# block 1

$ cat config.mk
export PLATFORM = sky130hd
export DESIGN_NAME = operand_skew_feeder_flat
export DESIGN_NICKNAME = d
export VERILOG_FILES = /design/src/rtl/operand_skew_feeder_pkg.sv /design/src/rtl/operand_skew_feeder_if.sv /design/src/rtl/operand_skew_feeder_skew_lane.sv /design/src/rtl/operand_skew_feeder.sv /design/src/flat_wrapper.sv
export SDC_FILE = /design/constraint.sdc
export NUM_CORES = 1
export LEC_CHECK = 0
export ABC_CLOCK_PERIOD_IN_PS = 3400
export CAP_MARGIN = 25
export CORE_UTILIZATION = 40
export CTS_CLUSTER_SIZE = 20
export DETAILED_ROUTE_END_ITERATION = 10
export PLACE_DENSITY_LB_ADDON = 0.25
export SYNTH_ARGS = -nofsm -noshare
export SYNTH_HDL_FRONTEND = slang
export SYNTH_SLANG_ARGS = --single-unit
export TNS_END_PERCENT = 30
$ cat constraint.sdc
create_clock -name clk -period 3.4 [get_ports clk]
set_input_delay 0.51 -clock clk [delete_from_list [all_inputs] [get_ports clk]]
set_output_delay 0.51 -clock clk [all_outputs]
set_load 0.005 [all_outputs]
$ cat src/rtl/operand_skew_feeder_pkg.sv
// Shared types and sizing helpers for the systolic-array operand skew feeder.
// Holds the controller state encoding, drain-counter sizing and lane offsets.
package operand_skew_feeder_pkg;

    typedef enum logic [1:0] {
        IDLE   = 2'd0,
        CLEAR  = 2'd1,
        STREAM = 2'd2,
        DRAIN  = 2'd3
    } state_t;

    // Cycles spent in DRAIN after the last beat, so that the deepest diagonal
    // (lane N-1 plus N-1 hops through the array plus the MAC latency) completes.
    function automatic int drain_load(input int n, input int mac_lat);
        return 2 * n + mac_lat - 2;
    endfunction

    function automatic int drain_cnt_w(input int n, input int mac_lat);
        int v;
        v = drain_load(n, mac_lat);
        return (v < 1) ? 1 : $clog2(v + 1);
    endfunction

    // Bit offset of a lane inside a packed multi-lane bus.
    function automatic int lane_lo(input int lane, input int op_width);
        return lane * op_width;
    endfunction

endpackage

$ cat src/rtl/operand_skew_feeder_if.sv
// Beat handshake between the operand source and the skew feeder:
// one A column plus the matching B row per accepted beat.
interface operand_skew_feeder_if #(
    parameter int N        = 16,
    parameter int OP_WIDTH = 8
);

    logic                  in_valid;
    logic                  in_ready;
    logic                  in_last;
    logic [N*OP_WIDTH-1:0] in_a_col;
    logic [N*OP_WIDTH-1:0] in_b_row;

    modport master (
        output in_valid,
        output in_last,
        output in_a_col,
        output in_b_row,
        input  in_ready
    );

    modport slave (
        input  in_valid,
        input  in_last,
        input  in_a_col,
        input  in_b_row,
        output in_ready
    );

endinterface

$ cat src/rtl/operand_skew_feeder_skew_lane.sv
// Depth-D, width-W shift chain that clears to zero; delays one operand lane
// by D cycles so lane i of the array sees its data i cycles after lane 0.
module operand_skew_feeder_skew_lane #(
    parameter int D = 1,
    parameter int W = 8
) (
    input  logic         clk,
    input  logic         reset_n,
    input  logic [W-1:0] din,
    output logic [W-1:0] dout
);

    logic [W-1:0] stage_q [D];

    // NOTE: every stage is reset, not just the head, so a mid-operation reset
    // leaves the array inputs at zero immediately instead of flushing stale data.
    always_ff @(posedge clk or negedge reset_n) begin
        if (!reset_n) begin
            for (int k = 0; k < D; k++) begin
                stage_q[k] <= '0;
            end
        end else begin
            stage_q[0] <= din;
            for (int k = 1; k < D; k++) begin
                stage_q[k] <= stage_q[k-1];
            end
        end
    end

    assign dout = stage_q[D-1];

endmodule

$ cat src/rtl/operand_skew_feeder.sv
// Skews A columns / B rows into an N x N systolic MAC array, clears it, and
// flags completion. Optional macro FEEDER_BEAT_COUNT_EN adds a beat counter.
module operand_skew_feeder
    import operand_skew_feeder_pkg::*;
#(
    parameter int N        = 16,
    parameter int OP_WIDTH = 8,
    parameter int MAC_LAT  = 1
) (
    input  logic                  clk,
    input  logic                  reset_n,
    input  logic                  start,
    operand_skew_feeder_if.slave  in_if,
    output logic [N*OP_WIDTH-1:0] new_a_column,
    output logic [N*OP_WIDTH-1:0] new_b_row,
    output logic                  array_clear,
    output logic                  busy,
    output logic                  done
`ifdef FEEDER_BEAT_COUNT_EN
    ,
    output logic [15:0]           beat_count
`endif
);

    localparam int                LOAD_VAL = drain_load(N, MAC_LAT);
    localparam int                CNT_W    = drain_cnt_w(N, MAC_LAT);
    localparam logic [CNT_W-1:0]  CNT_LOAD = CNT_W'(LOAD_VAL);
    localparam logic [CNT_W-1:0]  CNT_ONE  = CNT_W'(1);

    state_t             state_q, state_d;
    logic [CNT_W-1:0]   cnt_q, cnt_d;
    logic               done_q, done_d;
    logic               ready;
    logic               accept;
    logic               last_accept;
    logic [N*OP_WIDTH-1:0] a_feed;
    logic [N*OP_WIDTH-1:0] b_feed;

    assign accept      = in_if.in_valid & ready;
    assign last_accept = accept & in_if.in_last;

    // NOTE: sequential state uses non-blocking assignments so every register
    // samples pre-edge values regardless of process evaluation order.
    always_ff @(posedge clk or negedge reset_n) begin
        if (!reset_n) begin
            state_q <= IDLE;
        end else begin
            state_q <= state_d;
        end
    end

    // NOTE: state_d gets a default before the case so no path leaves it
    // unassigned, which would otherwise infer a latch.
    always_comb begin
        state_d = state_q;
        unique case (state_q)
            IDLE:   if (start)       state_d = CLEAR;
            CLEAR:                   state_d = STREAM;
            STREAM: if (last_accept) state_d = DRAIN;
            DRAIN:  if (cnt_q == '0) state_d = IDLE;
            default:                 state_d = IDLE;
        endcase
    end

    always_comb begin
        ready       = 1'b0;
        array_clear = 1'b0;
        busy        = (state_q != IDLE);
        unique case (state_q)
            CLEAR:   array_clear = 1'b1;
            STREAM:  ready       = 1'b1;
            default: ;
        endcase
    end

    assign in_if.in_ready = ready;

    // Drain countdown; done is registered so it lines up with the IDLE cycle.
    always_comb begin
        cnt_d  = cnt_q;
        done_d = 1'b0;
        if (state_q == STREAM && last_accept) begin
            cnt_d = CNT_LOAD;
        end else if (state_q == DRAIN) begin
            if (cnt_q == '0) begin
                done_d = 1'b1;
            end else begin
                cnt_d = cnt_q - CNT_ONE;
            end
        end
    end

    always_ff @(posedge clk or negedge reset_n) begin
        if (!reset_n) begin
            cnt_q  <= '0;
            done_q <= 1'b0;
        end else begin
            cnt_q  <= cnt_d;
            done_q <= done_d;
        end
    end

    assign done = done_q;

    // Cycles without a handshake feed zero beats so the diagonals stay aligned.
    assign a_feed = accept ? in_if.in_a_col : '0;
    assign b_feed = accept ? in_if.in_b_row : '0;

    for (genvar i = 0; i < N; i++) begin : g_lane
        operand_skew_feeder_skew_lane #(
            .D (i + 1),
            .W (OP_WIDTH)
        ) u_a_lane (
            .clk     (clk),
            .reset_n (reset_n),
            .din     (a_feed[lane_lo(i, OP_WIDTH) +: OP_WIDTH]),
            .dout    (new_a_column[lane_lo(i, OP_WIDTH) +: OP_WIDTH])
        );

        operand_skew_feeder_skew_lane #(
            .D (i + 1),
            .W (OP_WIDTH)
        ) u_b_lane (
            .clk     (clk),
            .reset_n (reset_n),
            .din     (b_feed[lane_lo(i, OP_WIDTH) +: OP_WIDTH]),
            .dout    (new_b_row[lane_lo(i, OP_WIDTH) +: OP_WIDTH])
        );
    end

`ifdef FEEDER_BEAT_COUNT_EN
    logic [15:0] beat_q, beat_d;

    always_comb begin
        beat_d = beat_q;
        if (state_q == CLEAR) begin
            beat_d = '0;
        end else if (accept && beat_q != 16'hFFFF) begin
            beat_d = beat_q + 16'd1;
        end
    end

    always_ff @(posedge clk or negedge reset_n) begin
        if (!reset_n) begin
            beat_q <= '0;
        end else begin
            beat_q <= beat_d;
        end
    end

    assign beat_count = beat_q;
`endif

endmodule

$ cat src/flat_wrapper.sv
// flat-port wrapper written by rule: the top's interface ports become plain ports
module operand_skew_feeder_flat import operand_skew_feeder_pkg::*;
#(
    parameter int N        = 16,
    parameter int OP_WIDTH = 8,
    parameter int MAC_LAT  = 1
)
  (clk, reset_n, start, new_a_column, new_b_row, array_clear, busy, done, in_if_in_valid, in_if_in_last, in_if_in_a_col, in_if_in_b_row, in_if_in_ready);
  operand_skew_feeder_if #(.N(N), .OP_WIDTH(OP_WIDTH)) in_if_i ();
  input  logic clk;
  input  logic reset_n;
  input  logic start;
  output logic [N*OP_WIDTH-1:0] new_a_column;
  output logic [N*OP_WIDTH-1:0] new_b_row;
  output logic array_clear;
  output logic busy;
  output logic done;
  input wire logic [$bits(in_if_i.in_valid)-1:0] in_if_in_valid;
  input wire logic [$bits(in_if_i.in_last)-1:0] in_if_in_last;
  input wire logic [$bits(in_if_i.in_a_col)-1:0] in_if_in_a_col;
  input wire logic [$bits(in_if_i.in_b_row)-1:0] in_if_in_b_row;
  output wire logic [$bits(in_if_i.in_ready)-1:0] in_if_in_ready;
  assign in_if_i.in_valid = in_if_in_valid;
  assign in_if_i.in_last = in_if_in_last;
  assign in_if_i.in_a_col = in_if_in_a_col;
  assign in_if_i.in_b_row = in_if_in_b_row;
  assign in_if_in_ready = in_if_i.in_ready;
  operand_skew_feeder #(.N(N), .OP_WIDTH(OP_WIDTH), .MAC_LAT(MAC_LAT)) u_core (.clk(clk), .reset_n(reset_n), .start(start), .in_if(in_if_i), .new_a_column(new_a_column), .new_b_row(new_b_row), .array_clear(array_clear), .busy(busy), .done(done));
endmodule
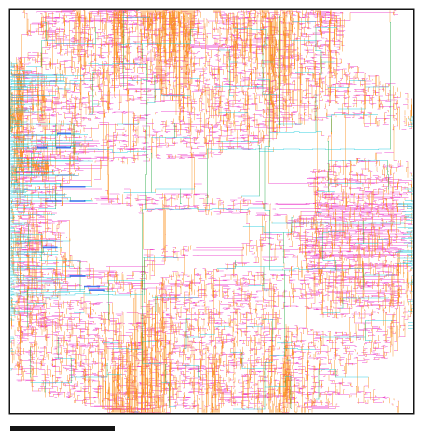
*Routed metal, one color a layer, block 1*
The bar under the picture is 100 um long.
legend:
  magenta:
    layer: metal 1
    wire_length: 35.5 mm
  green:
    layer: metal 4
    wire_length: 2270 um
  cyan:
    layer: metal 3
    wire_length: 6630 um
  orange:
    layer: metal 2
    wire_length: 42.6 mm
  blue:
    layer: metal 5
    wire_length: 138 um
via count: 21740
drt total wl: 87100 um
wire per inst: 16.3 um

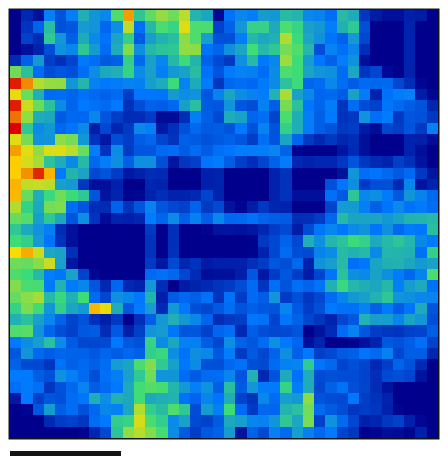
*Routed metal per tile, block 1*
The bar under the picture is 100 um long. The die is cut into 38 by 38 equal tiles; dark blue is low, red is high, scaled to the fullest tile. Values are wire area over tile area, all layers added.
nearly empty tiles: 11%
tiles over half the peak: 7.8%
mean over tiles: 0.097
gr usage total: 0.122

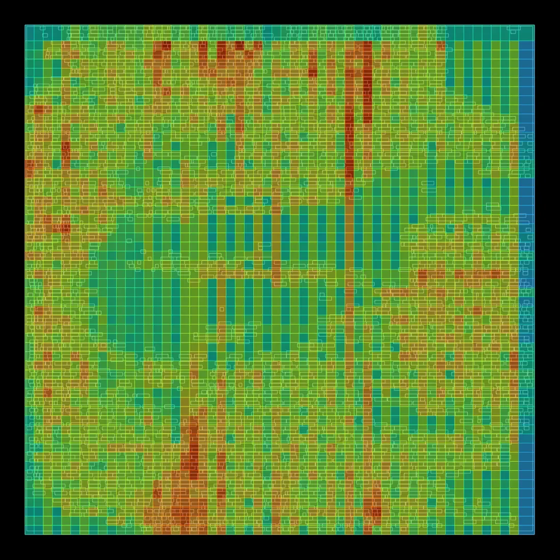
*Routing congestion, block 1*
met3 Use GR: 0.0476
GR Util met2: 0.190
busiest grt layer: met2

==> flow_summary.json <==
{
  "io_buffers": 520,
  "timing.hold.ws_ns": 0.197,
  "p_leak_nw": 37.3,
  "logic_gate_count": 287,
  "avgViaCountPerCell": 4.06,
  "crit_path_start": "u_core.state_q[1]$_DFFE_PN0P_",
  "postLayoutCellArea_sq_um": 71800,
  "cts-htree-levels": 4,
  "crit_buf_inv": 2,
  "tightest_slew_ns": 0.899,
  "insertion_delay_ns": 0.82,
  "flop_area_sq_um": 54700,
  "hp-start": "in_if_in_valid",
  "grt_pass1_wl_um": 138000,
  "reg2reg_to": "u_core.state_q[1]$_DFFE_PN0P_",
  "seq_power_mw": 30.7,
  "fin_ws_ns": 0.729,
  "grt_overflow": 0,
  "combPwrFrac": 0.054,
  "antenna_found_initial": 14,
  "wl_met1_um": 35500,
  "status": "finished, final reports clean",
  "seq_share": 0.761,
  "min_to": "u_core.g_lane[2].u_b_lane.stage_q[19]$_DFF_PN0_",
  "place_ws_ns": 1.33,
  "top_power_group": "sequential cells",
  "most_common_cell": "dfrtp_1"
}
==> flip-flops by register name, indices dropped and copies added, names as in the netlist <==
register                        count
u_core.state_q                      2
u_core.g_lane.u_b_lane.dout       128
u_core.g_lane.u_a_lane.dout       128
u_core.g_lane.u_a_lane.stage_q    960
u_core.done                         1
u_core.cnt_q                        5
u_core.g_lane.u_b_lane.stage_q    960
==> cell usage in the layout, fill, tap and decap left out, drive strengths merged, types with 4 or more instances in the layout <==
master	instances
and3	259
ha	6
clkinvlp	11
a21oi	4
diode	5
clkinv	53
clkdlybuf4s50	518
dfrtp	2184
inv	13
clkbuf	294
bufinv	11
buf	56

# block 2

### Routed metal per tile, block 2

The bar under the picture is 20 um long. The die is cut into 12 by 12 equal tiles; dark blue is low, red is high, scaled to the fullest tile. Values are wire area over tile area, all layers added.
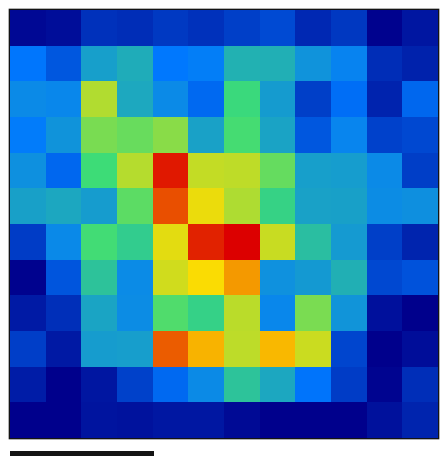
### Routing congestion, block 2

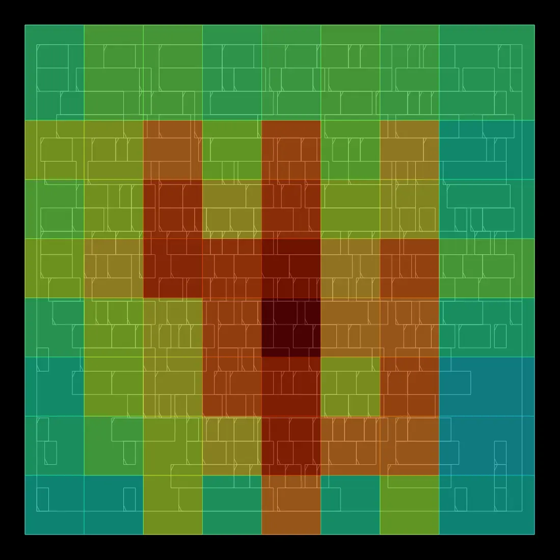
$ cat config.mk
export PLATFORM = sky130hd
export DESIGN_NAME = cobs_axis_decoder
export DESIGN_NICKNAME = d
export VERILOG_FILES = /design/src/rtl/cobs_axis_decoder.sv
export SDC_FILE = /design/constraint.sdc
export NUM_CORES = 1
export LEC_CHECK = 0
export CORE_UTILIZATION = 55
export CTS_BUF_LIST = sky130_fd_sc_hd__clkbuf_8
export DETAILED_ROUTE_END_ITERATION = 10
export PLACE_DENSITY = 0.85
export SLEW_MARGIN = 40
export SYNTH_ARGS = -nofsm -noshare
export SYNTH_HDL_FRONTEND = slang
export SYNTH_SLANG_ARGS = --single-unit
$ cat constraint.sdc
create_clock -name i_clk -period 2.4 [get_ports i_clk]
set_clock_uncertainty 0.05 [all_clocks]
set_input_delay 0.36 -clock i_clk [delete_from_list [all_inputs] [get_ports i_clk]]
set_output_delay 0.36 -clock i_clk [all_outputs]
set_load 0.05 [all_outputs]
$ cat src/rtl/cobs_axis_decoder.sv
// COBS stream decoder: 0x00-delimited COBS bytes in, decoded AXI-Stream bytes out with tlast on each frame end.
// Latency: a decoded byte appears 1 cycle after the following encoded byte is accepted (one-byte lookahead).
// Backpressure: input tready = !out_valid || out_tready; the output register holds stable while stalled.
module cobs_axis_decoder #(
  parameter int DATA_WIDTH  = 8,
  parameter int FLAG_ERRORS = 1,
  parameter int ID_WIDTH    = 8,
  parameter int DEST_WIDTH  = 8
) (
  input  logic                    i_clk,
  input  logic                    i_rst,
  // encoded COBS byte stream (sink)
  input  logic [DATA_WIDTH-1:0]   i_enc_tdata,
  input  logic                    i_enc_tvalid,
  output logic                    o_enc_tready,
  // decoded payload stream (source)
  output logic [DATA_WIDTH-1:0]   o_dec_tdata,
  output logic                    o_dec_tvalid,
  input  logic                    i_dec_tready,
  output logic                    o_dec_tlast,
  output logic                    o_dec_tuser,
  output logic [DATA_WIDTH/8-1:0] o_dec_tkeep,
  output logic [ID_WIDTH-1:0]     o_dec_tid,
  output logic [DEST_WIDTH-1:0]   o_dec_tdest,
  output logic                    o_frame_error
);

  if (DATA_WIDTH != 8) begin : g_bad_width
    $error("cobs_axis_decoder: DATA_WIDTH must be 8");
  end

  typedef enum logic {ST_CODE = 1'b0, ST_DATA = 1'b1} state_t;

  state_t                r_state, w_state_nxt;
  logic [7:0]            r_remaining, w_rem_nxt;
  logic                  r_code_ff, w_code_ff_nxt;
  logic                  r_zero_owed, w_zero_owed_nxt;
  logic                  r_pend_vld, w_pend_vld_nxt;
  logic [DATA_WIDTH-1:0] r_pend_dat, w_pend_dat_nxt;
  logic                  r_out_vld, r_out_last, r_out_user;
  logic [DATA_WIDTH-1:0] r_out_dat;
  logic                  r_frame_error;

  logic                  w_in_fire, w_in_zero;
  logic [7:0]            w_code;
  logic                  w_emit, w_emit_last, w_emit_user, w_err;

  // Each accepted byte releases at most one byte, so a free or draining output slot is enough.
  assign o_enc_tready = !i_rst && (!r_out_vld || i_dec_tready);
  assign w_in_fire    = i_enc_tvalid && o_enc_tready;
  assign w_in_zero    = (i_enc_tdata == '0);
  assign w_code       = i_enc_tdata[7:0];

  assign o_dec_tdata   = r_out_dat;
  assign o_dec_tvalid  = r_out_vld;
  assign o_dec_tlast   = r_out_last;
  assign o_dec_tuser   = r_out_user;
  assign o_dec_tkeep   = '1;
  assign o_dec_tid     = '0;
  assign o_dec_tdest   = '0;
  assign o_frame_error = r_frame_error;

  // State register
  always_ff @(posedge i_clk) begin
    if (i_rst) r_state <= ST_CODE;
    else       r_state <= w_state_nxt;
  end

  // Next state: a code byte > 1 opens a data run; the run ends on its last byte or on a stray zero
  always_comb begin
    w_state_nxt = r_state;
    if (w_in_fire) begin
      if (r_state == ST_CODE) begin
        if (!w_in_zero && w_code != 8'd1) w_state_nxt = ST_DATA;
      end else begin
        if (w_in_zero || r_remaining == 8'd1) w_state_nxt = ST_CODE;
      end
    end
  end

  // Output/datapath decisions: what gets released from pending and how pending/run state update
  always_comb begin
    w_emit          = 1'b0;
    w_emit_last     = 1'b0;
    w_emit_user     = 1'b0;
    w_err           = 1'b0;
    w_pend_vld_nxt  = r_pend_vld;
    w_pend_dat_nxt  = r_pend_dat;
    w_rem_nxt       = r_remaining;
    w_code_ff_nxt   = r_code_ff;
    w_zero_owed_nxt = r_zero_owed;
    if (w_in_fire) begin
      if (r_state == ST_CODE) begin
        if (w_in_zero) begin
          // frame delimiter: the held byte is the last one, any owed zero is the phantom terminator
          w_emit          = r_pend_vld;
          w_emit_last     = 1'b1;
          w_pend_vld_nxt  = 1'b0;
          w_pend_dat_nxt  = '0;
          w_zero_owed_nxt = 1'b0;
        end else begin
          // a further code byte proves the owed zero is real payload
          if (r_zero_owed) begin
            w_emit         = r_pend_vld;
            w_pend_vld_nxt = 1'b1;
            w_pend_dat_nxt = '0;
          end
          w_rem_nxt       = w_code - 8'd1;
          w_code_ff_nxt   = (w_code == 8'hFF);
          // only code 0x01 has an empty run; it always owes a zero
          w_zero_owed_nxt = (w_code == 8'd1);
        end
      end else begin
        if (w_in_zero) begin
          // delimiter inside a data run: frame was cut short
          w_emit          = r_pend_vld;
          w_emit_last     = 1'b1;
          w_emit_user     = (FLAG_ERRORS != 0);
          w_err           = 1'b1;
          w_pend_vld_nxt  = 1'b0;
          w_pend_dat_nxt  = '0;
          w_zero_owed_nxt = 1'b0;
        end else begin
          w_emit         = r_pend_vld;
          w_pend_vld_nxt = 1'b1;
          w_pend_dat_nxt = i_enc_tdata;
          w_rem_nxt      = r_remaining - 8'd1;
          if (r_remaining == 8'd1) w_zero_owed_nxt = !r_code_ff;
        end
      end
    end
  end

  // Pending byte, run bookkeeping, output register and error pulse
  always_ff @(posedge i_clk) begin
    if (i_rst) begin
      r_remaining   <= '0;
      r_code_ff     <= 1'b0;
      r_zero_owed   <= 1'b0;
      r_pend_vld    <= 1'b0;
      r_pend_dat    <= '0;
      r_out_vld     <= 1'b0;
      r_out_dat     <= '0;
      r_out_last    <= 1'b0;
      r_out_user    <= 1'b0;
      r_frame_error <= 1'b0;
    end else begin
      r_remaining   <= w_rem_nxt;
      r_code_ff     <= w_code_ff_nxt;
      r_zero_owed   <= w_zero_owed_nxt;
      r_pend_vld    <= w_pend_vld_nxt;
      r_pend_dat    <= w_pend_dat_nxt;
      r_frame_error <= w_err;
      if (w_emit) begin
        r_out_vld  <= 1'b1;
        r_out_dat  <= r_pend_dat;
        r_out_last <= w_emit_last;
        r_out_user <= w_emit_user;
      end else if (i_dec_tready) begin
        r_out_vld  <= 1'b0;
      end
    end
  end

endmodule

==> flow_summary.json <==
{
  "path_class": "input port to register",
  "seq_power_mw": 0.578,
  "cts_tree": "done",
  "finalSetupTns_ns": 0,
  "grt_use_met1": 0.325,
  "syn_area_per_cell_sq_um": 8.51,
  "synthDistinctLibCells": 44,
  "holdBufCountCts": 0,
  "p_seq_frac": 0.432,
  "muxShareOfSynthArea": 0.0669,
  "syn_area_sq_um": 1810,
  "start_kind": "input port",
  "p_leak_nw": 0.923,
  "flop_cell": "dfxtp_1",
  "status": "finished, final reports clean",
  "logic_gate_count": 162,
  "grt_pass1_wl_um": 6520,
  "antenna_found_initial": 0,
  "drt_iter0_markers": 65,
  "p_sw_frac": 0.291,
  "synthTopCellsByArea": "dfxtp_1, buf_4, mux2i_1, nor2_1, ha_1",
  "die_x_um": 59.4,
  "ys_cells": 213
}
## Picture notes: 'Routed metal per tile' of block 2
fullest tile: 0.59
tiles over half the peak: 22%
densest ninth of the die: middle
via count: 1626
wire per inst: 13.3 um
drt total wl: 3910 um

## Picture notes: 'Routing congestion' of block 2
met3 Use GR: 0.0699
GR Util met2: 0.393

## stage by stage
step / setup slack (ns) / instances / utilization / instance area, sq um
5_1_grt: 0.222 / 293 / 0.727 / 2240
6_report: 0.350 / 293 / 0.727 / 2240
4_1_cts: 0.362 / 293 / 0.727 / 2240
2_1_floorplan: 0.561 / 228 / - / 1870
3_3_place_gp: 0.109 / 285 / 0.692 / 2130
3_5_place_dp: 0.0552 / 285 / 0.692 / 2130
## worst min-delay path, delay by kind of cell (launching register included)
kind | cells | cell delay (ns)
compound gates | 1 | 0.05
flops | 1 | 0.31
simple gates | 1 | 0.05

# block 3

File: config.mk
export PLATFORM = sky130hd
export DESIGN_NAME = vlc_adaptive_codeword
export DESIGN_NICKNAME = d
export VERILOG_FILES = /design/src/rtl/vlc_adaptive_codeword.sv
export SDC_FILE = /design/constraint.sdc
export NUM_CORES = 1
export LEC_CHECK = 0
export ABC_AREA = 1
export CORE_MARGIN = 2
export CORE_UTILIZATION = 30
export CTS_CLUSTER_SIZE = 30
export DETAILED_ROUTE_END_ITERATION = 8
export GPL_TIMING_DRIVEN = 0
export SETUP_SLACK_MARGIN = 0.1
export SLEW_MARGIN = 20
export SYNTH_ARGS = -nofsm -noshare
export SYNTH_HDL_FRONTEND = slang
export SYNTH_SLANG_ARGS = --single-unit
File: constraint.sdc
create_clock -name clk -period 6 [get_ports clk]
set_clock_uncertainty 0.1 [all_clocks]
set_input_delay 0.6 -clock clk [delete_from_list [all_inputs] [get_ports clk]]
set_output_delay 0.6 -clock clk [all_outputs]
set_load 0.01 [all_outputs]
File: src/rtl/vlc_adaptive_codeword.sv
// ProRes adaptive VLC codeword generator. It covers the Rice region, the exp-Golomb escape and
// an optional sign bit. The result is a right-aligned codeword plus its length, in three stages.
module vlc_adaptive_codeword #(
    parameter int unsigned DATA_W = 16,
    parameter int unsigned CODE_W = 32,
    parameter int unsigned LEN_W  = 7
) (
    input  logic              clk,
    input  logic              reset,
    input  logic              in_valid,
    output logic              in_ready,
    input  logic [DATA_W-1:0] in_val,
    input  logic [2:0]        in_rice_k,
    input  logic [2:0]        in_exp_k,
    input  logic [1:0]        in_last_q,
    input  logic              in_signed,
    input  logic              in_sign,
    output logic              out_valid,
    input  logic              out_ready,
    output logic [CODE_W-1:0] out_code,
    output logic [LEN_W-1:0]  out_len,
    output logic              out_err
);
    localparam int unsigned VW = DATA_W + 1;
    localparam int unsigned NW = $clog2(VW);
    localparam int unsigned PW = VW + 1;

    logic adv;

    logic              s1_valid_q;
    logic [DATA_W-1:0] s1_val_q;
    logic [2:0]        s1_r_q, s1_k_q;
    logic [1:0]        s1_l_q;
    logic              s1_sgn_q, s1_sign_q;

    logic [DATA_W-1:0] s1_quot;
    logic              s1_rice;
    logic [DATA_W-1:0] s1_low_full;
    logic [7:0]        s1_low;
    logic [VW-1:0]     s1_esc;
    logic [VW-1:0]     s1_v;

    logic          s2_valid_q, s2_rice_q;
    logic [1:0]    s2_quot_q;
    logic [7:0]    s2_low_q;
    logic [VW-1:0] s2_v_q;
    logic [2:0]    s2_r_q, s2_k_q;
    logic [1:0]    s2_l_q;
    logic          s2_sgn_q, s2_sign_q;

    logic [NW-1:0]     s2_n;
    logic [7:0]        s2_rice_code;
    logic [PW-1:0]     s2_code;
    logic [LEN_W-1:0]  s2_len;
    logic              s2_err;

    logic              out_valid_q;
    logic [CODE_W-1:0] out_code_q;
    logic [LEN_W-1:0]  out_len_q;
    logic              out_err_q;

    assign adv      = !out_valid_q || out_ready;
    assign in_ready = adv;

    // Stage 1: registered inputs
    always_ff @(posedge clk or posedge reset) begin
        if (reset) begin
            s1_valid_q <= 1'b0;
            s1_val_q   <= '0;
            s1_r_q     <= '0;
            s1_k_q     <= '0;
            s1_l_q     <= '0;
            s1_sgn_q   <= 1'b0;
            s1_sign_q  <= 1'b0;
        end else if (adv) begin
            s1_valid_q <= in_valid;
            if (in_valid) begin
                s1_val_q  <= in_val;
                s1_r_q    <= in_rice_k;
                s1_k_q    <= in_exp_k;
                s1_l_q    <= in_last_q;
                s1_sgn_q  <= in_signed;
                s1_sign_q <= in_sign;
            end
        end
    end

    // v only matters in the escape region, where val >= (L+1) << R, so it cannot wrap there
    always_comb begin
        s1_quot     = s1_val_q >> s1_r_q;
        s1_rice     = (s1_quot <= DATA_W'(s1_l_q));
        s1_low_full = s1_val_q & ~({DATA_W{1'b1}} << s1_r_q);
        s1_low      = 8'(s1_low_full);
        s1_esc      = (VW'(s1_l_q) + VW'(1)) << s1_r_q;
        s1_v        = VW'(s1_val_q) - s1_esc + (VW'(1) << s1_k_q);
    end

    always_ff @(posedge clk or posedge reset) begin
        if (reset) begin
            s2_valid_q <= 1'b0;
            s2_rice_q  <= 1'b0;
            s2_quot_q  <= '0;
            s2_low_q   <= '0;
            s2_v_q     <= '0;
            s2_r_q     <= '0;
            s2_k_q     <= '0;
            s2_l_q     <= '0;
            s2_sgn_q   <= 1'b0;
            s2_sign_q  <= 1'b0;
        end else if (adv) begin
            s2_valid_q <= s1_valid_q;
            if (s1_valid_q) begin
                s2_rice_q <= s1_rice;
                s2_quot_q <= 2'(s1_quot);
                s2_low_q  <= s1_low;
                s2_v_q    <= s1_v;
                s2_r_q    <= s1_r_q;
                s2_k_q    <= s1_k_q;
                s2_l_q    <= s1_l_q;
                s2_sgn_q  <= s1_sgn_q;
                s2_sign_q <= s1_sign_q;
            end
        end
    end

    // Highest set bit of v; never below K because v >= 1 << K in the escape region
    always_comb begin
        s2_n = '0;
        for (int unsigned i = 0; i < VW; i++) begin
            if (s2_v_q[i]) begin
                s2_n = NW'(i);
            end
        end
    end

    always_comb begin
        s2_rice_code = (8'd1 << s2_r_q) | s2_low_q;
        if (s2_rice_q) begin
            s2_code = PW'(s2_rice_code);
            s2_len  = LEN_W'(s2_quot_q) + LEN_W'(1) + LEN_W'(s2_r_q);
        end else begin
            s2_code = PW'(s2_v_q);
            s2_len  = LEN_W'(s2_l_q) + LEN_W'(1) + (LEN_W'(s2_n) << 1)
                      - LEN_W'(s2_k_q) + LEN_W'(1);
        end
        if (s2_sgn_q) begin
            s2_code = {s2_code[PW-2:0], s2_sign_q};
            s2_len  = s2_len + LEN_W'(1);
        end
        s2_err = (s2_len > LEN_W'(CODE_W));
    end

    always_ff @(posedge clk or posedge reset) begin
        if (reset) begin
            out_valid_q <= 1'b0;
            out_code_q  <= '0;
            out_len_q   <= '0;
            out_err_q   <= 1'b0;
        end else if (adv) begin
            out_valid_q <= s2_valid_q;
            if (s2_valid_q) begin
                out_code_q <= s2_err ? '0 : CODE_W'(s2_code);
                out_len_q  <= s2_len;
                out_err_q  <= s2_err;
            end
        end
    end

    assign out_valid = out_valid_q;
    assign out_code  = out_code_q;
    assign out_len   = out_len_q;
    assign out_err   = out_err_q;

endmodule

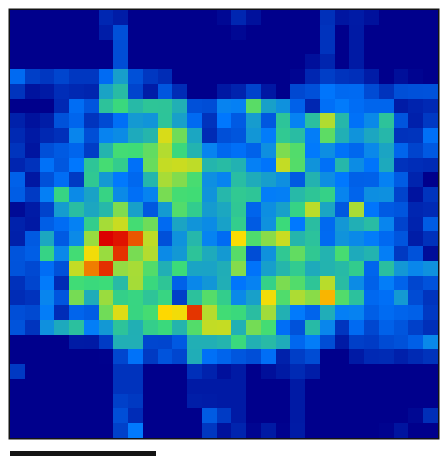
*Routed metal per tile, block 3*
The bar under the picture is 50 um long. The die is cut into 29 by 29 equal tiles; dark blue is low, red is high, scaled to the fullest tile. Values are wire area over tile area, all layers added.
nearly empty tiles: 28%
densest ninth of the die: middle
tiles over half the peak: 10%
emptiest ninth of the die: bottom right
fullest tile: 0.52
mean over tiles: 0.11
via count: 5291
drt total wl: 15000 um
wire per inst: 13.0 um
gr usage total: 0.148

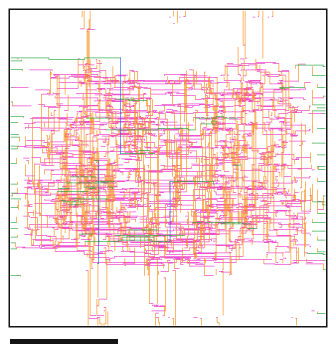
*Routed metal, one color a layer, block 3*
The bar under the picture is 50 um long.
legend:
  magenta:
    layer: metal 1
    wire_length: 7610 um
  blue:
    layer: metal 4
    wire_length: 120 um
  orange:
    layer: metal 2
    wire_length: 6650 um
  green:
    layer: metal 3
    wire_length: 636 um

==> flow_summary.json <==
{
  "hp-class": "register to register",
  "yosys.area_share.xor_xnor": 0.0101,
  "aoi_share": 0.155,
  "grt_pass1_wl_um": 25500,
  "flop_area_sq_um": 2300,
  "placed_area_sq_um": 7060,
  "drcViolationCount": 0,
  "logic_area_sq_um": 3120,
  "taps": 270,
  "synthDistinctLibCells": 45,
  "min_to": "out_valid$_DFFE_PP0N_",
  "async_flop_share": 1.00,
  "synthAdderAreaFrac": 0.0989,
  "slew_headroom": 0.542,
  "cap_violations": 0,
  "layout_top_cell": "nand2_1",
  "core_area_sq_um": 20000,
  "grtUsageMet2": 0.231,
  "ff2ff_setup_slack_ns": 1.32,
  "status": "finished, final reports clean"
}
state kept, by name (all words and copies together) (netlist names), 3 cells and up:
name / cells
s2_v_q: 17
s2_low_q: 7
s2_k_q: 3
s1_r_q: 3
s1_val_q: 16
out_len: 7
out_code: 18
s1_k_q: 3
s2_r_q: 3
stage by stage:
step,util,worst slack (ns),power (mW)
after global placement,0.351,1.41,3.53
after global routing,0.368,0.738,4.65
after detailed placement,0.352,1.40,3.58
after CTS,0.368,1.39,4.21
final,0.368,1.32,4.18
after floorplan,-,2.06,2.91

# block 4

===== config.mk =====
export PLATFORM = sky130hd
export DESIGN_NAME = dmem_arbiter
export DESIGN_NICKNAME = d
export VERILOG_FILES = /design/src/rtl/scp_mem_pkg.sv /design/src/rtl/dbg_age_counter.sv /design/src/rtl/dmem_arbiter.sv
export SDC_FILE = /design/constraint.sdc
export NUM_CORES = 1
export LEC_CHECK = 0
export ABC_CLOCK_PERIOD_IN_PS = 2650
export CAP_MARGIN = 20
export CORE_ASPECT_RATIO = 2
export CORE_MARGIN = 2
export CORE_UTILIZATION = 49
export CTS_BUF_LIST = sky130_fd_sc_hd__clkbuf_4
export DETAILED_ROUTE_END_ITERATION = 8
export PLACE_DENSITY = 0.93
export SKIP_LAST_GASP = 1
export SLEW_MARGIN = 20
export SYNTH_ARGS = -nofsm -noshare
export SYNTH_HDL_FRONTEND = slang
export SYNTH_HIERARCHICAL = 1
export SYNTH_SLANG_ARGS = --single-unit

===== constraint.sdc =====
create_clock -name clk -period 2.65 [get_ports clk]
set_input_delay 0.3975 -clock clk [delete_from_list [all_inputs] [get_ports clk]]
set_output_delay 0.3975 -clock clk [all_outputs]
set_load 0.02 [all_outputs]

===== src/rtl/scp_mem_pkg.sv =====
// Shared definitions for the data-memory arbiter: default widths, the
// full-word byte-enable pattern and the arbiter state encoding.
package scp_mem_pkg;

   localparam int unsigned AW_DEF  = 12;
   localparam int unsigned DW_DEF  = 32;
   localparam logic [3:0]  BE_WORD = 4'hF;

   typedef enum logic [2:0] {
      ST_IDLE     = 3'd0,
      ST_ISS_CORE = 3'd1,
      ST_RSP_CORE = 3'd2,
      ST_ISS_DBG  = 3'd3,
      ST_RSP_DBG  = 3'd4
   } arb_state_t;

   // States in which a new access may be selected (the memory port is free
   // next cycle): idle, or the response cycle of the previous access.
   function automatic logic is_select_state(arb_state_t s);
      return (s == ST_IDLE) || (s == ST_RSP_CORE) || (s == ST_RSP_DBG);
   endfunction

endpackage


===== src/rtl/dbg_age_counter.sv =====
// Saturating age counter for a pending debug request. Counts cycles in which
// the debug request is waiting; clear has priority over increment.
module dbg_age_counter #(
   parameter int unsigned MAX_WAIT = 4
) (
   input  logic clk,
   input  logic rst,
   input  logic clr_i,
   input  logic inc_i,
   output logic sat_o
);

   localparam int unsigned CW = $clog2(MAX_WAIT + 1);

   logic [CW-1:0] age_q;
   logic [CW-1:0] age_d;

   assign sat_o = (age_q >= CW'(MAX_WAIT));

   // Next age: clear, else count up until saturated.
   always_comb begin
      age_d = age_q;
      if (clr_i) begin
         age_d = '0;
      end else if (inc_i && !sat_o) begin
         age_d = age_q + CW'(1);
      end
   end

   // Age register.
   always_ff @(posedge clk or negedge rst) begin
      if (!rst) begin
         age_q <= '0;
      end else begin
         age_q <= age_d;
      end
   end

endmodule


===== src/rtl/dmem_arbiter.sv =====
// Arbitrates the single-port data memory between the core load/store path
// and the debug readout port. One access at a time: an issue cycle drives the
// memory, the following cycle returns data and acks the requester. The core
// has priority; the age counter lets a starved debug read win eventually.
module dmem_arbiter
   import scp_mem_pkg::*;
#(
   parameter int unsigned AW           = AW_DEF,
   parameter int unsigned DW           = DW_DEF,
   parameter int unsigned DBG_MAX_WAIT = 4
) (
   input  logic          clk,
   input  logic          rst,
   input  logic          core_req,
   input  logic          core_we,
   input  logic [3:0]    core_be,
   input  logic [AW-1:0] core_addr,
   input  logic [DW-1:0] core_wdata,
   output logic [DW-1:0] core_rdata,
   output logic          core_ack,
   output logic          core_stall,
   input  logic          dbg_req,
   input  logic [AW-1:0] dbg_addr,
   output logic [DW-1:0] dbg_rdata,
   output logic          dbg_ack,
   output logic          mem_en,
   output logic          mem_we,
   output logic [3:0]    mem_be,
   output logic [AW-1:0] mem_addr,
   output logic [DW-1:0] mem_wdata,
   input  logic [DW-1:0] mem_rdata
);

   arb_state_t    state_q;
   arb_state_t    state_d;
   logic [AW-1:0] addr_q;
   logic [DW-1:0] wdata_q;
   logic [DW-1:0] core_rdata_q;
   logic [DW-1:0] dbg_rdata_q;

   logic core_ok;
   logic dbg_ok;
   logic age_sat;
   logic age_clr;
   logic age_inc;

   // A requester being acked this cycle is still holding its request; it must
   // not be picked again for the access that is already finishing.
   assign core_ok = core_req && (state_q != ST_RSP_CORE);
   assign dbg_ok  = dbg_req  && (state_q != ST_RSP_DBG);

   assign age_inc = dbg_req && (state_q != ST_ISS_DBG) && (state_q != ST_RSP_DBG);
   assign age_clr = !dbg_req || (state_d == ST_ISS_DBG);

   dbg_age_counter #(
      .MAX_WAIT (DBG_MAX_WAIT)
   ) u_age (
      .clk   (clk),
      .rst   (rst),
      .clr_i (age_clr),
      .inc_i (age_inc),
      .sat_o (age_sat)
   );

   assign core_stall = core_req && !core_ack;

   // Next state, memory port mux and response outputs.
   always_comb begin
      state_d    = state_q;
      mem_en     = 1'b0;
      mem_we     = 1'b0;
      mem_be     = '0;
      mem_addr   = addr_q;
      mem_wdata  = wdata_q;
      core_ack   = 1'b0;
      dbg_ack    = 1'b0;
      core_rdata = core_rdata_q;
      dbg_rdata  = dbg_rdata_q;

      case (state_q)
         ST_ISS_CORE: begin
            mem_en    = 1'b1;
            mem_we    = core_we;
            mem_be    = core_be;
            mem_addr  = core_addr;
            mem_wdata = core_wdata;
            state_d   = ST_RSP_CORE;
         end
         ST_ISS_DBG: begin
            mem_en    = 1'b1;
            mem_be    = BE_WORD;
            mem_addr  = dbg_addr;
            mem_wdata = '0;
            state_d   = ST_RSP_DBG;
         end
         ST_RSP_CORE: begin
            core_ack   = 1'b1;
            core_rdata = mem_rdata;
         end
         ST_RSP_DBG: begin
            dbg_ack   = 1'b1;
            dbg_rdata = mem_rdata;
         end
         default: begin
         end
      endcase

      if (is_select_state(state_q)) begin
         if (dbg_ok && age_sat) begin
            state_d = ST_ISS_DBG;
         end else if (core_ok) begin
            state_d = ST_ISS_CORE;
         end else if (dbg_ok) begin
            state_d = ST_ISS_DBG;
         end else begin
            state_d = ST_IDLE;
         end
      end
   end

   // FSM state register.
   always_ff @(posedge clk or negedge rst) begin
      if (!rst) begin
         state_q <= ST_IDLE;
      end else begin
         state_q <= state_d;
      end
   end

   // Hold the last driven address/data and capture read data per requester.
   always_ff @(posedge clk or negedge rst) begin
      if (!rst) begin
         addr_q       <= '0;
         wdata_q      <= '0;
         core_rdata_q <= '0;
         dbg_rdata_q  <= '0;
      end else begin
         if (mem_en) begin
            addr_q  <= mem_addr;
            wdata_q <= mem_wdata;
         end
         if (state_q == ST_RSP_CORE) begin
            core_rdata_q <= mem_rdata;
         end
         if (state_q == ST_RSP_DBG) begin
            dbg_rdata_q <= mem_rdata;
         end
      end
   end

endmodule


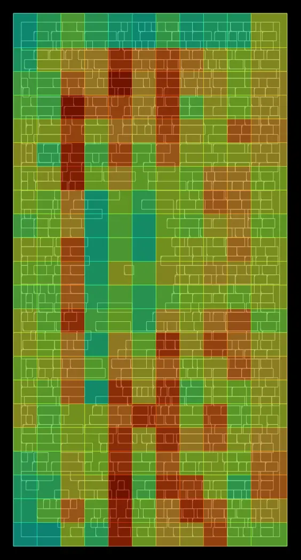
*Routing congestion, block 4*
wire per inst: 19.1 um
GR Util met2: 0.469

==> flow_summary.json <==
{
  "worstPathMaxFanout": 17,
  "warning_count": 30,
  "cts_tree": "done",
  "hold_viol": 0,
  "synth.top_cell.area_share": 0.511,
  "clkSinkCount": 114,
  "signal_buffers": 241,
  "cp_num_cells": 6,
  "synthDistinctLibCells": 26,
  "status": "finished, final reports clean",
  "ys_seq_share": 0.511,
  "most_common_cell": "mux2_2",
  "cpPeakStageDelay_ns": 0.46,
  "maxUsedRoutingLayer": "met4",
  "drive_above_1_share": 0.460,
  "wl_um": 14400,
  "combPwrFrac": 0.611,
  "floorplanUtilization": 0.497,
  "instances_no_fill": 755
}
[per-stage QoR]
step	TNS [ns]	worst slack, ns
floorplan	0	0.800
global placement	0	0.231
detailed placement	0	0.166
CTS	-1.19	-0.142
global route	-0.308	-0.0328
finish	0	0.107
[state kept, by name, indices dropped and copies added (netlist names)]
signal,flops
addr_q,12
core_rdata_q,32
dbg_rdata_q,32
state_q,3
wdata_q,32
u_age/age_q,3
[cell families after synthesis]
group	Yosys count	share of synthesized area
muxes	165	0.363
DFF	114	0.511
and+or+nand+nor	51	0.0660
buffers and inverters	29	0.0435
AOI/OAI and AO/OA	8	0.0101
adders and majority gates	3	0.00628

# block 5

$ cat src/rtl/obi_pkg.sv
// Shared OBI-subset types and widths for the demux and its address decoder.
package obi_pkg;

  localparam int ADDR_W = 32;
  localparam int DATA_W = 32;
  localparam int BE_W   = 4;

  typedef enum logic [1:0] {
    IDLE     = 2'd0,
    WAIT_S0  = 2'd1,
    WAIT_S1  = 2'd2,
    WAIT_ERR = 2'd3
  } obi_dmx_state_e;

  typedef enum logic [1:0] {
    SEL_S0   = 2'd0,
    SEL_S1   = 2'd1,
    SEL_NONE = 2'd2
  } obi_sel_e;

endpackage

$ cat src/rtl/obi_addr_decode.sv
// Base/mask window compare for two slave regions; slave 0 wins on overlap.
module obi_addr_decode
  import obi_pkg::*;
#(
  parameter logic [ADDR_W-1:0] S0_BASE = 32'h0000_0000,
  parameter logic [ADDR_W-1:0] S0_MASK = 32'hFFFF_0000,
  parameter logic [ADDR_W-1:0] S1_BASE = 32'h8000_0000,
  parameter logic [ADDR_W-1:0] S1_MASK = 32'hFFFF_0000
) (
  input  logic [ADDR_W-1:0] addr,
  output obi_sel_e          sel
);

  // Priority window match
  always_comb begin
    if ((addr & S0_MASK) == S0_BASE) begin
      sel = SEL_S0;
    end else if ((addr & S1_MASK) == S1_BASE) begin
      sel = SEL_S1;
    end else begin
      sel = SEL_NONE;
    end
  end

endmodule

$ cat src/rtl/obi_demux_1_to_2.sv
// Address-decoded 1-to-2 OBI demux with an internal error responder for unmapped
// accesses; the FSM only remembers which target owes the single outstanding read.
module obi_demux_1_to_2
  import obi_pkg::*;
#(
  parameter logic [ADDR_W-1:0] S0_BASE   = 32'h0000_0000,
  parameter logic [ADDR_W-1:0] S0_MASK   = 32'hFFFF_0000,
  parameter logic [ADDR_W-1:0] S1_BASE   = 32'h8000_0000,
  parameter logic [ADDR_W-1:0] S1_MASK   = 32'hFFFF_0000,
  parameter logic [DATA_W-1:0] ERR_RDATA = 32'hDEAD_BEEF
) (
  input  logic              clk_i,
  input  logic              rst_ni,
  input  logic              m_req_i,
  output logic              m_gnt_o,
  input  logic [ADDR_W-1:0] m_addr_i,
  input  logic              m_we_i,
  input  logic [BE_W-1:0]   m_be_i,
  input  logic [DATA_W-1:0] m_wdata_i,
  output logic              m_rvalid_o,
  output logic [DATA_W-1:0] m_rdata_o,
  output logic              s0_req_o,
  input  logic              s0_gnt_i,
  output logic [ADDR_W-1:0] s0_addr_o,
  output logic              s0_we_o,
  output logic [BE_W-1:0]   s0_be_o,
  output logic [DATA_W-1:0] s0_wdata_o,
  input  logic              s0_rvalid_i,
  input  logic [DATA_W-1:0] s0_rdata_i,
  output logic              s1_req_o,
  input  logic              s1_gnt_i,
  output logic [ADDR_W-1:0] s1_addr_o,
  output logic              s1_we_o,
  output logic [BE_W-1:0]   s1_be_o,
  output logic [DATA_W-1:0] s1_wdata_o,
  input  logic              s1_rvalid_i,
  input  logic [DATA_W-1:0] s1_rdata_i,
  output logic              decode_err_o,
  output logic              bad_state_o
);

  obi_sel_e       sel_s;
  obi_dmx_state_e state_r;
  logic           bad_state_r;
  logic           done_s;
  logic           available_s;
  logic           gnt_s;
  logic           accept_rd_s;

  obi_addr_decode #(
    .S0_BASE (S0_BASE),
    .S0_MASK (S0_MASK),
    .S1_BASE (S1_BASE),
    .S1_MASK (S1_MASK)
  ) u_decode (
    .addr (m_addr_i),
    .sel  (sel_s)
  );

  assign s0_addr_o  = m_addr_i;
  assign s0_we_o    = m_we_i;
  assign s0_be_o    = m_be_i;
  assign s0_wdata_o = m_wdata_i;
  assign s1_addr_o  = m_addr_i;
  assign s1_we_o    = m_we_i;
  assign s1_be_o    = m_be_i;
  assign s1_wdata_o = m_wdata_i;

  // Completion of the outstanding read frees the port in the same cycle
  always_comb begin
    done_s = 1'b0;
    case (state_r)
      WAIT_S0:  done_s = s0_rvalid_i;
      WAIT_S1:  done_s = s1_rvalid_i;
      WAIT_ERR: done_s = 1'b1;
      default:  done_s = 1'b0;
    endcase
    available_s = (state_r == IDLE) | done_s;
  end

  // Request routing and grant return; unmapped accesses are granted internally
  always_comb begin
    s0_req_o = m_req_i & available_s & (sel_s == SEL_S0);
    s1_req_o = m_req_i & available_s & (sel_s == SEL_S1);
    case (sel_s)
      SEL_S0:  gnt_s = m_req_i & available_s & s0_gnt_i;
      SEL_S1:  gnt_s = m_req_i & available_s & s1_gnt_i;
      default: gnt_s = m_req_i & available_s;
    endcase
    m_gnt_o      = gnt_s;
    decode_err_o = gnt_s & (sel_s == SEL_NONE);
    accept_rd_s  = gnt_s & ~m_we_i;
  end

  // Response steering from whichever target owns the outstanding read
  always_comb begin
    m_rvalid_o = 1'b0;
    m_rdata_o  = {DATA_W{1'b0}};
    case (state_r)
      WAIT_S0: begin
        m_rvalid_o = s0_rvalid_i;
        m_rdata_o  = s0_rvalid_i ? s0_rdata_i : {DATA_W{1'b0}};
      end
      WAIT_S1: begin
        m_rvalid_o = s1_rvalid_i;
        m_rdata_o  = s1_rvalid_i ? s1_rdata_i : {DATA_W{1'b0}};
      end
      WAIT_ERR: begin
        m_rvalid_o = 1'b1;
        m_rdata_o  = ERR_RDATA;
      end
      default: begin
        m_rvalid_o = 1'b0;
        m_rdata_o  = {DATA_W{1'b0}};
      end
    endcase
  end

  // Outstanding-target tracking and sticky detection of unsolicited responses
  always_ff @(posedge clk_i or negedge rst_ni) begin
    if (!rst_ni) begin
      state_r     <= IDLE;
      bad_state_r <= 1'b0;
    end else begin
      if (accept_rd_s) begin
        case (sel_s)
          SEL_S0:  state_r <= WAIT_S0;
          SEL_S1:  state_r <= WAIT_S1;
          default: state_r <= WAIT_ERR;
        endcase
      end else if (done_s) begin
        state_r <= IDLE;
      end else begin
        state_r <= state_r;
      end
      if ((s0_rvalid_i && (state_r != WAIT_S0)) || (s1_rvalid_i && (state_r != WAIT_S1))) begin
        bad_state_r <= 1'b1;
      end else begin
        bad_state_r <= bad_state_r;
      end
    end
  end

  assign bad_state_o = bad_state_r;

endmodule

$ cat config.mk
export PLATFORM = sky130hd
export DESIGN_NAME = obi_demux_1_to_2
export DESIGN_NICKNAME = d
export VERILOG_FILES = /design/src/rtl/obi_pkg.sv /design/src/rtl/obi_addr_decode.sv /design/src/rtl/obi_demux_1_to_2.sv
export SDC_FILE = /design/constraint.sdc
export NUM_CORES = 1
export LEC_CHECK = 0
export ABC_CLOCK_PERIOD_IN_PS = 1800
export CAP_MARGIN = 40
export CORE_AREA = 10 10 116 118
export CTS_CLUSTER_SIZE = 14
export DETAILED_ROUTE_END_ITERATION = 10
export DIE_AREA = 0 0 126 128
export SYNTH_ARGS = -nofsm -noshare
export SYNTH_HDL_FRONTEND = slang
export SYNTH_HIERARCHICAL = 1
export SYNTH_SLANG_ARGS = --single-unit
export TNS_END_PERCENT = 10
$ cat constraint.sdc
create_clock -name clk_i -period 1.8 [get_ports clk_i]
set_clock_uncertainty 0.05 [all_clocks]
set_input_delay 0.27 -clock clk_i [delete_from_list [all_inputs] [get_ports clk_i]]
set_output_delay 0.27 -clock clk_i [all_outputs]
set_load 0.005 [all_outputs]
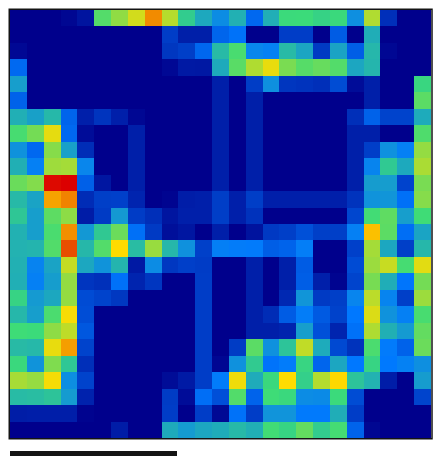
*Routed metal per tile, block 5*
The bar under the picture is 50 um long. The die is cut into 25 by 26 equal tiles; dark blue is low, red is high, scaled to the fullest tile. Values are wire area over tile area, all layers added.
nearly empty tiles: 36%
emptiest ninth of the die: middle
fullest tile: 0.44
mean over tiles: 0.086
tiles over half the peak: 13%
via count: 1633
gr usage total: 0.0875
wire per inst: 19.4 um
drt total wl: 7940 um

==> flow_summary.json <==
{
  "status": "complete, but fails checks",
  "violations": "setup timing",
  "flop_area_sq_um": 76.3,
  "met3_usage": 0.0633,
  "synth_nets": 352,
  "ff2ff_path_depth": 7,
  "place_ws_ns": -0.805,
  "yosys_warnings": 6,
  "top_power_group": "combinational logic",
  "setup_viol": 34,
  "flop_cell": "dfrtp_1",
  "fin_ws_ns": -0.118,
  "crit_buf_inv": 4,
  "combinationalPower_mw": 0.725,
  "hp-class": "input port to async pin"
}
==> layout by cell type (no fill, tap or decap), types with 2 or more instances in the layout <==
master	synthesis	layout
nor3b_1	3	2
nor3_2	0	2
dfrtp_1	3	2
clkdlybuf4s15_1	0	6
clkbuf_2	0	12
nor2_1	3	2
clkdlybuf4s50_1	0	105
buf_12	0	4
buf_2	5	33
nor4_2	3	2
a21oi_1	4	3
clkbuf_16	0	5
buf_4	138	26
a221o_1	24	24
buf_8	0	2
buf_6	4	5
dlygate4sd2_1	0	3
a22o_1	8	8
==> flip-flops by register name, indices dropped and copies added, names as in the netlist <==
register     flops
bad_state_o      1
state_r          2

# block 6

`src/rtl/sram_row_access_scheduler.sv`:
```
// Round-robin scheduler for one shared 8T SRAM column: sequences bl/wwl/rwl strobes,
// captures read data, and owns the column clock-gate and power-gate enables.
module sram_row_access_scheduler #(
   parameter int unsigned ADDR_W       = 3,
   parameter int unsigned STROBE_CYC   = 1,
   parameter int unsigned IDLE_TIMEOUT = 16,
   parameter int unsigned WAKE_CYC     = 2
) (
   input  logic                     clk,
   input  logic                     rst,
   input  logic                     test_mode,
   input  logic                     req0_valid,
   input  logic                     req0_we,
   input  logic [ADDR_W-1:0]        req0_addr,
   input  logic                     req0_wdata,
   output logic                     req0_ready,
   input  logic                     req1_valid,
   input  logic                     req1_we,
   input  logic [ADDR_W-1:0]        req1_addr,
   input  logic                     req1_wdata,
   output logic                     req1_ready,
   output logic                     bl,
   output logic [(2**ADDR_W)-1:0]   wwl,
   output logic [(2**ADDR_W)-1:0]   rwl,
   input  logic [(2**ADDR_W)-1:0]   q,
   output logic                     rsp_valid,
   output logic                     rsp_id,
   output logic                     rsp_rdata,
   output logic                     en_clk,
   output logic                     en_pwr,
   output logic                     busy
);
   localparam int unsigned ROWS    = 2**ADDR_W;
   localparam int unsigned CNT_MAX = IDLE_TIMEOUT + STROBE_CYC + WAKE_CYC;
   localparam int unsigned CNT_W   = $clog2(CNT_MAX + 1);

   localparam logic [2:0] S_IDLE   = 3'd0;
   localparam logic [2:0] S_SETUP  = 3'd1;
   localparam logic [2:0] S_STROBE = 3'd2;
   localparam logic [2:0] S_DONE   = 3'd3;
   localparam logic [2:0] S_CGATE  = 3'd4;
   localparam logic [2:0] S_OFF    = 3'd5;
   localparam logic [2:0] S_WAKE   = 3'd6;

   logic [2:0]        state, state_d;
   logic [CNT_W-1:0]  cnt, cnt_d;
   logic              ptr, ptr_d;
   logic              op_we, op_we_d;
   logic              op_id, op_id_d;
   logic [ADDR_W-1:0] op_addr, op_addr_d;
   logic              bl_d, rsp_valid_d, rsp_id_d, rsp_rdata_d;
   logic              en_clk_d, en_pwr_d, busy_d;
   logic [ROWS-1:0]   wwl_d, rwl_d;
   logic              any_valid, gnt_id, in_idle;

   // Pointer's requester wins if valid, otherwise the other one
   assign any_valid  = req0_valid | req1_valid;
   assign gnt_id     = ptr ? req1_valid : ~req0_valid;
   assign in_idle    = (state == S_IDLE);
   assign req0_ready = in_idle & req0_valid & ~gnt_id;
   assign req1_ready = in_idle & req1_valid & gnt_id;

   always_comb begin
      state_d     = state;
      cnt_d       = cnt;
      ptr_d       = ptr;
      op_we_d     = op_we;
      op_id_d     = op_id;
      op_addr_d   = op_addr;
      bl_d        = bl;
      wwl_d       = '0;
      rwl_d       = '0;
      rsp_valid_d = 1'b0;
      rsp_id_d    = 1'b0;
      rsp_rdata_d = 1'b0;
      case (state)
         S_IDLE: begin
            if (any_valid) begin
               op_id_d   = gnt_id;
               op_we_d   = gnt_id ? req1_we   : req0_we;
               op_addr_d = gnt_id ? req1_addr : req0_addr;
               bl_d      = gnt_id ? (req1_we & req1_wdata) : (req0_we & req0_wdata);
               cnt_d     = '0;
               state_d   = S_SETUP;
            end else if (test_mode) begin
               cnt_d = '0;
            end else if (cnt == CNT_W'(IDLE_TIMEOUT - 1)) begin
               cnt_d   = '0;
               state_d = S_CGATE;
            end else begin
               cnt_d = cnt + CNT_W'(1);
            end
         end
         S_SETUP: begin
            cnt_d   = '0;
            state_d = S_STROBE;
         end
         S_STROBE: begin
            if (cnt == CNT_W'(STROBE_CYC - 1)) begin
               cnt_d       = '0;
               state_d     = S_DONE;
               rsp_valid_d = 1'b1;
               rsp_id_d    = op_id;
               rsp_rdata_d = ~op_we & q[op_addr];
            end else begin
               cnt_d = cnt + CNT_W'(1);
            end
         end
         S_DONE: begin
            ptr_d   = ~op_id;
            bl_d    = 1'b0;
            state_d = S_IDLE;
         end
         S_CGATE: state_d = S_OFF;
         S_OFF: begin
            if (any_valid || test_mode) begin
               cnt_d   = '0;
               state_d = S_WAKE;
            end
         end
         S_WAKE: begin
            if (cnt == CNT_W'(WAKE_CYC - 1)) begin
               cnt_d   = '0;
               state_d = S_IDLE;
            end else begin
               cnt_d = cnt + CNT_W'(1);
            end
         end
         default: begin
            cnt_d   = '0;
            state_d = S_IDLE;
         end
      endcase
      // Outputs are registered, so they are derived from the state being entered
      if (state_d == S_STROBE) begin
         if (op_we_d) wwl_d = ROWS'(1) << op_addr_d;
         else         rwl_d = ROWS'(1) << op_addr_d;
      end
      en_pwr_d = (state_d != S_OFF);
      en_clk_d = (state_d != S_CGATE) && (state_d != S_OFF) && (state_d != S_WAKE);
      busy_d   = (state_d != S_IDLE) && (state_d != S_OFF);
   end

   always_ff @(posedge clk) begin
      if (rst) begin
         state     <= S_IDLE;
         cnt       <= '0;
         ptr       <= 1'b0;
         op_we     <= 1'b0;
         op_id     <= 1'b0;
         op_addr   <= '0;
         bl        <= 1'b0;
         wwl       <= '0;
         rwl       <= '0;
         rsp_valid <= 1'b0;
         rsp_id    <= 1'b0;
         rsp_rdata <= 1'b0;
         en_clk    <= 1'b1;
         en_pwr    <= 1'b1;
         busy      <= 1'b0;
      end else begin
         state     <= state_d;
         cnt       <= cnt_d;
         ptr       <= ptr_d;
         op_we     <= op_we_d;
         op_id     <= op_id_d;
         op_addr   <= op_addr_d;
         bl        <= bl_d;
         wwl       <= wwl_d;
         rwl       <= rwl_d;
         rsp_valid <= rsp_valid_d;
         rsp_id    <= rsp_id_d;
         rsp_rdata <= rsp_rdata_d;
         en_clk    <= en_clk_d;
         en_pwr    <= en_pwr_d;
         busy      <= busy_d;
      end
   end
endmodule

```
`config.mk`:
```
export PLATFORM = sky130hd
export DESIGN_NAME = sram_row_access_scheduler
export DESIGN_NICKNAME = d
export VERILOG_FILES = /design/src/rtl/sram_row_access_scheduler.sv
export SDC_FILE = /design/constraint.sdc
export NUM_CORES = 1
export LEC_CHECK = 0
export CORE_MARGIN = 3
export CORE_UTILIZATION = 43
export DETAILED_ROUTE_END_ITERATION = 10
export PLACE_DENSITY = 0.87
export SETUP_SLACK_MARGIN = 0.05
export SYNTH_ARGS = -nofsm -noshare
export SYNTH_HDL_FRONTEND = slang
export SYNTH_SLANG_ARGS = --single-unit
```
`constraint.sdc`:
```
create_clock -name clk -period 1.7 [get_ports clk]
set_clock_uncertainty 0.15 [all_clocks]
set_input_delay 0.34 -clock clk [delete_from_list [all_inputs] [get_ports clk]]
set_output_delay 0.34 -clock clk [all_outputs]
set_load 0.02 [all_outputs]
```
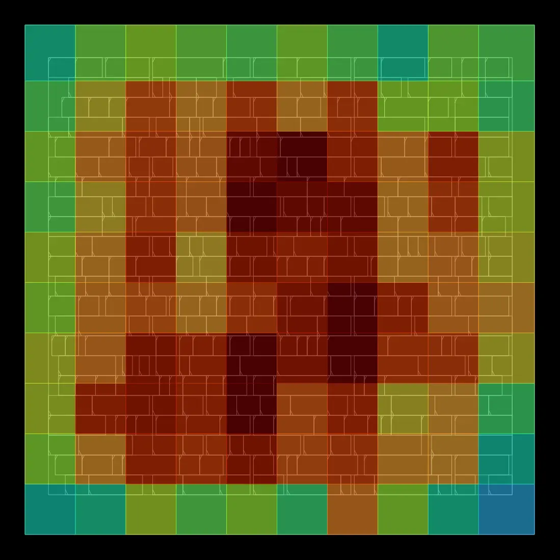
*Routing congestion, block 6*
met3 Use GR: 0.0696
wire per inst: 27.7 um
met1 usage: 0.381
fin util: 0.955
gr usage total: 0.320

==> flow_summary.json <==
{
  "yosys.area_share.xor_xnor": 0,
  "finalNetCount": 343,
  "fin_ws_ns": -0.369,
  "warning_count": 32,
  "wl_um": 10100,
  "synthSimpleGateAreaFrac": 0.266,
  "first_pass_iters": 5,
  "flop_cell": "dfxtp_1",
  "layout_top_cell": "buf_4",
  "violations": "setup timing",
  "grt_overflow": 0,
  "setup_viol": 36,
  "status": "complete, but fails checks",
  "cp_top_family": "simple AND/OR/NAND/NOR gates",
  "path_cells": "buf_6 -> nor2b_1 -> o21ai_2 -> or4b_4 -> buf_4 -> nor3_4",
  "clk_path_buf_depth": 2,
  "path_class": "register to register"
}
## power by group through the flow
stage | sequential, mW | clock (mW) | combinational (mW)
floorplan | 0.989 | 0 | 0.391
global placement | 0.975 | 0 | 0.673
detailed placement | 0.977 | 0 | 0.691
CTS | 0.959 | 0.935 | 0.896
global route | 0.985 | 0.986 | 1.32
finish | 0.986 | 0.958 | 1.29
## area by class of cell
class                   count  area [sq um]
fillers                    90           173
inverters                   8          32.5
flip-flops and latches     37           756
diodes                      1          2.50
multi-input cells         142          1530
repair buffers            121          1110
well taps                  48          60.1
clock inverters             3          68.8
clock buffers               5          68.8

# block 7

**config.mk**
```make
export PLATFORM = sky130hd
export DESIGN_NAME = add
export DESIGN_NICKNAME = d
export VERILOG_FILES = /design/src/rtl/add_pkg.sv /design/src/rtl/add_cla4.sv /design/src/rtl/add.sv
export SDC_FILE = /design/constraint.sdc
export NUM_CORES = 1
export LEC_CHECK = 0
export ABC_CLOCK_PERIOD_IN_PS = 3630
export CAP_MARGIN = 20
export CORE_MARGIN = 5
export CORE_UTILIZATION = 44
export CTS_CLUSTER_DIAMETER = 120
export DETAILED_ROUTE_END_ITERATION = 12
export PLACE_DENSITY = 0.8
export SLEW_MARGIN = 15
export SYNTH_ARGS = -nofsm -noshare
export SYNTH_HDL_FRONTEND = slang
export SYNTH_HIERARCHICAL = 1
export SYNTH_SLANG_ARGS = --single-unit
```
**constraint.sdc**
```tcl
create_clock -name clock -period 3.63 [get_ports clock]
set_input_delay 0.5445 -clock clock [delete_from_list [all_inputs] [get_ports clock]]
set_output_delay 0.5445 -clock clock [all_outputs]
set_load 0.005 [all_outputs]
```
**src/rtl/add_pkg.sv**
```systemverilog
// Shared constants for the add datapath primitive.
//   ADD_DEFAULT_N : default operand/sum width
//   ADD_GROUP_W   : width of one carry-lookahead group
package add_pkg;

  localparam int unsigned ADD_DEFAULT_N = 16;
  localparam int unsigned ADD_GROUP_W   = 4;

endpackage : add_pkg

```
**src/rtl/add_cla4.sv**
```systemverilog
// Combinational 4-bit carry-lookahead group.
// Ports:
//   a, b : 4-bit operand slices
//   ci   : carry into the group
//   sum  : 4 sum bits
//   p, g : group propagate / generate, for chaining group carries outside
module add_cla4 (
  input  logic [3:0] a,
  input  logic [3:0] b,
  input  logic       ci,
  output logic [3:0] sum,
  output logic       p,
  output logic       g
);

  logic [3:0] bit_g;
  logic [3:0] bit_p;
  logic [3:0] carry;

  // Internal carries are fully expanded so no bit waits on a lower one.
  always_comb begin
    bit_g    = a & b;
    bit_p    = a ^ b;
    carry[0] = ci;
    carry[1] = bit_g[0] | (bit_p[0] & ci);
    carry[2] = bit_g[1] | (bit_p[1] & bit_g[0]) | (bit_p[1] & bit_p[0] & ci);
    carry[3] = bit_g[2] | (bit_p[2] & bit_g[1]) | (bit_p[2] & bit_p[1] & bit_g[0])
             | (bit_p[2] & bit_p[1] & bit_p[0] & ci);
    sum      = bit_p ^ carry;
    p        = &bit_p;
    g        = bit_g[3] | (bit_p[3] & bit_g[2]) | (bit_p[3] & bit_p[2] & bit_g[1])
             | (bit_p[3] & bit_p[2] & bit_p[1] & bit_g[0]);
  end

endmodule : add_cla4

```
**src/rtl/add.sv**
```systemverilog
// Registered N-bit adder with carry-in, carry-out and signed overflow.
// Sum is formed from N/4 add_cla4 groups whose carries ripple group to group.
// Ports:
//   clock, reset_     : clock and synchronous active-high reset
//   x, y, c_in        : operands and carry-in, qualified by in_valid
//   s, c_out, ovf     : registered sum, unsigned carry-out, signed overflow
//   out_valid         : s/c_out/ovf hold a fresh result this cycle
// Build option ADD_PIPE_EN: registers the low half sum and the mid carry,
// finishing the high half one cycle later (latency 2, needs N >= 8).
module add
  import add_pkg::*;
#(
  parameter int unsigned N = ADD_DEFAULT_N
) (
  input  logic         clock,
  input  logic         reset_,
  input  logic [N-1:0] x,
  input  logic [N-1:0] y,
  input  logic         c_in,
  input  logic         in_valid,
  output logic [N-1:0] s,
  output logic         c_out,
  output logic         ovf,
  output logic         out_valid
);

  localparam int unsigned NG   = N / ADD_GROUP_W;
  localparam int          NG_I = int'(NG);
  localparam int          GW   = int'(ADD_GROUP_W);

`ifdef ADD_PIPE_EN
  localparam int          LG   = NG_I / 2;
  localparam int unsigned LW   = 32'(LG) * ADD_GROUP_W;
  localparam int unsigned HW   = N - LW;

  logic [LW-1:0] lo_d, lo_q;
  logic [HW-1:0] xh_d, xh_q;
  logic [HW-1:0] yh_d, yh_q;
  logic          cm_d, cm_q;
  logic          v1_d, v1_q;
`endif

  logic [ADD_GROUP_W-1:0] grp_a [NG];
  logic [ADD_GROUP_W-1:0] grp_b [NG];
  logic [NG-1:0]          grp_p;
  logic [NG-1:0]          grp_g;
  logic [NG-1:0]          grp_ci;
  logic [NG-1:0]          grp_co;
  logic [N-1:0]           sum_w;

  logic [N-1:0] s_d, s_q;
  logic         c_d, c_q;
  logic         o_d, o_q;
  logic         v_d, v_q;

  // Group array: operand source and carry-in selection per group.
  for (genvar k = 0; k < NG_I; k++) begin : g_grp
`ifdef ADD_PIPE_EN
    if (k < LG) begin : g_lo
      assign grp_a[k] = x[GW*k +: GW];
      assign grp_b[k] = y[GW*k +: GW];
    end else begin : g_hi
      assign grp_a[k] = xh_q[GW*(k-LG) +: GW];
      assign grp_b[k] = yh_q[GW*(k-LG) +: GW];
    end
    if (k == LG) begin : g_ci_mid
      assign grp_ci[k] = cm_q;
    end else if (k == 0) begin : g_ci_in
      assign grp_ci[k] = c_in;
    end else begin : g_ci_chain
      assign grp_ci[k] = grp_co[k-1];
    end
`else
    assign grp_a[k] = x[GW*k +: GW];
    assign grp_b[k] = y[GW*k +: GW];
    if (k == 0) begin : g_ci_in
      assign grp_ci[k] = c_in;
    end else begin : g_ci_chain
      assign grp_ci[k] = grp_co[k-1];
    end
`endif

    add_cla4 u_cla4 (
      .a   (grp_a[k]),
      .b   (grp_b[k]),
      .ci  (grp_ci[k]),
      .sum (sum_w[GW*k +: GW]),
      .p   (grp_p[k]),
      .g   (grp_g[k])
    );

    assign grp_co[k] = grp_g[k] | (grp_p[k] & grp_ci[k]);
  end

`ifdef ADD_PIPE_EN
  // Stage 1: capture low-half sum, mid carry and high-half operands.
  always_comb begin
    lo_d = lo_q;
    xh_d = xh_q;
    yh_d = yh_q;
    cm_d = cm_q;
    v1_d = in_valid;
    if (in_valid) begin
      lo_d = sum_w[LW-1:0];
      xh_d = x[N-1:LW];
      yh_d = y[N-1:LW];
      cm_d = grp_co[LG-1];
    end
  end

  // Stage 2: high half completes from stage-1 registers.
  always_comb begin
    s_d = s_q;
    c_d = c_q;
    o_d = o_q;
    v_d = v1_q;
    if (v1_q) begin
      s_d = {sum_w[N-1:LW], lo_q};
      c_d = grp_co[NG-1];
      o_d = (xh_q[HW-1] == yh_q[HW-1]) && (sum_w[N-1] != xh_q[HW-1]);
    end
  end

  always_ff @(posedge clock) begin
    if (reset_) begin
      lo_q <= '0;
      xh_q <= '0;
      yh_q <= '0;
      cm_q <= 1'b0;
      v1_q <= 1'b0;
    end else begin
      lo_q <= lo_d;
      xh_q <= xh_d;
      yh_q <= yh_d;
      cm_q <= cm_d;
      v1_q <= v1_d;
    end
  end
`else
  // Single stage: whole sum and flags load on a valid edge.
  always_comb begin
    s_d = s_q;
    c_d = c_q;
    o_d = o_q;
    v_d = in_valid;
    if (in_valid) begin
      s_d = sum_w;
      c_d = grp_co[NG-1];
      o_d = (x[N-1] == y[N-1]) && (sum_w[N-1] != x[N-1]);
    end
  end
`endif

  always_ff @(posedge clock) begin
    if (reset_) begin
      s_q <= '0;
      c_q <= 1'b0;
      o_q <= 1'b0;
      v_q <= 1'b0;
    end else begin
      s_q <= s_d;
      c_q <= c_d;
      o_q <= o_d;
      v_q <= v_d;
    end
  end

  assign s         = s_q;
  assign c_out     = c_q;
  assign ovf       = o_q;
  assign out_valid = v_q;

endmodule : add

```
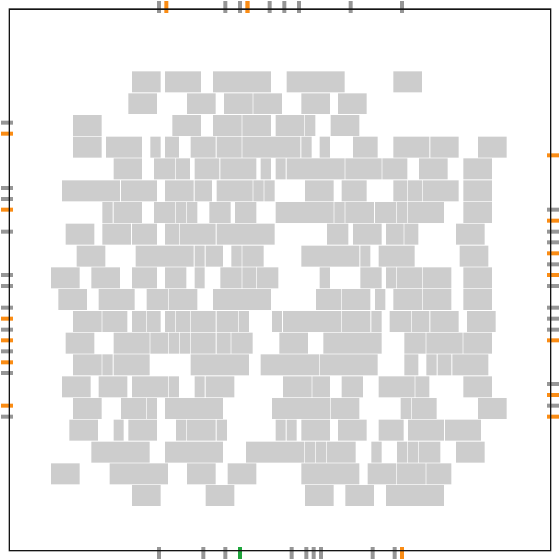
*Pin placement, block 7*
Pins as bars across the die edge, other pins in gray.
legend:
  green:
    port: `ovf`
    pins: 1
    direction: output
    edge: bottom
  orange:
    port: `x`
    pins: 16
    direction: input
    edge: 7 right, 6 left, 2 top, 1 bottom
all pins by edge: 17 left, 17 right, 11 bottom, 10 top
die width: 67.5 um
# port buffers: 54

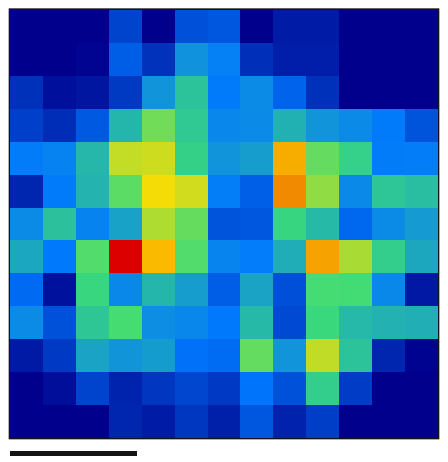
*Routed metal per tile, block 7*
The bar under the picture is 20 um long. The die is cut into 13 by 13 equal tiles; dark blue is low, red is high, scaled to the fullest tile. Values are wire area over tile area, all layers added.
fullest tile: 0.45
emptiest ninth of the die: top right
mean over tiles: 0.12
wire per inst: 13.1 um
via count: 1265
gr usage total: 0.157
drt total wl: 3370 um

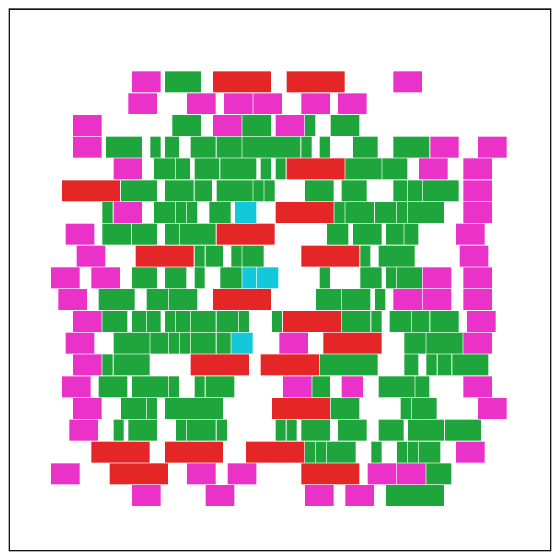
*Placed cells, one color a class, block 7*
legend:
  magenta:
    class: remaining buffers and delay cells
    cells: 55
  red:
    class: sequential cells
    cells: 19
  green:
    class: combinational and other logic
    cells: 136
  cyan:
    class: clock drivers and dummy loads
    cells: 4
core area: 3100 sq um
fin area: 2060 sq um
fin util: 0.663
num rows: 20

==> flow_summary.json <==
{
  "status": "finished, final reports clean",
  "async_flop_share": 0,
  "top_cells_by_count": "ha_1, dfxtp_1, nor2_1",
  "crit_path_start": "x[2]",
  "cp-end-kind": "register",
  "synth.top_cell.area_share": 0.262,
  "placed_area_sq_um": 2030,
  "p_sw_frac": 0.308,
  "dieArea_sq_um": 4550,
  "antenna_found_initial": 0,
  "grt_pass1_vias": 1397,
  "fin_ws_ns": 0.584,
  "peakVddDrop_uv": 137,
  "cts-htree-levels": 1,
  "synthDistinctLibCells": 22,
  "path_clk_slew_ns": 0.11,
  "ys_seq_share": 0.262,
  "insertion_delay_ns": 0.29,
  "ys_cells": 159,
  "wl_met1_um": 1470,
  "post_cts_buffers": 0,
  "syn_area_sq_um": 1450,
  "netlist_instances": 159,
  "cts_resized": 0,
  "reg2reg_to": "c_out$_SDFFE_PP0P_",
  "cts_tree": "done",
  "grt_start_max_net_pins": 20,
  "power_density_nw_per_um2": 296
}
layout make-up:
class,instances,area (sq um),share of cell area
multi-input combinational,119,981,0.477
timing repair buffer,55,548,0.267
sequential,19,380,0.185
inverter,17,63.8,0.0310
tap,44,55.1,0.0268
clock buffer,3,22.5,0.0110
clock inverter,1,5.00,0.00243
worst min-delay path, stage by stage (launching register included):
cell	delay, ns
dfxtp_1	0.34
mux2i_1	0.06
nor2_1	0.07
registers in the layout, indices dropped and copies added (netlist names):
register	count
out_valid	1
s	16
ovf	1
c_out	1

# block 8

## config.mk

```make
export PLATFORM = sky130hd
export DESIGN_NAME = jtag_catch_drain
export DESIGN_NICKNAME = d
export VERILOG_FILES = /design/src/rtl/jtag_catch_drain.sv
export SDC_FILE = /design/constraint.sdc
export NUM_CORES = 1
export LEC_CHECK = 0
export ABC_CLOCK_PERIOD_IN_PS = 3500
export CAP_MARGIN = 25
export CORE_UTILIZATION = 51
export DETAILED_ROUTE_END_ITERATION = 6
export GPL_TIMING_DRIVEN = 1
export PLACE_DENSITY = 0.78
export SYNTH_ARGS = -nofsm -noshare
export SYNTH_HDL_FRONTEND = slang
export SYNTH_SLANG_ARGS = --single-unit
```

## constraint.sdc

```tcl
create_clock -name sclk -period 3.5 [get_ports sclk]
set_input_delay 0.875 -clock sclk [delete_from_list [all_inputs] [get_ports sclk]]
set_output_delay 0.875 -clock sclk [all_outputs]
set_load 0.005 [all_outputs]
```

## src/rtl/jtag_catch_drain.sv

```systemverilog
// Drains one JTAG capture into a framed valid/ready packet: header word
// {IR, trunc, 7'b0, DATALEN} followed by the captured RAM words.
module jtag_catch_drain #(
  parameter int ADDR_W    = 10,
  parameter int DEPTH     = 512,
  parameter int BASE_ADDR = 0,
  parameter int RD_LAT    = 1
) (
  input  logic              sclk,
  input  logic              reset,
  input  logic              enable_i,
  input  logic              int_register_i,
  input  logic [7:0]        IR_register_i,
  input  logic [15:0]       DATALEN_register_i,
  output logic              clear_int_o,
  output logic [ADDR_W-1:0] ram_raddr_o,
  input  logic [31:0]       ram_rdata_i,
  output logic              m_valid_o,
  input  logic              m_ready_i,
  output logic [31:0]       m_data_o,
  output logic              m_last_o,
  output logic              busy_o,
  output logic [15:0]       frames_o
);

  typedef enum logic [2:0] {IDLE, HDR, RD, WAIT, SEND, CLR, WAITLOW} state_t;

  state_t      state, nxt;
  logic [7:0]  ir;
  logic [15:0] len;
  logic        trunc;
  logic [16:0] words, idx, raw_words;
  logic [31:0] dout;
  logic [1:0]  lat;
  logic [15:0] frames;
  logic        start, accept, last_data, lat_done;

  // 17-bit so DATALEN=0xFFFF rounds up without overflow
  assign raw_words = (17'(DATALEN_register_i) + 17'd31) >> 5;
  assign start     = (state == IDLE) && enable_i && int_register_i;
  assign accept    = m_valid_o && m_ready_i;
  assign last_data = (idx == words - 17'd1);
  assign lat_done  = (lat == 2'(RD_LAT - 1));

  always_comb begin
    nxt       = state;
    m_valid_o = 1'b0;
    m_data_o  = '0;
    m_last_o  = 1'b0;
    case (state)
      IDLE:    if (start) nxt = HDR;
      HDR: begin
        m_valid_o = 1'b1;
        m_data_o  = {ir, trunc, 7'b0, len};
        m_last_o  = (words == 17'd0);
        if (accept) nxt = (words == 17'd0) ? CLR : RD;
      end
      RD:      nxt = WAIT;
      WAIT:    if (lat_done) nxt = SEND;
      SEND: begin
        m_valid_o = 1'b1;
        m_data_o  = dout;
        m_last_o  = last_data;
        if (accept) nxt = last_data ? CLR : RD;
      end
      CLR:     nxt = WAITLOW;
      // a stale flag must fall before another capture is accepted
      WAITLOW: if (!int_register_i) nxt = IDLE;
      default: nxt = IDLE;
    endcase
  end

  always_ff @(posedge sclk or negedge reset) begin
    if (!reset) begin
      state  <= IDLE;
      ir     <= '0;
      len    <= '0;
      trunc  <= 1'b0;
      words  <= '0;
      idx    <= '0;
      dout   <= '0;
      lat    <= '0;
      frames <= '0;
    end else begin
      state <= nxt;
      if (start) begin
        ir    <= IR_register_i;
        len   <= DATALEN_register_i;
        trunc <= (raw_words > 17'(DEPTH));
        words <= (raw_words > 17'(DEPTH)) ? 17'(DEPTH) : raw_words;
        idx   <= '0;
      end
      if (state == RD) lat <= '0;
      if (state == WAIT) begin
        lat <= lat + 2'd1;
        if (lat_done) dout <= ram_rdata_i;
      end
      if (state == SEND && accept) idx <= idx + 17'd1;
      if (state == CLR) frames <= frames + 16'd1;
    end
  end

  assign clear_int_o = (state == CLR);
  assign busy_o      = (state != IDLE);
  assign ram_raddr_o = ADDR_W'(BASE_ADDR) + idx[ADDR_W-1:0];
  assign frames_o    = frames;

endmodule

```

==> flow_summary.json <==
{
  "async_flop_share": 1.00,
  "comb_share": 0.371,
  "status": "finished, final reports clean",
  "setup_viol": 0,
  "ff2ff_setup_slack_ns": 0.16,
  "path_clk_slew_ns": 0.11,
  "muxShareOfSynthArea": 0.0787,
  "cts_resized": 11,
  "fin_ws_ns": 0.0678,
  "slew_viol_final": 0,
  "die_x_um": 106,
  "place.gp.congestion": 0.866,
  "grt_pass1_wl_um": 22300,
  "tightest_slew_ns": 0.790,
  "synth-edff-count": 0,
  "hp-start": "frames_o[15]$_DFFE_PN0P_",
  "drt_iter0_markers": 175,
  "yosys_warnings": 0,
  "grt_pass1_vias": 4604,
  "ff2ff_path_depth": 16,
  "numCtsBuffers": 9
}
## synth_stat cells, drive strengths merged (11+ instances only)
cell / count / area (sq um)
a22o: 26 / 228
buf: 12 / 83.8
clkbuf: 29 / 109
dfrtp: 107 / 2680
inv: 11 / 41.3
mux2: 34 / 383
nand2: 114 / 430
nand3: 20 / 100
nand4: 11 / 68.8
nor2: 21 / 78.8
o21ai: 21 / 105
xnor2: 17 / 149
xor2: 22 / 193
## flip-flops by register name (all words and copies together) (netlist names)
register	count
idx	17
trunc	1
frames_o	16
len	16
state	3
words	12
dout	32
lat	2
ir	8
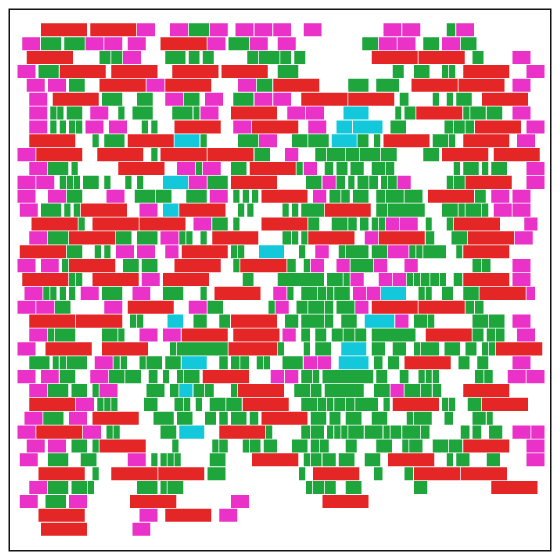
*Placed cells, one color a class, block 8*
legend:
  green:
    class: combinational and other logic
    cells: 407
  red:
    class: sequential cells
    cells: 107
  cyan:
    class: clock drivers and dummy loads
    cells: 16
  magenta:
    class: remaining buffers and delay cells
    cells: 152
core area: 10400 sq um
flop share of the area: 0.371
fin util: 0.692
fin area: 7210 sq um

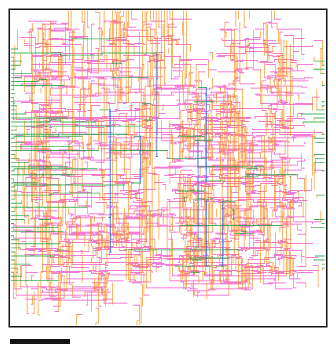
*Routed metal, one color a layer, block 8*
The bar under the picture is 20 um long.
legend:
  blue:
    layer: metal 4
    wire_length: 210 um
  green:
    layer: metal 3
    wire_length: 985 um
  orange:
    layer: metal 2
    wire_length: 6690 um
  magenta:
    layer: metal 1
    wire_length: 5690 um
via count: 4570
gr usage total: 0.252
drt total wl: 13600 um
wire per inst: 16.6 um

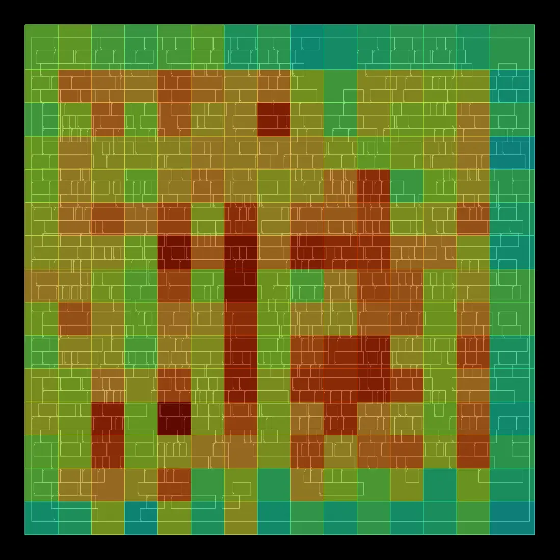
*Routing congestion, block 8*
GR Util met2: 0.421
busiest grt layer: met2
met3 Use GR: 0.0643
met1 usage: 0.317


# block 9

===== config.mk =====
export PLATFORM = sky130hd
export DESIGN_NAME = instr_sequencer
export DESIGN_NICKNAME = d
export VERILOG_FILES = /design/src/rtl/instr_sequencer.sv
export SDC_FILE = /design/constraint.sdc
export NUM_CORES = 1
export LEC_CHECK = 0
export CORE_MARGIN = 5
export CORE_UTILIZATION = 42
export CTS_BUF_LIST = sky130_fd_sc_hd__clkbuf_8
export DETAILED_ROUTE_END_ITERATION = 6
export PLACE_DENSITY = 0.82
export SETUP_SLACK_MARGIN = 0.05
export SKIP_LAST_GASP = 1
export SLEW_MARGIN = 25
export SYNTH_ARGS = -nofsm -noshare
export SYNTH_HDL_FRONTEND = slang
export SYNTH_SLANG_ARGS = --single-unit

===== constraint.sdc =====
create_clock -name clk -period 2.1 [get_ports clk]
set_input_delay 0.21 -clock clk [delete_from_list [all_inputs] [get_ports clk]]
set_output_delay 0.21 -clock clk [all_outputs]
set_load 0.01 [all_outputs]

===== src/rtl/instr_sequencer.sv =====
// ---------------------------------------------------------------------------
// instr_sequencer
//
// Multi-cycle FETCH/DECODE/EXEC/WB sequencer for the 8-bit RISC-RNS core.
// Owns the program counter, the instruction register and the {gt,lt,eq,carry}
// flag register. Resolves every jump type in WB and gates the one-cycle
// register-file and data-memory write strobes. Stalls in EXEC while the RNS
// datapath reports a multi-cycle operation in progress.
//
// Ports
//   clk, reset            clock (rising edge), asynchronous active-high reset
//   instr_valid/instr_in  instruction memory handshake, sampled in FETCH only
//   write_to_regfile,
//   store_true,
//   add_op_true,
//   compare_true          decoder controls for the current instr_reg
//   jump_true,
//   unconditional_jump,
//   jump_gt/lt/eq/carry   decoder jump controls
//   branch_addr           decoded jump target
//   alu_gt/lt/eq/carry    ALU flags, valid in the last EXEC cycle
//   alu_busy              multi-cycle RNS operation in progress
//   prog_ctr              fetch address
//   fetch_req             fetch request (Moore output of FETCH)
//   instr_reg             latched instruction, drives the decoder
//   regfile_we, mem_we    write strobes, only ever high in WB
//   flags                 {gt, lt, eq, carry}
//   halted                sequencer stopped until reset
// ---------------------------------------------------------------------------
module instr_sequencer #(
    parameter int              PC_W     = 10,
    parameter logic [PC_W-1:0] RESET_PC = '0
) (
    input  logic            clk,
    input  logic            reset,
    input  logic            instr_valid,
    input  logic [15:0]     instr_in,
    input  logic            write_to_regfile,
    input  logic            store_true,
    input  logic            add_op_true,
    input  logic            compare_true,
    input  logic            jump_true,
    input  logic            unconditional_jump,
    input  logic            jump_gt,
    input  logic            jump_lt,
    input  logic            jump_eq,
    input  logic            jump_carry,
    input  logic [PC_W-1:0] branch_addr,
    input  logic            alu_gt,
    input  logic            alu_lt,
    input  logic            alu_eq,
    input  logic            alu_carry,
    input  logic            alu_busy,
    output logic [PC_W-1:0] prog_ctr,
    output logic            fetch_req,
    output logic [15:0]     instr_reg,
    output logic            regfile_we,
    output logic            mem_we,
    output logic [3:0]      flags,
    output logic            halted
);

    typedef enum logic [2:0] {
        ST_FETCH  = 3'd0,
        ST_DECODE = 3'd1,
        ST_EXEC   = 3'd2,
        ST_WB     = 3'd3,
        ST_HALT   = 3'd4
    } state_t;

    localparam logic [4:0] HALT_OPCODE = 5'b11111;

    // Bit positions inside the flag register.
    localparam int FLAG_GT = 3;
    localparam int FLAG_LT = 2;
    localparam int FLAG_EQ = 1;
    localparam int FLAG_C  = 0;

    state_t          state_q, state_d;
    logic [PC_W-1:0] pc_q, pc_d;
    logic [15:0]     ir_q, ir_d;
    logic [3:0]      flags_q, flags_d;
    logic            branch_taken;

    // jump_true is a summary of the individual jump controls; the individual
    // controls already carry all the information needed to resolve a branch.
    logic            unused_jump_true;
    assign unused_jump_true = jump_true;

    // Branch conditions look at the flags held before this WB edge, so a
    // compare and a jump asserted together can never race.
    assign branch_taken = unconditional_jump
                        | (jump_gt    & flags_q[FLAG_GT])
                        | (jump_lt    & flags_q[FLAG_LT])
                        | (jump_eq    & flags_q[FLAG_EQ])
                        | (jump_carry & flags_q[FLAG_C]);

    // -----------------------------------------------------------------------
    // State and datapath registers
    // -----------------------------------------------------------------------
    // NOTE: sequential state uses non-blocking assignments so every register
    // samples the pre-edge value of every other register.
    always_ff @(posedge clk or posedge reset) begin
        if (reset) begin
            state_q <= ST_FETCH;
            pc_q    <= RESET_PC;
            ir_q    <= 16'h0000;
            flags_q <= 4'b0000;
        end else begin
            state_q <= state_d;
            pc_q    <= pc_d;
            ir_q    <= ir_d;
            flags_q <= flags_d;
        end
    end

    // -----------------------------------------------------------------------
    // Next-state and datapath update
    // -----------------------------------------------------------------------
    // NOTE: every signal written here gets a default first, so no path through
    // the case statement can leave one unassigned and infer a latch.
    always_comb begin
        state_d = state_q;
        pc_d    = pc_q;
        ir_d    = ir_q;
        flags_d = flags_q;

        unique case (state_q)
            ST_FETCH: begin
                if (instr_valid) begin
                    ir_d    = instr_in;
                    state_d = ST_DECODE;
                end
            end

            ST_DECODE: begin
                if (ir_q[15:11] == HALT_OPCODE) begin
                    state_d = ST_HALT;
                end else begin
                    state_d = ST_EXEC;
                end
            end

            ST_EXEC: begin
                if (!alu_busy) begin
                    state_d = ST_WB;
                end
            end

            ST_WB: begin
                if (compare_true) begin
                    flags_d = {alu_gt, alu_lt, alu_eq, alu_carry};
                end else if (add_op_true) begin
                    flags_d[FLAG_C] = alu_carry;
                end

                // The increment wraps naturally at 2^PC_W.
                if (branch_taken) begin
                    pc_d = branch_addr;
                end else begin
                    pc_d = pc_q + PC_W'(1);
                end

                state_d = ST_FETCH;
            end

            ST_HALT: begin
                state_d = ST_HALT;
            end

            default: begin
                state_d = ST_FETCH;
            end
        endcase
    end

    // -----------------------------------------------------------------------
    // Outputs: decoded from the registered state; the decoder controls only
    // reach the strobes while the state register says WB.
    // -----------------------------------------------------------------------
    assign fetch_req  = (state_q == ST_FETCH);
    assign halted     = (state_q == ST_HALT);
    assign regfile_we = (state_q == ST_WB) && write_to_regfile;
    assign mem_we     = (state_q == ST_WB) && store_true;
    assign prog_ctr   = pc_q;
    assign instr_reg  = ir_q;
    assign flags      = flags_q;

endmodule


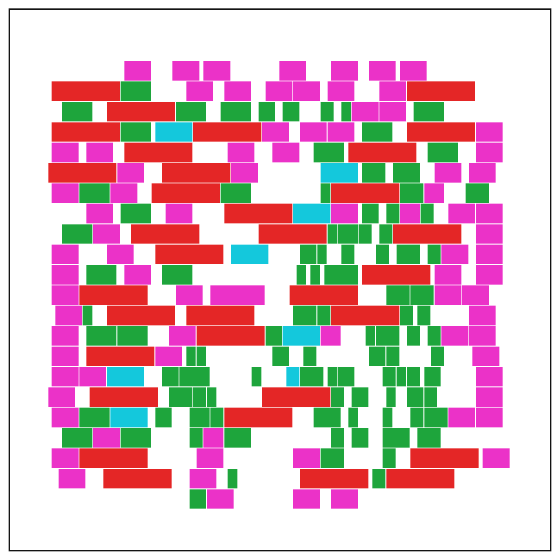
*Placed cells, one color a class, block 9*
legend:
  cyan:
    class: clock drivers and dummy loads
    cells: 8
  magenta:
    class: remaining buffers and delay cells
    cells: 81
  green:
    class: combinational and other logic
    cells: 101
  red:
    class: sequential cells
    cells: 33
fin area: 2510 sq um
core area: 3690 sq um
num rows: 22
fin util: 0.681

==> flow_summary.json <==
{
  "status": "finished, final reports clean",
  "holdBufCountCts": 0,
  "p_sw_frac": 0.338,
  "clk_share": 0.0403,
  "cap_violations": 0,
  "reg2reg_to": "instr_reg[1]$_DFFE_PP0P_",
  "instances_no_fill": 271,
  "hp-class": "input port to async pin",
  "warning_count": 27,
  "wl_met2_um": 1800,
  "flop_area_sq_um": 826,
  "yosys.area_share.xor_xnor": 0,
  "syn2layout_area_growth_pct": 55.4,
  "grt_start_max_net_pins": 21,
  "placed_area_sq_um": 2410,
  "fillers": 306
}
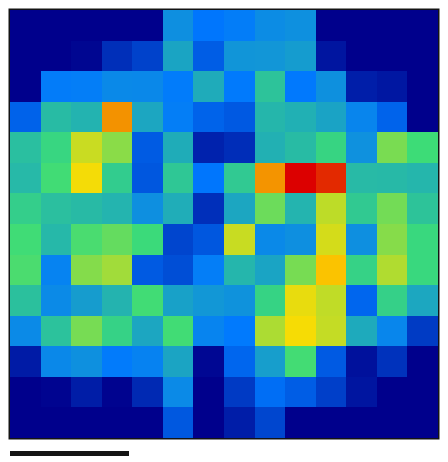
*Routed metal per tile, block 9*
The bar under the picture is 20 um long. The die is cut into 14 by 14 equal tiles; dark blue is low, red is high, scaled to the fullest tile. Values are wire area over tile area, all layers added.
fullest tile: 0.42
tiles over half the peak: 17%
nearly empty tiles: 19%
drt total wl: 3870 um
gr usage total: 0.157
wire per inst: 14.3 um
via count: 1423

-- Yosys cell counts (2+ instances only) --
library cell,n
nand2_1,9
nand3_1,6
dfrtp_1,33
a31oi_1,2
o21ai_0,5
mux2i_1,3
nor2_1,5
and2_1,5
buf_2,2
buf_6,2
mux2_2,21
o22a_1,6
inv_1,4
nor3_1,3
nand4_1,2
a21oi_1,12
and3_1,3
buf_4,2
-- worst max-delay path, cell delays in order, from the launching register on --
cell	delay, ns
dfrtp_1	0.47
nand2_1	0.11
nor2_2	0.16
and2_1	0.14
clkdlybuf4s50_1	0.53

# block 10

### Routing congestion, block 10

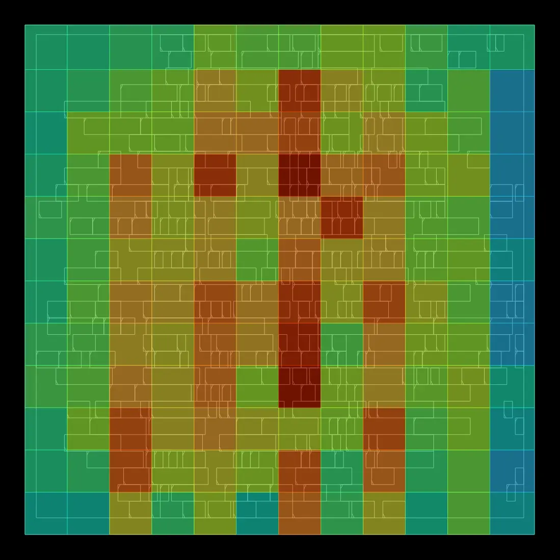
File: src/rtl/conv_fp_widen.sv
// conv_fp_widen: widens a small IEEE-style float {sign, exponent, mantissa}
// into a larger format without rounding. Every input value, subnormals
// included, is exactly representable in the wider format.
//
// Pipeline: stage 1 registers the input fields, the class and the leading-one
// position of the mantissa. Stage 2 registers the assembled result. A stall
// (output valid but not accepted) freezes both stages.
//
// Ports:
//   clk, rst_n           clock, asynchronous active-low reset
//   in_valid / in_ready  input handshake
//   Fin, in_tag, ftz     input float, sideband tag, flush-to-zero mode
//   out_valid/out_ready  output handshake
//   Fout, out_tag        widened float and its tag
//   out_flags            {nan, inf, sub, zero} class of the input value
module conv_fp_widen #(
    parameter int EXP_IN  = 5,
    parameter int MAN_IN  = 10,
    parameter int EXP_OUT = 8,
    parameter int MAN_OUT = 23,
    parameter int TAG_W   = 4
) (
    input  logic                         clk,
    input  logic                         rst_n,
    input  logic                         in_valid,
    output logic                         in_ready,
    input  logic [EXP_IN+MAN_IN:0]       Fin,
    input  logic [TAG_W-1:0]             in_tag,
    input  logic                         ftz,
    output logic                         out_valid,
    input  logic                         out_ready,
    output logic [EXP_OUT+MAN_OUT:0]     Fout,
    output logic [TAG_W-1:0]             out_tag,
    output logic [3:0]                   out_flags
);

    localparam int BIAS_IN   = (1 << (EXP_IN - 1)) - 1;
    localparam int BIAS_OUT  = (1 << (EXP_OUT - 1)) - 1;
    localparam int EXP_DELTA = BIAS_OUT - BIAS_IN;
    // Output exponent of a subnormal whose leading one sits at index 0;
    // each step up in leading-one position adds one.
    localparam int SUB_BASE  = BIAS_OUT + 1 - BIAS_IN - MAN_IN;
    localparam int P_W       = (MAN_IN > 1) ? $clog2(MAN_IN) : 1;
    localparam int PAD       = MAN_OUT - MAN_IN;

    // Handshake: both stages move together unless the output is blocked.
    logic stall;
    logic accept;

    assign stall    = out_valid && !out_ready;
    assign in_ready = !stall;
    assign accept   = in_valid && in_ready;

    // ------------------------------------------------------------------
    // Stage 1: classify and find the leading one.
    // ------------------------------------------------------------------
    logic                 in_sign;
    logic [EXP_IN-1:0]    in_exp;
    logic [MAN_IN-1:0]    in_man;
    logic                 exp_max;
    logic                 exp_min;
    logic                 man_nz;
    logic [3:0]           in_class;
    logic [P_W-1:0]       lead_pos;

    assign in_sign  = Fin[EXP_IN+MAN_IN];
    assign in_exp   = Fin[MAN_IN +: EXP_IN];
    assign in_man   = Fin[MAN_IN-1:0];
    assign exp_max  = &in_exp;
    assign exp_min  = ~|in_exp;
    assign man_nz   = |in_man;
    assign in_class = {exp_max & man_nz, exp_max & ~man_nz,
                       exp_min & man_nz, exp_min & ~man_nz};

    // Highest set bit wins because later iterations overwrite earlier ones.
    always_comb begin
        lead_pos = '0;
        for (int i = 0; i < MAN_IN; i++) begin
            if (in_man[i]) begin
                lead_pos = P_W'(i);
            end
        end
    end

    logic                 s1_valid_reg;
    logic                 s1_sign_reg;
    logic [EXP_IN-1:0]    s1_exp_reg;
    logic [MAN_IN-1:0]    s1_man_reg;
    logic [P_W-1:0]       s1_lead_reg;
    logic [3:0]           s1_class_reg;
    logic                 s1_ftz_reg;
    logic [TAG_W-1:0]     s1_tag_reg;

    always_ff @(posedge clk or negedge rst_n) begin
        if (!rst_n) begin
            s1_valid_reg <= 1'b0;
            s1_sign_reg  <= 1'b0;
            s1_exp_reg   <= '0;
            s1_man_reg   <= '0;
            s1_lead_reg  <= '0;
            s1_class_reg <= '0;
            s1_ftz_reg   <= 1'b0;
            s1_tag_reg   <= '0;
        end else if (!stall) begin
            // An idle input cycle becomes a bubble in stage 1.
            s1_valid_reg <= accept;
            if (accept) begin
                s1_sign_reg  <= in_sign;
                s1_exp_reg   <= in_exp;
                s1_man_reg   <= in_man;
                s1_lead_reg  <= lead_pos;
                s1_class_reg <= in_class;
                s1_ftz_reg   <= ftz;
                s1_tag_reg   <= in_tag;
            end
        end
    end

    // ------------------------------------------------------------------
    // Stage 2: assemble the wide result.
    // ------------------------------------------------------------------
    logic [MAN_OUT-1:0]       man_wide;
    logic [MAN_IN-1:0]        sub_man;
    logic [EXP_OUT-1:0]       sub_exp;
    logic [EXP_OUT-1:0]       norm_exp;
    logic [EXP_OUT-1:0]       exp_next;
    logic [MAN_OUT-1:0]       man_next;
    logic [EXP_OUT+MAN_OUT:0] fout_next;

    assign man_wide = MAN_OUT'(s1_man_reg) << PAD;
    // Shift the leading one out of the top: the implicit bit of the
    // normalised result. Bits below it become the fraction, left-aligned.
    assign sub_man  = (s1_man_reg << 1) << (P_W'(MAN_IN - 1) - s1_lead_reg);
    assign sub_exp  = EXP_OUT'(SUB_BASE) + EXP_OUT'(s1_lead_reg);
    assign norm_exp = EXP_OUT'(s1_exp_reg) + EXP_OUT'(EXP_DELTA);

    always_comb begin
        exp_next = norm_exp;
        man_next = man_wide;
        if (s1_class_reg[3]) begin
            // NaN: keep the payload, force the quiet bit.
            exp_next = '1;
            man_next = man_wide | (MAN_OUT'(1) << (MAN_OUT - 1));
        end else if (s1_class_reg[2]) begin
            exp_next = '1;
            man_next = '0;
        end else if (s1_class_reg[1]) begin
            if (s1_ftz_reg) begin
                exp_next = '0;
                man_next = '0;
            end else begin
                exp_next = sub_exp;
                man_next = MAN_OUT'(sub_man) << PAD;
            end
        end else if (s1_class_reg[0]) begin
            exp_next = '0;
            man_next = '0;
        end
    end

    assign fout_next = {s1_sign_reg, exp_next, man_next};

    always_ff @(posedge clk or negedge rst_n) begin
        if (!rst_n) begin
            out_valid <= 1'b0;
            Fout      <= '0;
            out_tag   <= '0;
            out_flags <= '0;
        end else if (!stall) begin
            out_valid <= s1_valid_reg;
            if (s1_valid_reg) begin
                Fout      <= fout_next;
                out_tag   <= s1_tag_reg;
                out_flags <= s1_class_reg;
            end
        end
    end

endmodule

File: config.mk
export PLATFORM = sky130hd
export DESIGN_NAME = conv_fp_widen
export DESIGN_NICKNAME = d
export VERILOG_FILES = /design/src/rtl/conv_fp_widen.sv
export SDC_FILE = /design/constraint.sdc
export NUM_CORES = 1
export LEC_CHECK = 0
export CORE_MARGIN = 1.5
export CORE_UTILIZATION = 45
export CTS_BUF_LIST = sky130_fd_sc_hd__clkbuf_16
export DETAILED_ROUTE_END_ITERATION = 6
export PLACE_DENSITY = 0.72
export SLEW_MARGIN = 0
export SYNTH_ARGS = -nofsm -noshare
export SYNTH_HDL_FRONTEND = slang
export SYNTH_SLANG_ARGS = --single-unit
File: constraint.sdc
create_clock -name clk -period 6 [get_ports clk]
set_input_delay 1.2 -clock clk [delete_from_list [all_inputs] [get_ports clk]]
set_output_delay 1.2 -clock clk [all_outputs]
set_load 0.03 [all_outputs]
==> flow_summary.json <==
{
  "lay_top_cells": "nand2_1, dfrtp_1, clkdlybuf4s50_1",
  "rows": 29,
  "rsz0062_at_grt": "false",
  "synth-edff-count": 0,
  "yosys.area_share.xor_xnor": 0.00908,
  "floorplanUtilization": 0.461,
  "topCombFamilyByArea": "simple AND/OR/NAND/NOR gates",
  "antenna_found_initial": 0,
  "status": "finished, final reports clean",
  "holdBufCountCts": 0,
  "setup_viol": 0,
  "busiest_layer": "met1",
  "dp_hpwl_um": 4390,
  "area_share_nonclk_buffers": 0.145,
  "clockRootBuffer": "clkbuf_16",
  "grt_pass1_wl_um": 10300,
  "largest_reg_flops": 18,
  "placed_area_sq_um": 3390,
  "skew_ns": 0.00568,
  "nClkBuffers": 9,
  "logic_area_sq_um": 1310
}
About 'Routing congestion' of block 10:
fin util: 0.584
gr usage total: 0.192
wire per inst: 14.6 um
met1 usage: 0.276
met3 Use GR: 0.0378

cell usage after synthesis, drive strengths merged (3+ instances only):
library cell,count
nor3,6
or2,3
a21oi,16
nand2,59
clkbuf,3
inv,6
nand3,4
ha,3
nor2,16
buf,25
mux2i,8
a221oi,3
o22ai,5
mux2,21
nor2b,3
o21ai,17
nand2b,4
dfrtp,57
worst max path at each step:
stage          endpoint  slack, ns
6_report       in_ready       2.18
5_1_grt        in_ready       2.09
4_1_cts        in_ready       2.17
3_5_place_dp   in_ready       2.18
3_3_place_gp   in_ready       2.21
2_1_floorplan  in_ready       3.29

# block 11

### Routing congestion, block 11

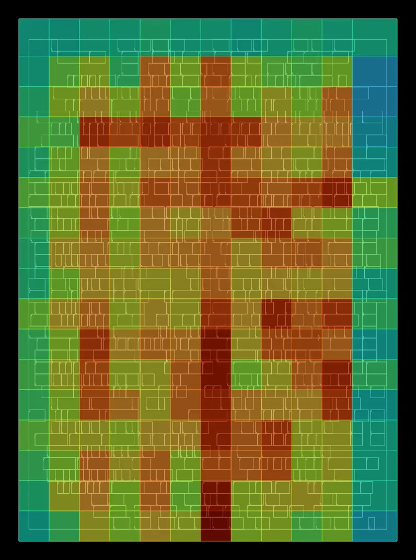
$ cat config.mk
export PLATFORM = sky130hd
export DESIGN_NAME = pc_gen
export DESIGN_NICKNAME = d
export VERILOG_FILES = /design/src/rtl/pc_pkg.sv /design/src/rtl/pc_redirect_buf.sv /design/src/rtl/pc_gen.sv
export SDC_FILE = /design/constraint.sdc
export NUM_CORES = 1
export LEC_CHECK = 0
export CAP_MARGIN = 20
export CORE_ASPECT_RATIO = 1.4
export CORE_MARGIN = 2
export CORE_UTILIZATION = 42
export DETAILED_ROUTE_END_ITERATION = 10
export PLACE_DENSITY_LB_ADDON = 0.3
export SYNTH_ARGS = -nofsm -noshare
export SYNTH_HDL_FRONTEND = slang
export SYNTH_SLANG_ARGS = --single-unit
$ cat constraint.sdc
create_clock -name clk -period 1.8 [get_ports clk]
set_clock_uncertainty 0.15 [all_clocks]
set_input_delay 0.18 -clock clk [delete_from_list [all_inputs] [get_ports clk]]
set_output_delay 0.18 -clock clk [all_outputs]
set_load 0.03 [all_outputs]
$ cat src/rtl/pc_pkg.sv
// Shared definitions for the fetch PC generator: default widths, the
// redirect-buffer state type and the target alignment helper.
package pc_pkg;

    localparam int XLEN_DEF       = 32;
    localparam int ILEN_BYTES_DEF = 4;
    localparam int ADDR_SHIFT_DEF = 2;

    // Widest PC the alignment helper handles; callers cast in and out.
    localparam int PC_MAX_W = 64;

    typedef enum logic [0:0] {
        RUN  = 1'b0,
        HOLD = 1'b1
    } pc_state_e;

    function automatic logic [PC_MAX_W-1:0] align_pc(
        input logic [PC_MAX_W-1:0] addr,
        input int unsigned         shift
    );
        logic [PC_MAX_W-1:0] mask;
        mask = ~((64'd1 << shift) - 64'd1);
        return addr & mask;
    endfunction

endpackage

$ cat src/rtl/pc_redirect_buf.sv
// Pending-redirect buffer: stores a branch target that arrives while the
// pipeline is paused and tracks the RUN/HOLD state.
module pc_redirect_buf
    import pc_pkg::*;
#(
    parameter int XLEN = XLEN_DEF
) (
    input  logic            clk,
    input  logic            rst,
    input  logic            capture,
    input  logic            release_en,
    input  logic            clear,
    input  logic [XLEN-1:0] capture_pc,
    output logic [XLEN-1:0] pend_pc,
    output logic            pend_valid
);

    pc_state_e       state_r;
    pc_state_e       state_nxt_s;
    logic [XLEN-1:0] pend_pc_r;
    logic [XLEN-1:0] pend_pc_nxt_s;
    logic            pend_valid_r;

    // Next-state and pending-target selection; clear dominates capture.
    always_comb begin
        state_nxt_s   = state_r;
        pend_pc_nxt_s = pend_pc_r;
        case (state_r)
            RUN: begin
                if (clear) begin
                    state_nxt_s   = RUN;
                    pend_pc_nxt_s = {XLEN{1'b0}};
                end else if (capture) begin
                    state_nxt_s   = HOLD;
                    pend_pc_nxt_s = capture_pc;
                end else begin
                    state_nxt_s   = RUN;
                end
            end
            HOLD: begin
                if (clear) begin
                    state_nxt_s   = RUN;
                    pend_pc_nxt_s = {XLEN{1'b0}};
                end else if (capture) begin
                    state_nxt_s   = HOLD;
                    pend_pc_nxt_s = capture_pc;
                end else if (release_en) begin
                    state_nxt_s   = RUN;
                end else begin
                    state_nxt_s   = HOLD;
                end
            end
            default: begin
                state_nxt_s   = RUN;
                pend_pc_nxt_s = {XLEN{1'b0}};
            end
        endcase
    end

    // State, stored target and the registered HOLD indication.
    always_ff @(posedge clk) begin
        if (rst) begin
            state_r      <= RUN;
            pend_pc_r    <= {XLEN{1'b0}};
            pend_valid_r <= 1'b0;
        end else begin
            state_r      <= state_nxt_s;
            pend_pc_r    <= pend_pc_nxt_s;
            pend_valid_r <= (state_nxt_s == HOLD);
        end
    end

    assign pend_pc    = pend_pc_r;
    assign pend_valid = pend_valid_r;

endmodule

$ cat src/rtl/pc_gen.sv
// Fetch program-counter generator: arbitrates trap, redirect, pending
// target, pause and sequential advance, and drives the ROM word address.
module pc_gen
    import pc_pkg::*;
#(
    parameter int              XLEN       = XLEN_DEF,
    parameter logic [XLEN-1:0] RESET_PC   = 32'h0000_0000,
    parameter int              ILEN_BYTES = ILEN_BYTES_DEF,
    parameter int              ADDR_SHIFT = ADDR_SHIFT_DEF
) (
    input  logic                       clk,
    input  logic                       rst,
    input  logic                       pause,
    input  logic                       redirect_valid,
    input  logic [XLEN-1:0]            redirect_pc,
    input  logic                       trap_valid,
    input  logic [XLEN-1:0]            trap_pc,
    output logic [XLEN-1:0]            pc,
    output logic [XLEN-ADDR_SHIFT-1:0] pc_rom_addr,
    output logic                       pend_valid,
    output logic                       misalign_err
);

    logic [XLEN-1:0] pc_r;
    logic [XLEN-1:0] pc_nxt_s;
    logic            misalign_r;
    logic            misalign_nxt_s;
    logic [XLEN-1:0] tgt_s;
    logic [XLEN-1:0] tgt_aligned_s;
    logic            tgt_load_s;
    logic            buf_capture_s;
    logic            buf_release_s;
    logic            buf_clear_s;
    logic [XLEN-1:0] pend_pc_s;
    logic            pend_valid_s;

    // A trap or an unpaused redirect supersedes anything pending.
    assign buf_clear_s   = trap_valid | (redirect_valid & ~pause);
    assign buf_capture_s = ~trap_valid & redirect_valid & pause;
    assign buf_release_s = pend_valid_s & ~pause & ~trap_valid & ~redirect_valid;

    pc_redirect_buf #(
        .XLEN (XLEN)
    ) u_redirect_buf (
        .clk        (clk),
        .rst        (rst),
        .capture    (buf_capture_s),
        .release_en (buf_release_s),
        .clear      (buf_clear_s),
        .capture_pc (redirect_pc),
        .pend_pc    (pend_pc_s),
        .pend_valid (pend_valid_s)
    );

    // Priority selection of the target to apply this cycle, if any.
    always_comb begin
        tgt_s      = {XLEN{1'b0}};
        tgt_load_s = 1'b0;
        if (trap_valid) begin
            tgt_s      = trap_pc;
            tgt_load_s = 1'b1;
        end else if (redirect_valid && !pause) begin
            tgt_s      = redirect_pc;
            tgt_load_s = 1'b1;
        end else if (!redirect_valid && pend_valid_s && !pause) begin
            tgt_s      = pend_pc_s;
            tgt_load_s = 1'b1;
        end else begin
            tgt_load_s = 1'b0;
        end
    end

    assign tgt_aligned_s = XLEN'(align_pc(PC_MAX_W'(tgt_s), ADDR_SHIFT));

    // Next PC: applied target, hold under pause/capture, else sequential.
    always_comb begin
        pc_nxt_s       = pc_r + XLEN'(ILEN_BYTES);
        misalign_nxt_s = 1'b0;
        if (tgt_load_s) begin
            pc_nxt_s       = tgt_aligned_s;
            misalign_nxt_s = (tgt_aligned_s != tgt_s);
        end else if (pause) begin
            pc_nxt_s = pc_r;
        end else begin
            pc_nxt_s = pc_r + XLEN'(ILEN_BYTES);
        end
    end

    // PC register and one-cycle misalignment pulse.
    always_ff @(posedge clk) begin
        if (rst) begin
            pc_r       <= RESET_PC;
            misalign_r <= 1'b0;
        end else begin
            pc_r       <= pc_nxt_s;
            misalign_r <= misalign_nxt_s;
        end
    end

    assign pc           = pc_r;
    assign pc_rom_addr  = pc_r[XLEN-1:ADDR_SHIFT];
    assign pend_valid   = pend_valid_s;
    assign misalign_err = misalign_r;

endmodule

==> flow_summary.json <==
{
  "status": "finished, final reports clean",
  "finalSetupTns_ns": 0,
  "holdBufCountCts": 0,
  "fin_ws_ns": 0.0231,
  "critPathSlowestCell": "dfxtp_4",
  "start_kind": "register",
  "post_cts_buffers": 0,
  "floorplanUtilization": 0.436,
  "max_freq_mhz": 563,
  "ant_nets": 0,
  "worstPathMaxFanout": 9,
  "p_seq_frac": 0.350,
  "most_common_cell": "nand2_1",
  "crit_buf_inv": 2,
  "path_clk_slew_ns": 0.05,
  "muxShareOfSynthArea": 0.00758,
  "ff2ff_setup_slack_ns": 0.02,
  "vias": 4835,
  "drcViolationCount": 0
}
## Picture notes: 'Routing congestion' of block 11
met1 usage: 0.375
met3 Use GR: 0.0485
gr usage total: 0.286
wire per inst: 17.7 um

through the flow:
step | power, mW | cell area [sq um]
4_1_cts | 4.45 | 6210
2_1_floorplan | 2.25 | 4030
5_1_grt | 4.65 | 6380
3_5_place_dp | 2.87 | 5940
3_3_place_gp | 2.85 | 5940
6_report | 4.47 | 6380
routing by layer:
layer,vias up,GRT usage,part of all wire
li1,2320,-,-
met5,-,0,0
met3,15,0.0485,0.066
met4,0,0.0873,0.013
met1,2302,0.375,0.41
met2,198,0.476,0.51

# block 12

<file path="src/rtl/mem_arbiter.sv">
// Round-robin arbiter that shares one single-port memory among NUM_REQ requesters.
// It runs one transaction at a time, absorbs the memory read latency and returns a one-cycle response.
module mem_arbiter #(
  parameter int NUM_REQ = 2,
  parameter int ADDR_W  = 3,
  parameter int DATA_W  = 8,
  parameter int RD_LAT  = 2
) (
  input  logic                        clk,
  input  logic                        rst_n,
  input  logic [NUM_REQ-1:0]          req_valid_i,
  output logic [NUM_REQ-1:0]          req_ready_o,
  input  logic [NUM_REQ-1:0]          req_rd_wr_i,
  input  logic [NUM_REQ*ADDR_W-1:0]   req_addr_i,
  input  logic [NUM_REQ*DATA_W-1:0]   req_wdata_i,
  output logic [NUM_REQ-1:0]          rsp_valid_o,
  output logic [DATA_W-1:0]           rsp_rdata_o,
  output logic                        mem_enable_o,
  output logic                        mem_rd_wr_o,
  output logic [ADDR_W-1:0]           mem_addr_o,
  output logic [DATA_W-1:0]           mem_wr_data_o,
  input  logic [DATA_W-1:0]           mem_rd_data_i,
  output logic                        busy_o
);

  localparam int IDX_W = (NUM_REQ > 1) ? $clog2(NUM_REQ) : 1;
  localparam int CNT_W = (RD_LAT > 1) ? $clog2(RD_LAT) : 1;

  typedef enum logic [1:0] {IDLE, ISSUE, WAIT, RESP} state_t;

  state_t              state_q, state_d;
  logic [IDX_W-1:0]    last_grant_q, last_grant_d;
  logic [IDX_W-1:0]    owner_q, owner_d;
  logic [CNT_W-1:0]    cnt_q, cnt_d;
  logic                mem_enable_q, mem_enable_d;
  logic                mem_rd_wr_q, mem_rd_wr_d;
  logic [ADDR_W-1:0]   mem_addr_q, mem_addr_d;
  logic [DATA_W-1:0]   mem_wr_data_q, mem_wr_data_d;
  logic [DATA_W-1:0]   rsp_rdata_q, rsp_rdata_d;

  logic [IDX_W-1:0]    winner;
  logic [IDX_W-1:0]    cand;
  logic                found;

  // Scan starts just after the previous winner so priority rotates.
  always_comb begin
    winner = '0;
    cand   = '0;
    found  = 1'b0;
    for (int k = 1; k <= NUM_REQ; k++) begin
      cand = IDX_W'((int'(last_grant_q) + k) % NUM_REQ);
      if (!found && req_valid_i[cand]) begin
        found  = 1'b1;
        winner = cand;
      end
    end
  end

  always_comb begin
    state_d       = state_q;
    last_grant_d  = last_grant_q;
    owner_d       = owner_q;
    cnt_d         = cnt_q;
    mem_enable_d  = 1'b0;
    mem_rd_wr_d   = mem_rd_wr_q;
    mem_addr_d    = mem_addr_q;
    mem_wr_data_d = mem_wr_data_q;
    rsp_rdata_d   = rsp_rdata_q;
    req_ready_o   = '0;
    rsp_valid_o   = '0;
    unique case (state_q)
      IDLE: begin
        if (found) begin
          req_ready_o[winner] = 1'b1;
          owner_d       = winner;
          last_grant_d  = winner;
          mem_enable_d  = 1'b1;
          mem_rd_wr_d   = req_rd_wr_i[winner];
          mem_addr_d    = req_addr_i[int'(winner)*ADDR_W +: ADDR_W];
          mem_wr_data_d = req_wdata_i[int'(winner)*DATA_W +: DATA_W];
          state_d       = ISSUE;
        end
      end
      ISSUE: begin
        if (mem_rd_wr_q) begin
          cnt_d   = CNT_W'(RD_LAT - 1);
          state_d = WAIT;
        end else begin
          rsp_rdata_d = '0;
          state_d     = RESP;
        end
      end
      WAIT: begin
        if (cnt_q == '0) begin
          rsp_rdata_d = mem_rd_data_i;
          state_d     = RESP;
        end else begin
          cnt_d = cnt_q - 1'b1;
        end
      end
      RESP: begin
        rsp_valid_o[owner_q] = 1'b1;
        state_d              = IDLE;
      end
      default: state_d = IDLE;
    endcase
  end

  always_ff @(posedge clk or negedge rst_n) begin
    if (!rst_n) begin
      state_q       <= IDLE;
      last_grant_q  <= IDX_W'(NUM_REQ - 1);
      owner_q       <= '0;
      cnt_q         <= '0;
      mem_enable_q  <= 1'b0;
      mem_rd_wr_q   <= 1'b0;
      mem_addr_q    <= '0;
      mem_wr_data_q <= '0;
      rsp_rdata_q   <= '0;
    end else begin
      state_q       <= state_d;
      last_grant_q  <= last_grant_d;
      owner_q       <= owner_d;
      cnt_q         <= cnt_d;
      mem_enable_q  <= mem_enable_d;
      mem_rd_wr_q   <= mem_rd_wr_d;
      mem_addr_q    <= mem_addr_d;
      mem_wr_data_q <= mem_wr_data_d;
      rsp_rdata_q   <= rsp_rdata_d;
    end
  end

  assign mem_enable_o  = mem_enable_q;
  assign mem_rd_wr_o   = mem_rd_wr_q;
  assign mem_addr_o    = mem_addr_q;
  assign mem_wr_data_o = mem_wr_data_q;
  assign rsp_rdata_o   = rsp_rdata_q;
  assign busy_o        = (state_q != IDLE);

endmodule
</file>
<file path="config.mk">
export PLATFORM = sky130hd
export DESIGN_NAME = mem_arbiter
export DESIGN_NICKNAME = d
export VERILOG_FILES = /design/src/rtl/mem_arbiter.sv
export SDC_FILE = /design/constraint.sdc
export NUM_CORES = 1
export LEC_CHECK = 0
export CAP_MARGIN = 5
export CELL_PAD_IN_SITES_DETAIL_PLACEMENT = 1
export CELL_PAD_IN_SITES_GLOBAL_PLACEMENT = 1
export CORE_UTILIZATION = 28
export DETAILED_ROUTE_END_ITERATION = 12
export GPL_ROUTABILITY_DRIVEN = 0
export PLACE_DENSITY = 0.76
export REMOVE_ABC_BUFFERS = 1
export SLEW_MARGIN = 20
export SYNTH_ARGS = -nofsm -noshare
export SYNTH_HDL_FRONTEND = slang
export SYNTH_SLANG_ARGS = --single-unit
</file>
<file path="constraint.sdc">
create_clock -name clk -period 1.8 [get_ports clk]
set_input_delay 0.27 -clock clk [delete_from_list [all_inputs] [get_ports clk]]
set_output_delay 0.27 -clock clk [all_outputs]
set_load 0.1 [all_outputs]
</file>
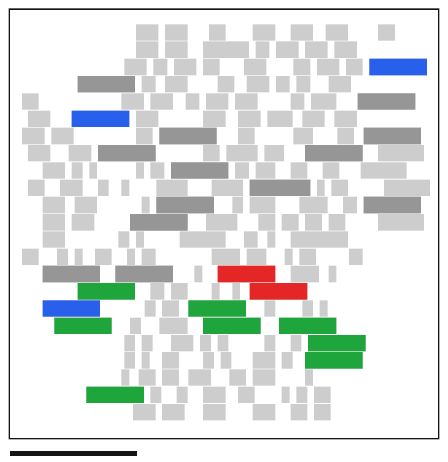
*Where the registers sit, block 12*
The bar under the picture is 20 um long.
legend:
  red:
    netlist_name: `state_q`
    placed_flops: 2
  blue:
    netlist_name: `mem_addr_o`
    placed_flops: 3
  green:
    netlist_name: `rsp_rdata_o`
    placed_flops: 8
Register Area: 652 sq um
flop share of the area: 0.324
fin util: 0.496

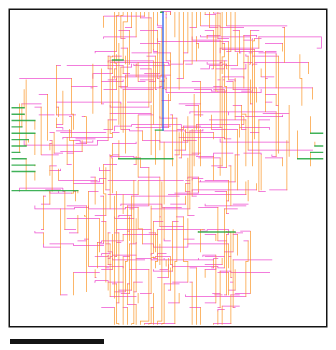
*Routed metal, one color a layer, block 12*
The bar under the picture is 20 um long.
legend:
  magenta:
    layer: metal 1
    wire_length: 1450 um
  green:
    layer: metal 3
    wire_length: 86.9 um
  orange:
    layer: metal 2
    wire_length: 2030 um
  blue:
    layer: metal 4
    wire_length: 25.2 um
drt total wl: 3590 um
gr usage total: 0.171

==> flow_summary.json <==
{
  "lay_top_cells": "clkdlybuf4s50_1, buf_4, dfrtp_1",
  "status": "finished, final reports clean",
  "grt_pass1_vias": 1175,
  "path_clk_slew_ns": 0.09,
  "max_freq_mhz": 582,
  "layout_top_cell": "clkdlybuf4s50_1",
  "drt_iter0_markers": 21,
  "grt_use_met1": 0.210,
  "cts_tree": "done",
  "core_area_sq_um": 4060,
  "cp-endpoint": "req_ready_o[1]",
  "muxShareOfSynthArea": 0.0428,
  "path_class": "input port to primary output",
  "avgViaCountPerCell": 4.89,
  "first_pass_iters": 4,
  "period_needed_ns": 1.72,
  "worstPathMaxFanout": 3,
  "finalClockPeriodUsage": 0.955,
  "maxUsedRoutingLayer": "met4",
  "antenna_found_initial": 0,
  "met3_usage": 0.0186,
  "cap_violations": 0,
  "ff2ff_setup_slack_ns": 0.12
}
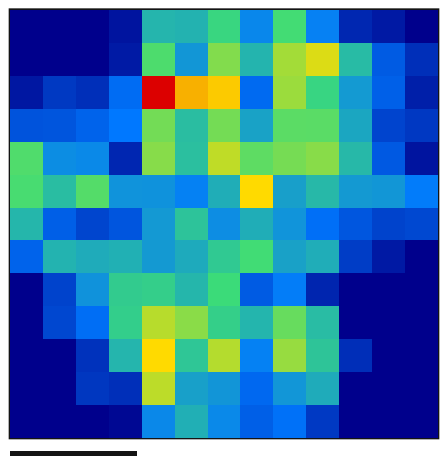
*Routed metal per tile, block 12*
The bar under the picture is 20 um long. The die is cut into 13 by 13 equal tiles; dark blue is low, red is high, scaled to the fullest tile. Values are wire area over tile area, all layers added.
mean over tiles: 0.12
densest ninth of the die: top middle
fullest tile: 0.42
nearly empty tiles: 19%
wire per inst: 15.5 um
via count: 1135

-- final cells by class --
| cell class | count | area [sq um] | share of cell area |
|---|---|---|---|
| Tap cell | 50 | 62.6 | 0.0311 |
| Clock buffer | 4 | 55.1 | 0.0273 |
| Timing Repair Buffer | 71 | 696 | 0.346 |
| Sequential cell | 26 | 652 | 0.324 |
| Inverter | 13 | 48.8 | 0.0242 |
| Multi-Input combinational cell | 68 | 499 | 0.248 |
-- worst max-delay path: stages --
cell and delay, ns:
clkdlybuf4s50_1 0.51, a21boi_2 0.29, and2_4 0.21, buf_12 0.17


==> screenshots <==
Where the registers sit.
shot_01.png
The bar under the picture is 20 um long.
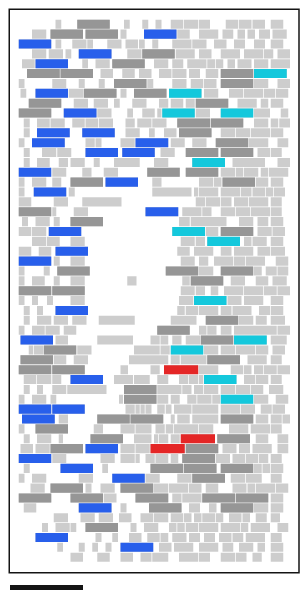
shot_02.png
The bar under the picture is 20 um long.
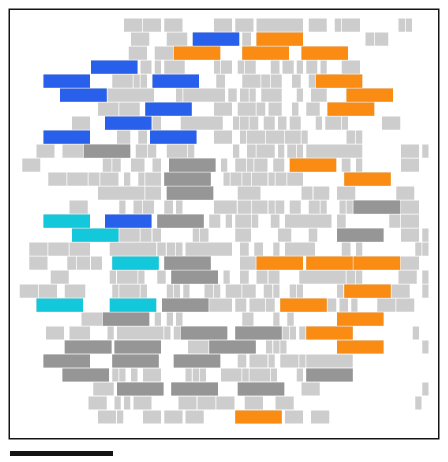
shot_03.png
The bar under the picture is 20 um long.
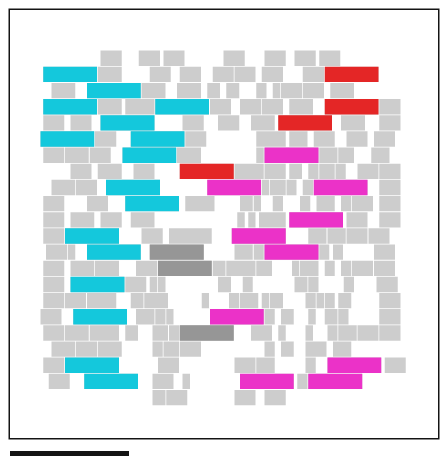
shot_04.png
The bar under the picture is 100 um long.
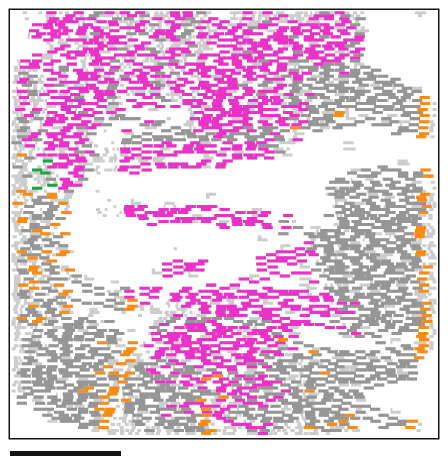
shot_05.png
The bar under the picture is 20 um long.
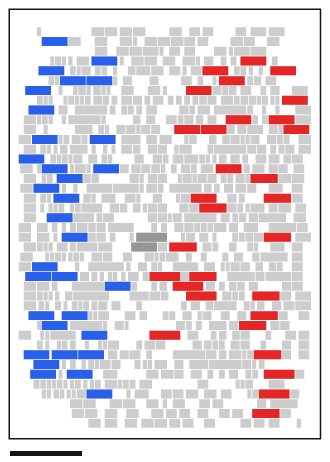
shot_06.png
The bar under the picture is 20 um long.
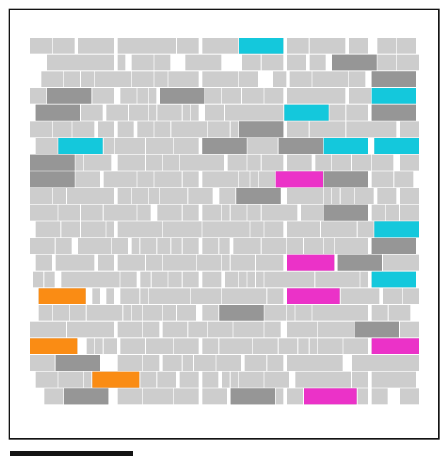
shot_04.png -> block 1
shot_03.png -> block 9
shot_06.png -> block 6
shot_02.png -> block 10
shot_05.png -> block 11
shot_01.png -> block 4
- largest die: shot_04.png
- fewest cells: shot_03.png


## Gallery

Routed metal, one color a layer.
panel A
The bar under the picture is 50 um long.
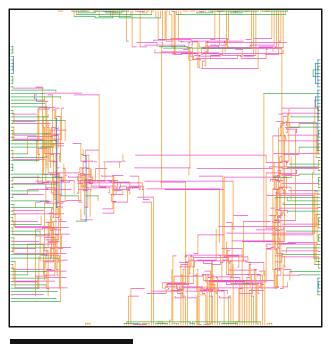
panel B
The bar under the picture is 20 um long.
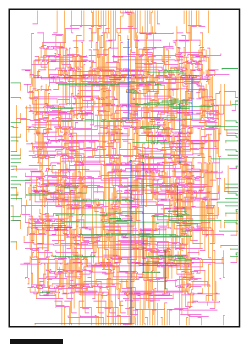
panel C
The bar under the picture is 20 um long.
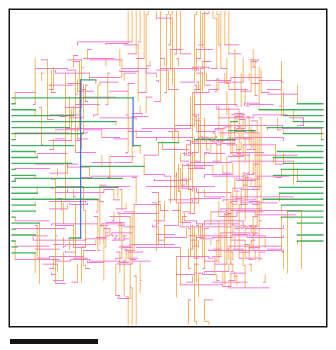
panel D
The bar under the picture is 20 um long.
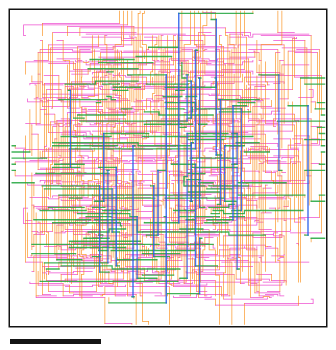
panel E
The bar under the picture is 20 um long.
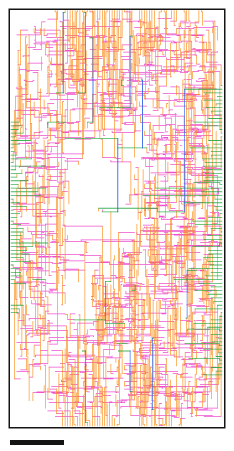
panel F
The bar under the picture is 20 um long.
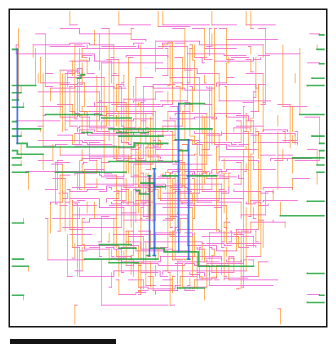
- smallest die: panel F
- panel A = block 5
- panel F = block 2
- panel E = block 4
- panel D = block 6
- panel C = block 9
- panel B = block 11

Key to panel E:
legend:
  magenta:
    layer: metal 1
    wire_length: 4720 um
  orange:
    layer: metal 2
    wire_length: 8500 um
  green:
    layer: metal 3
    wire_length: 849 um
  blue:
    layer: metal 4
    wire_length: 316 um

No activity file was given, so power comes from the tool's default toggle rates.
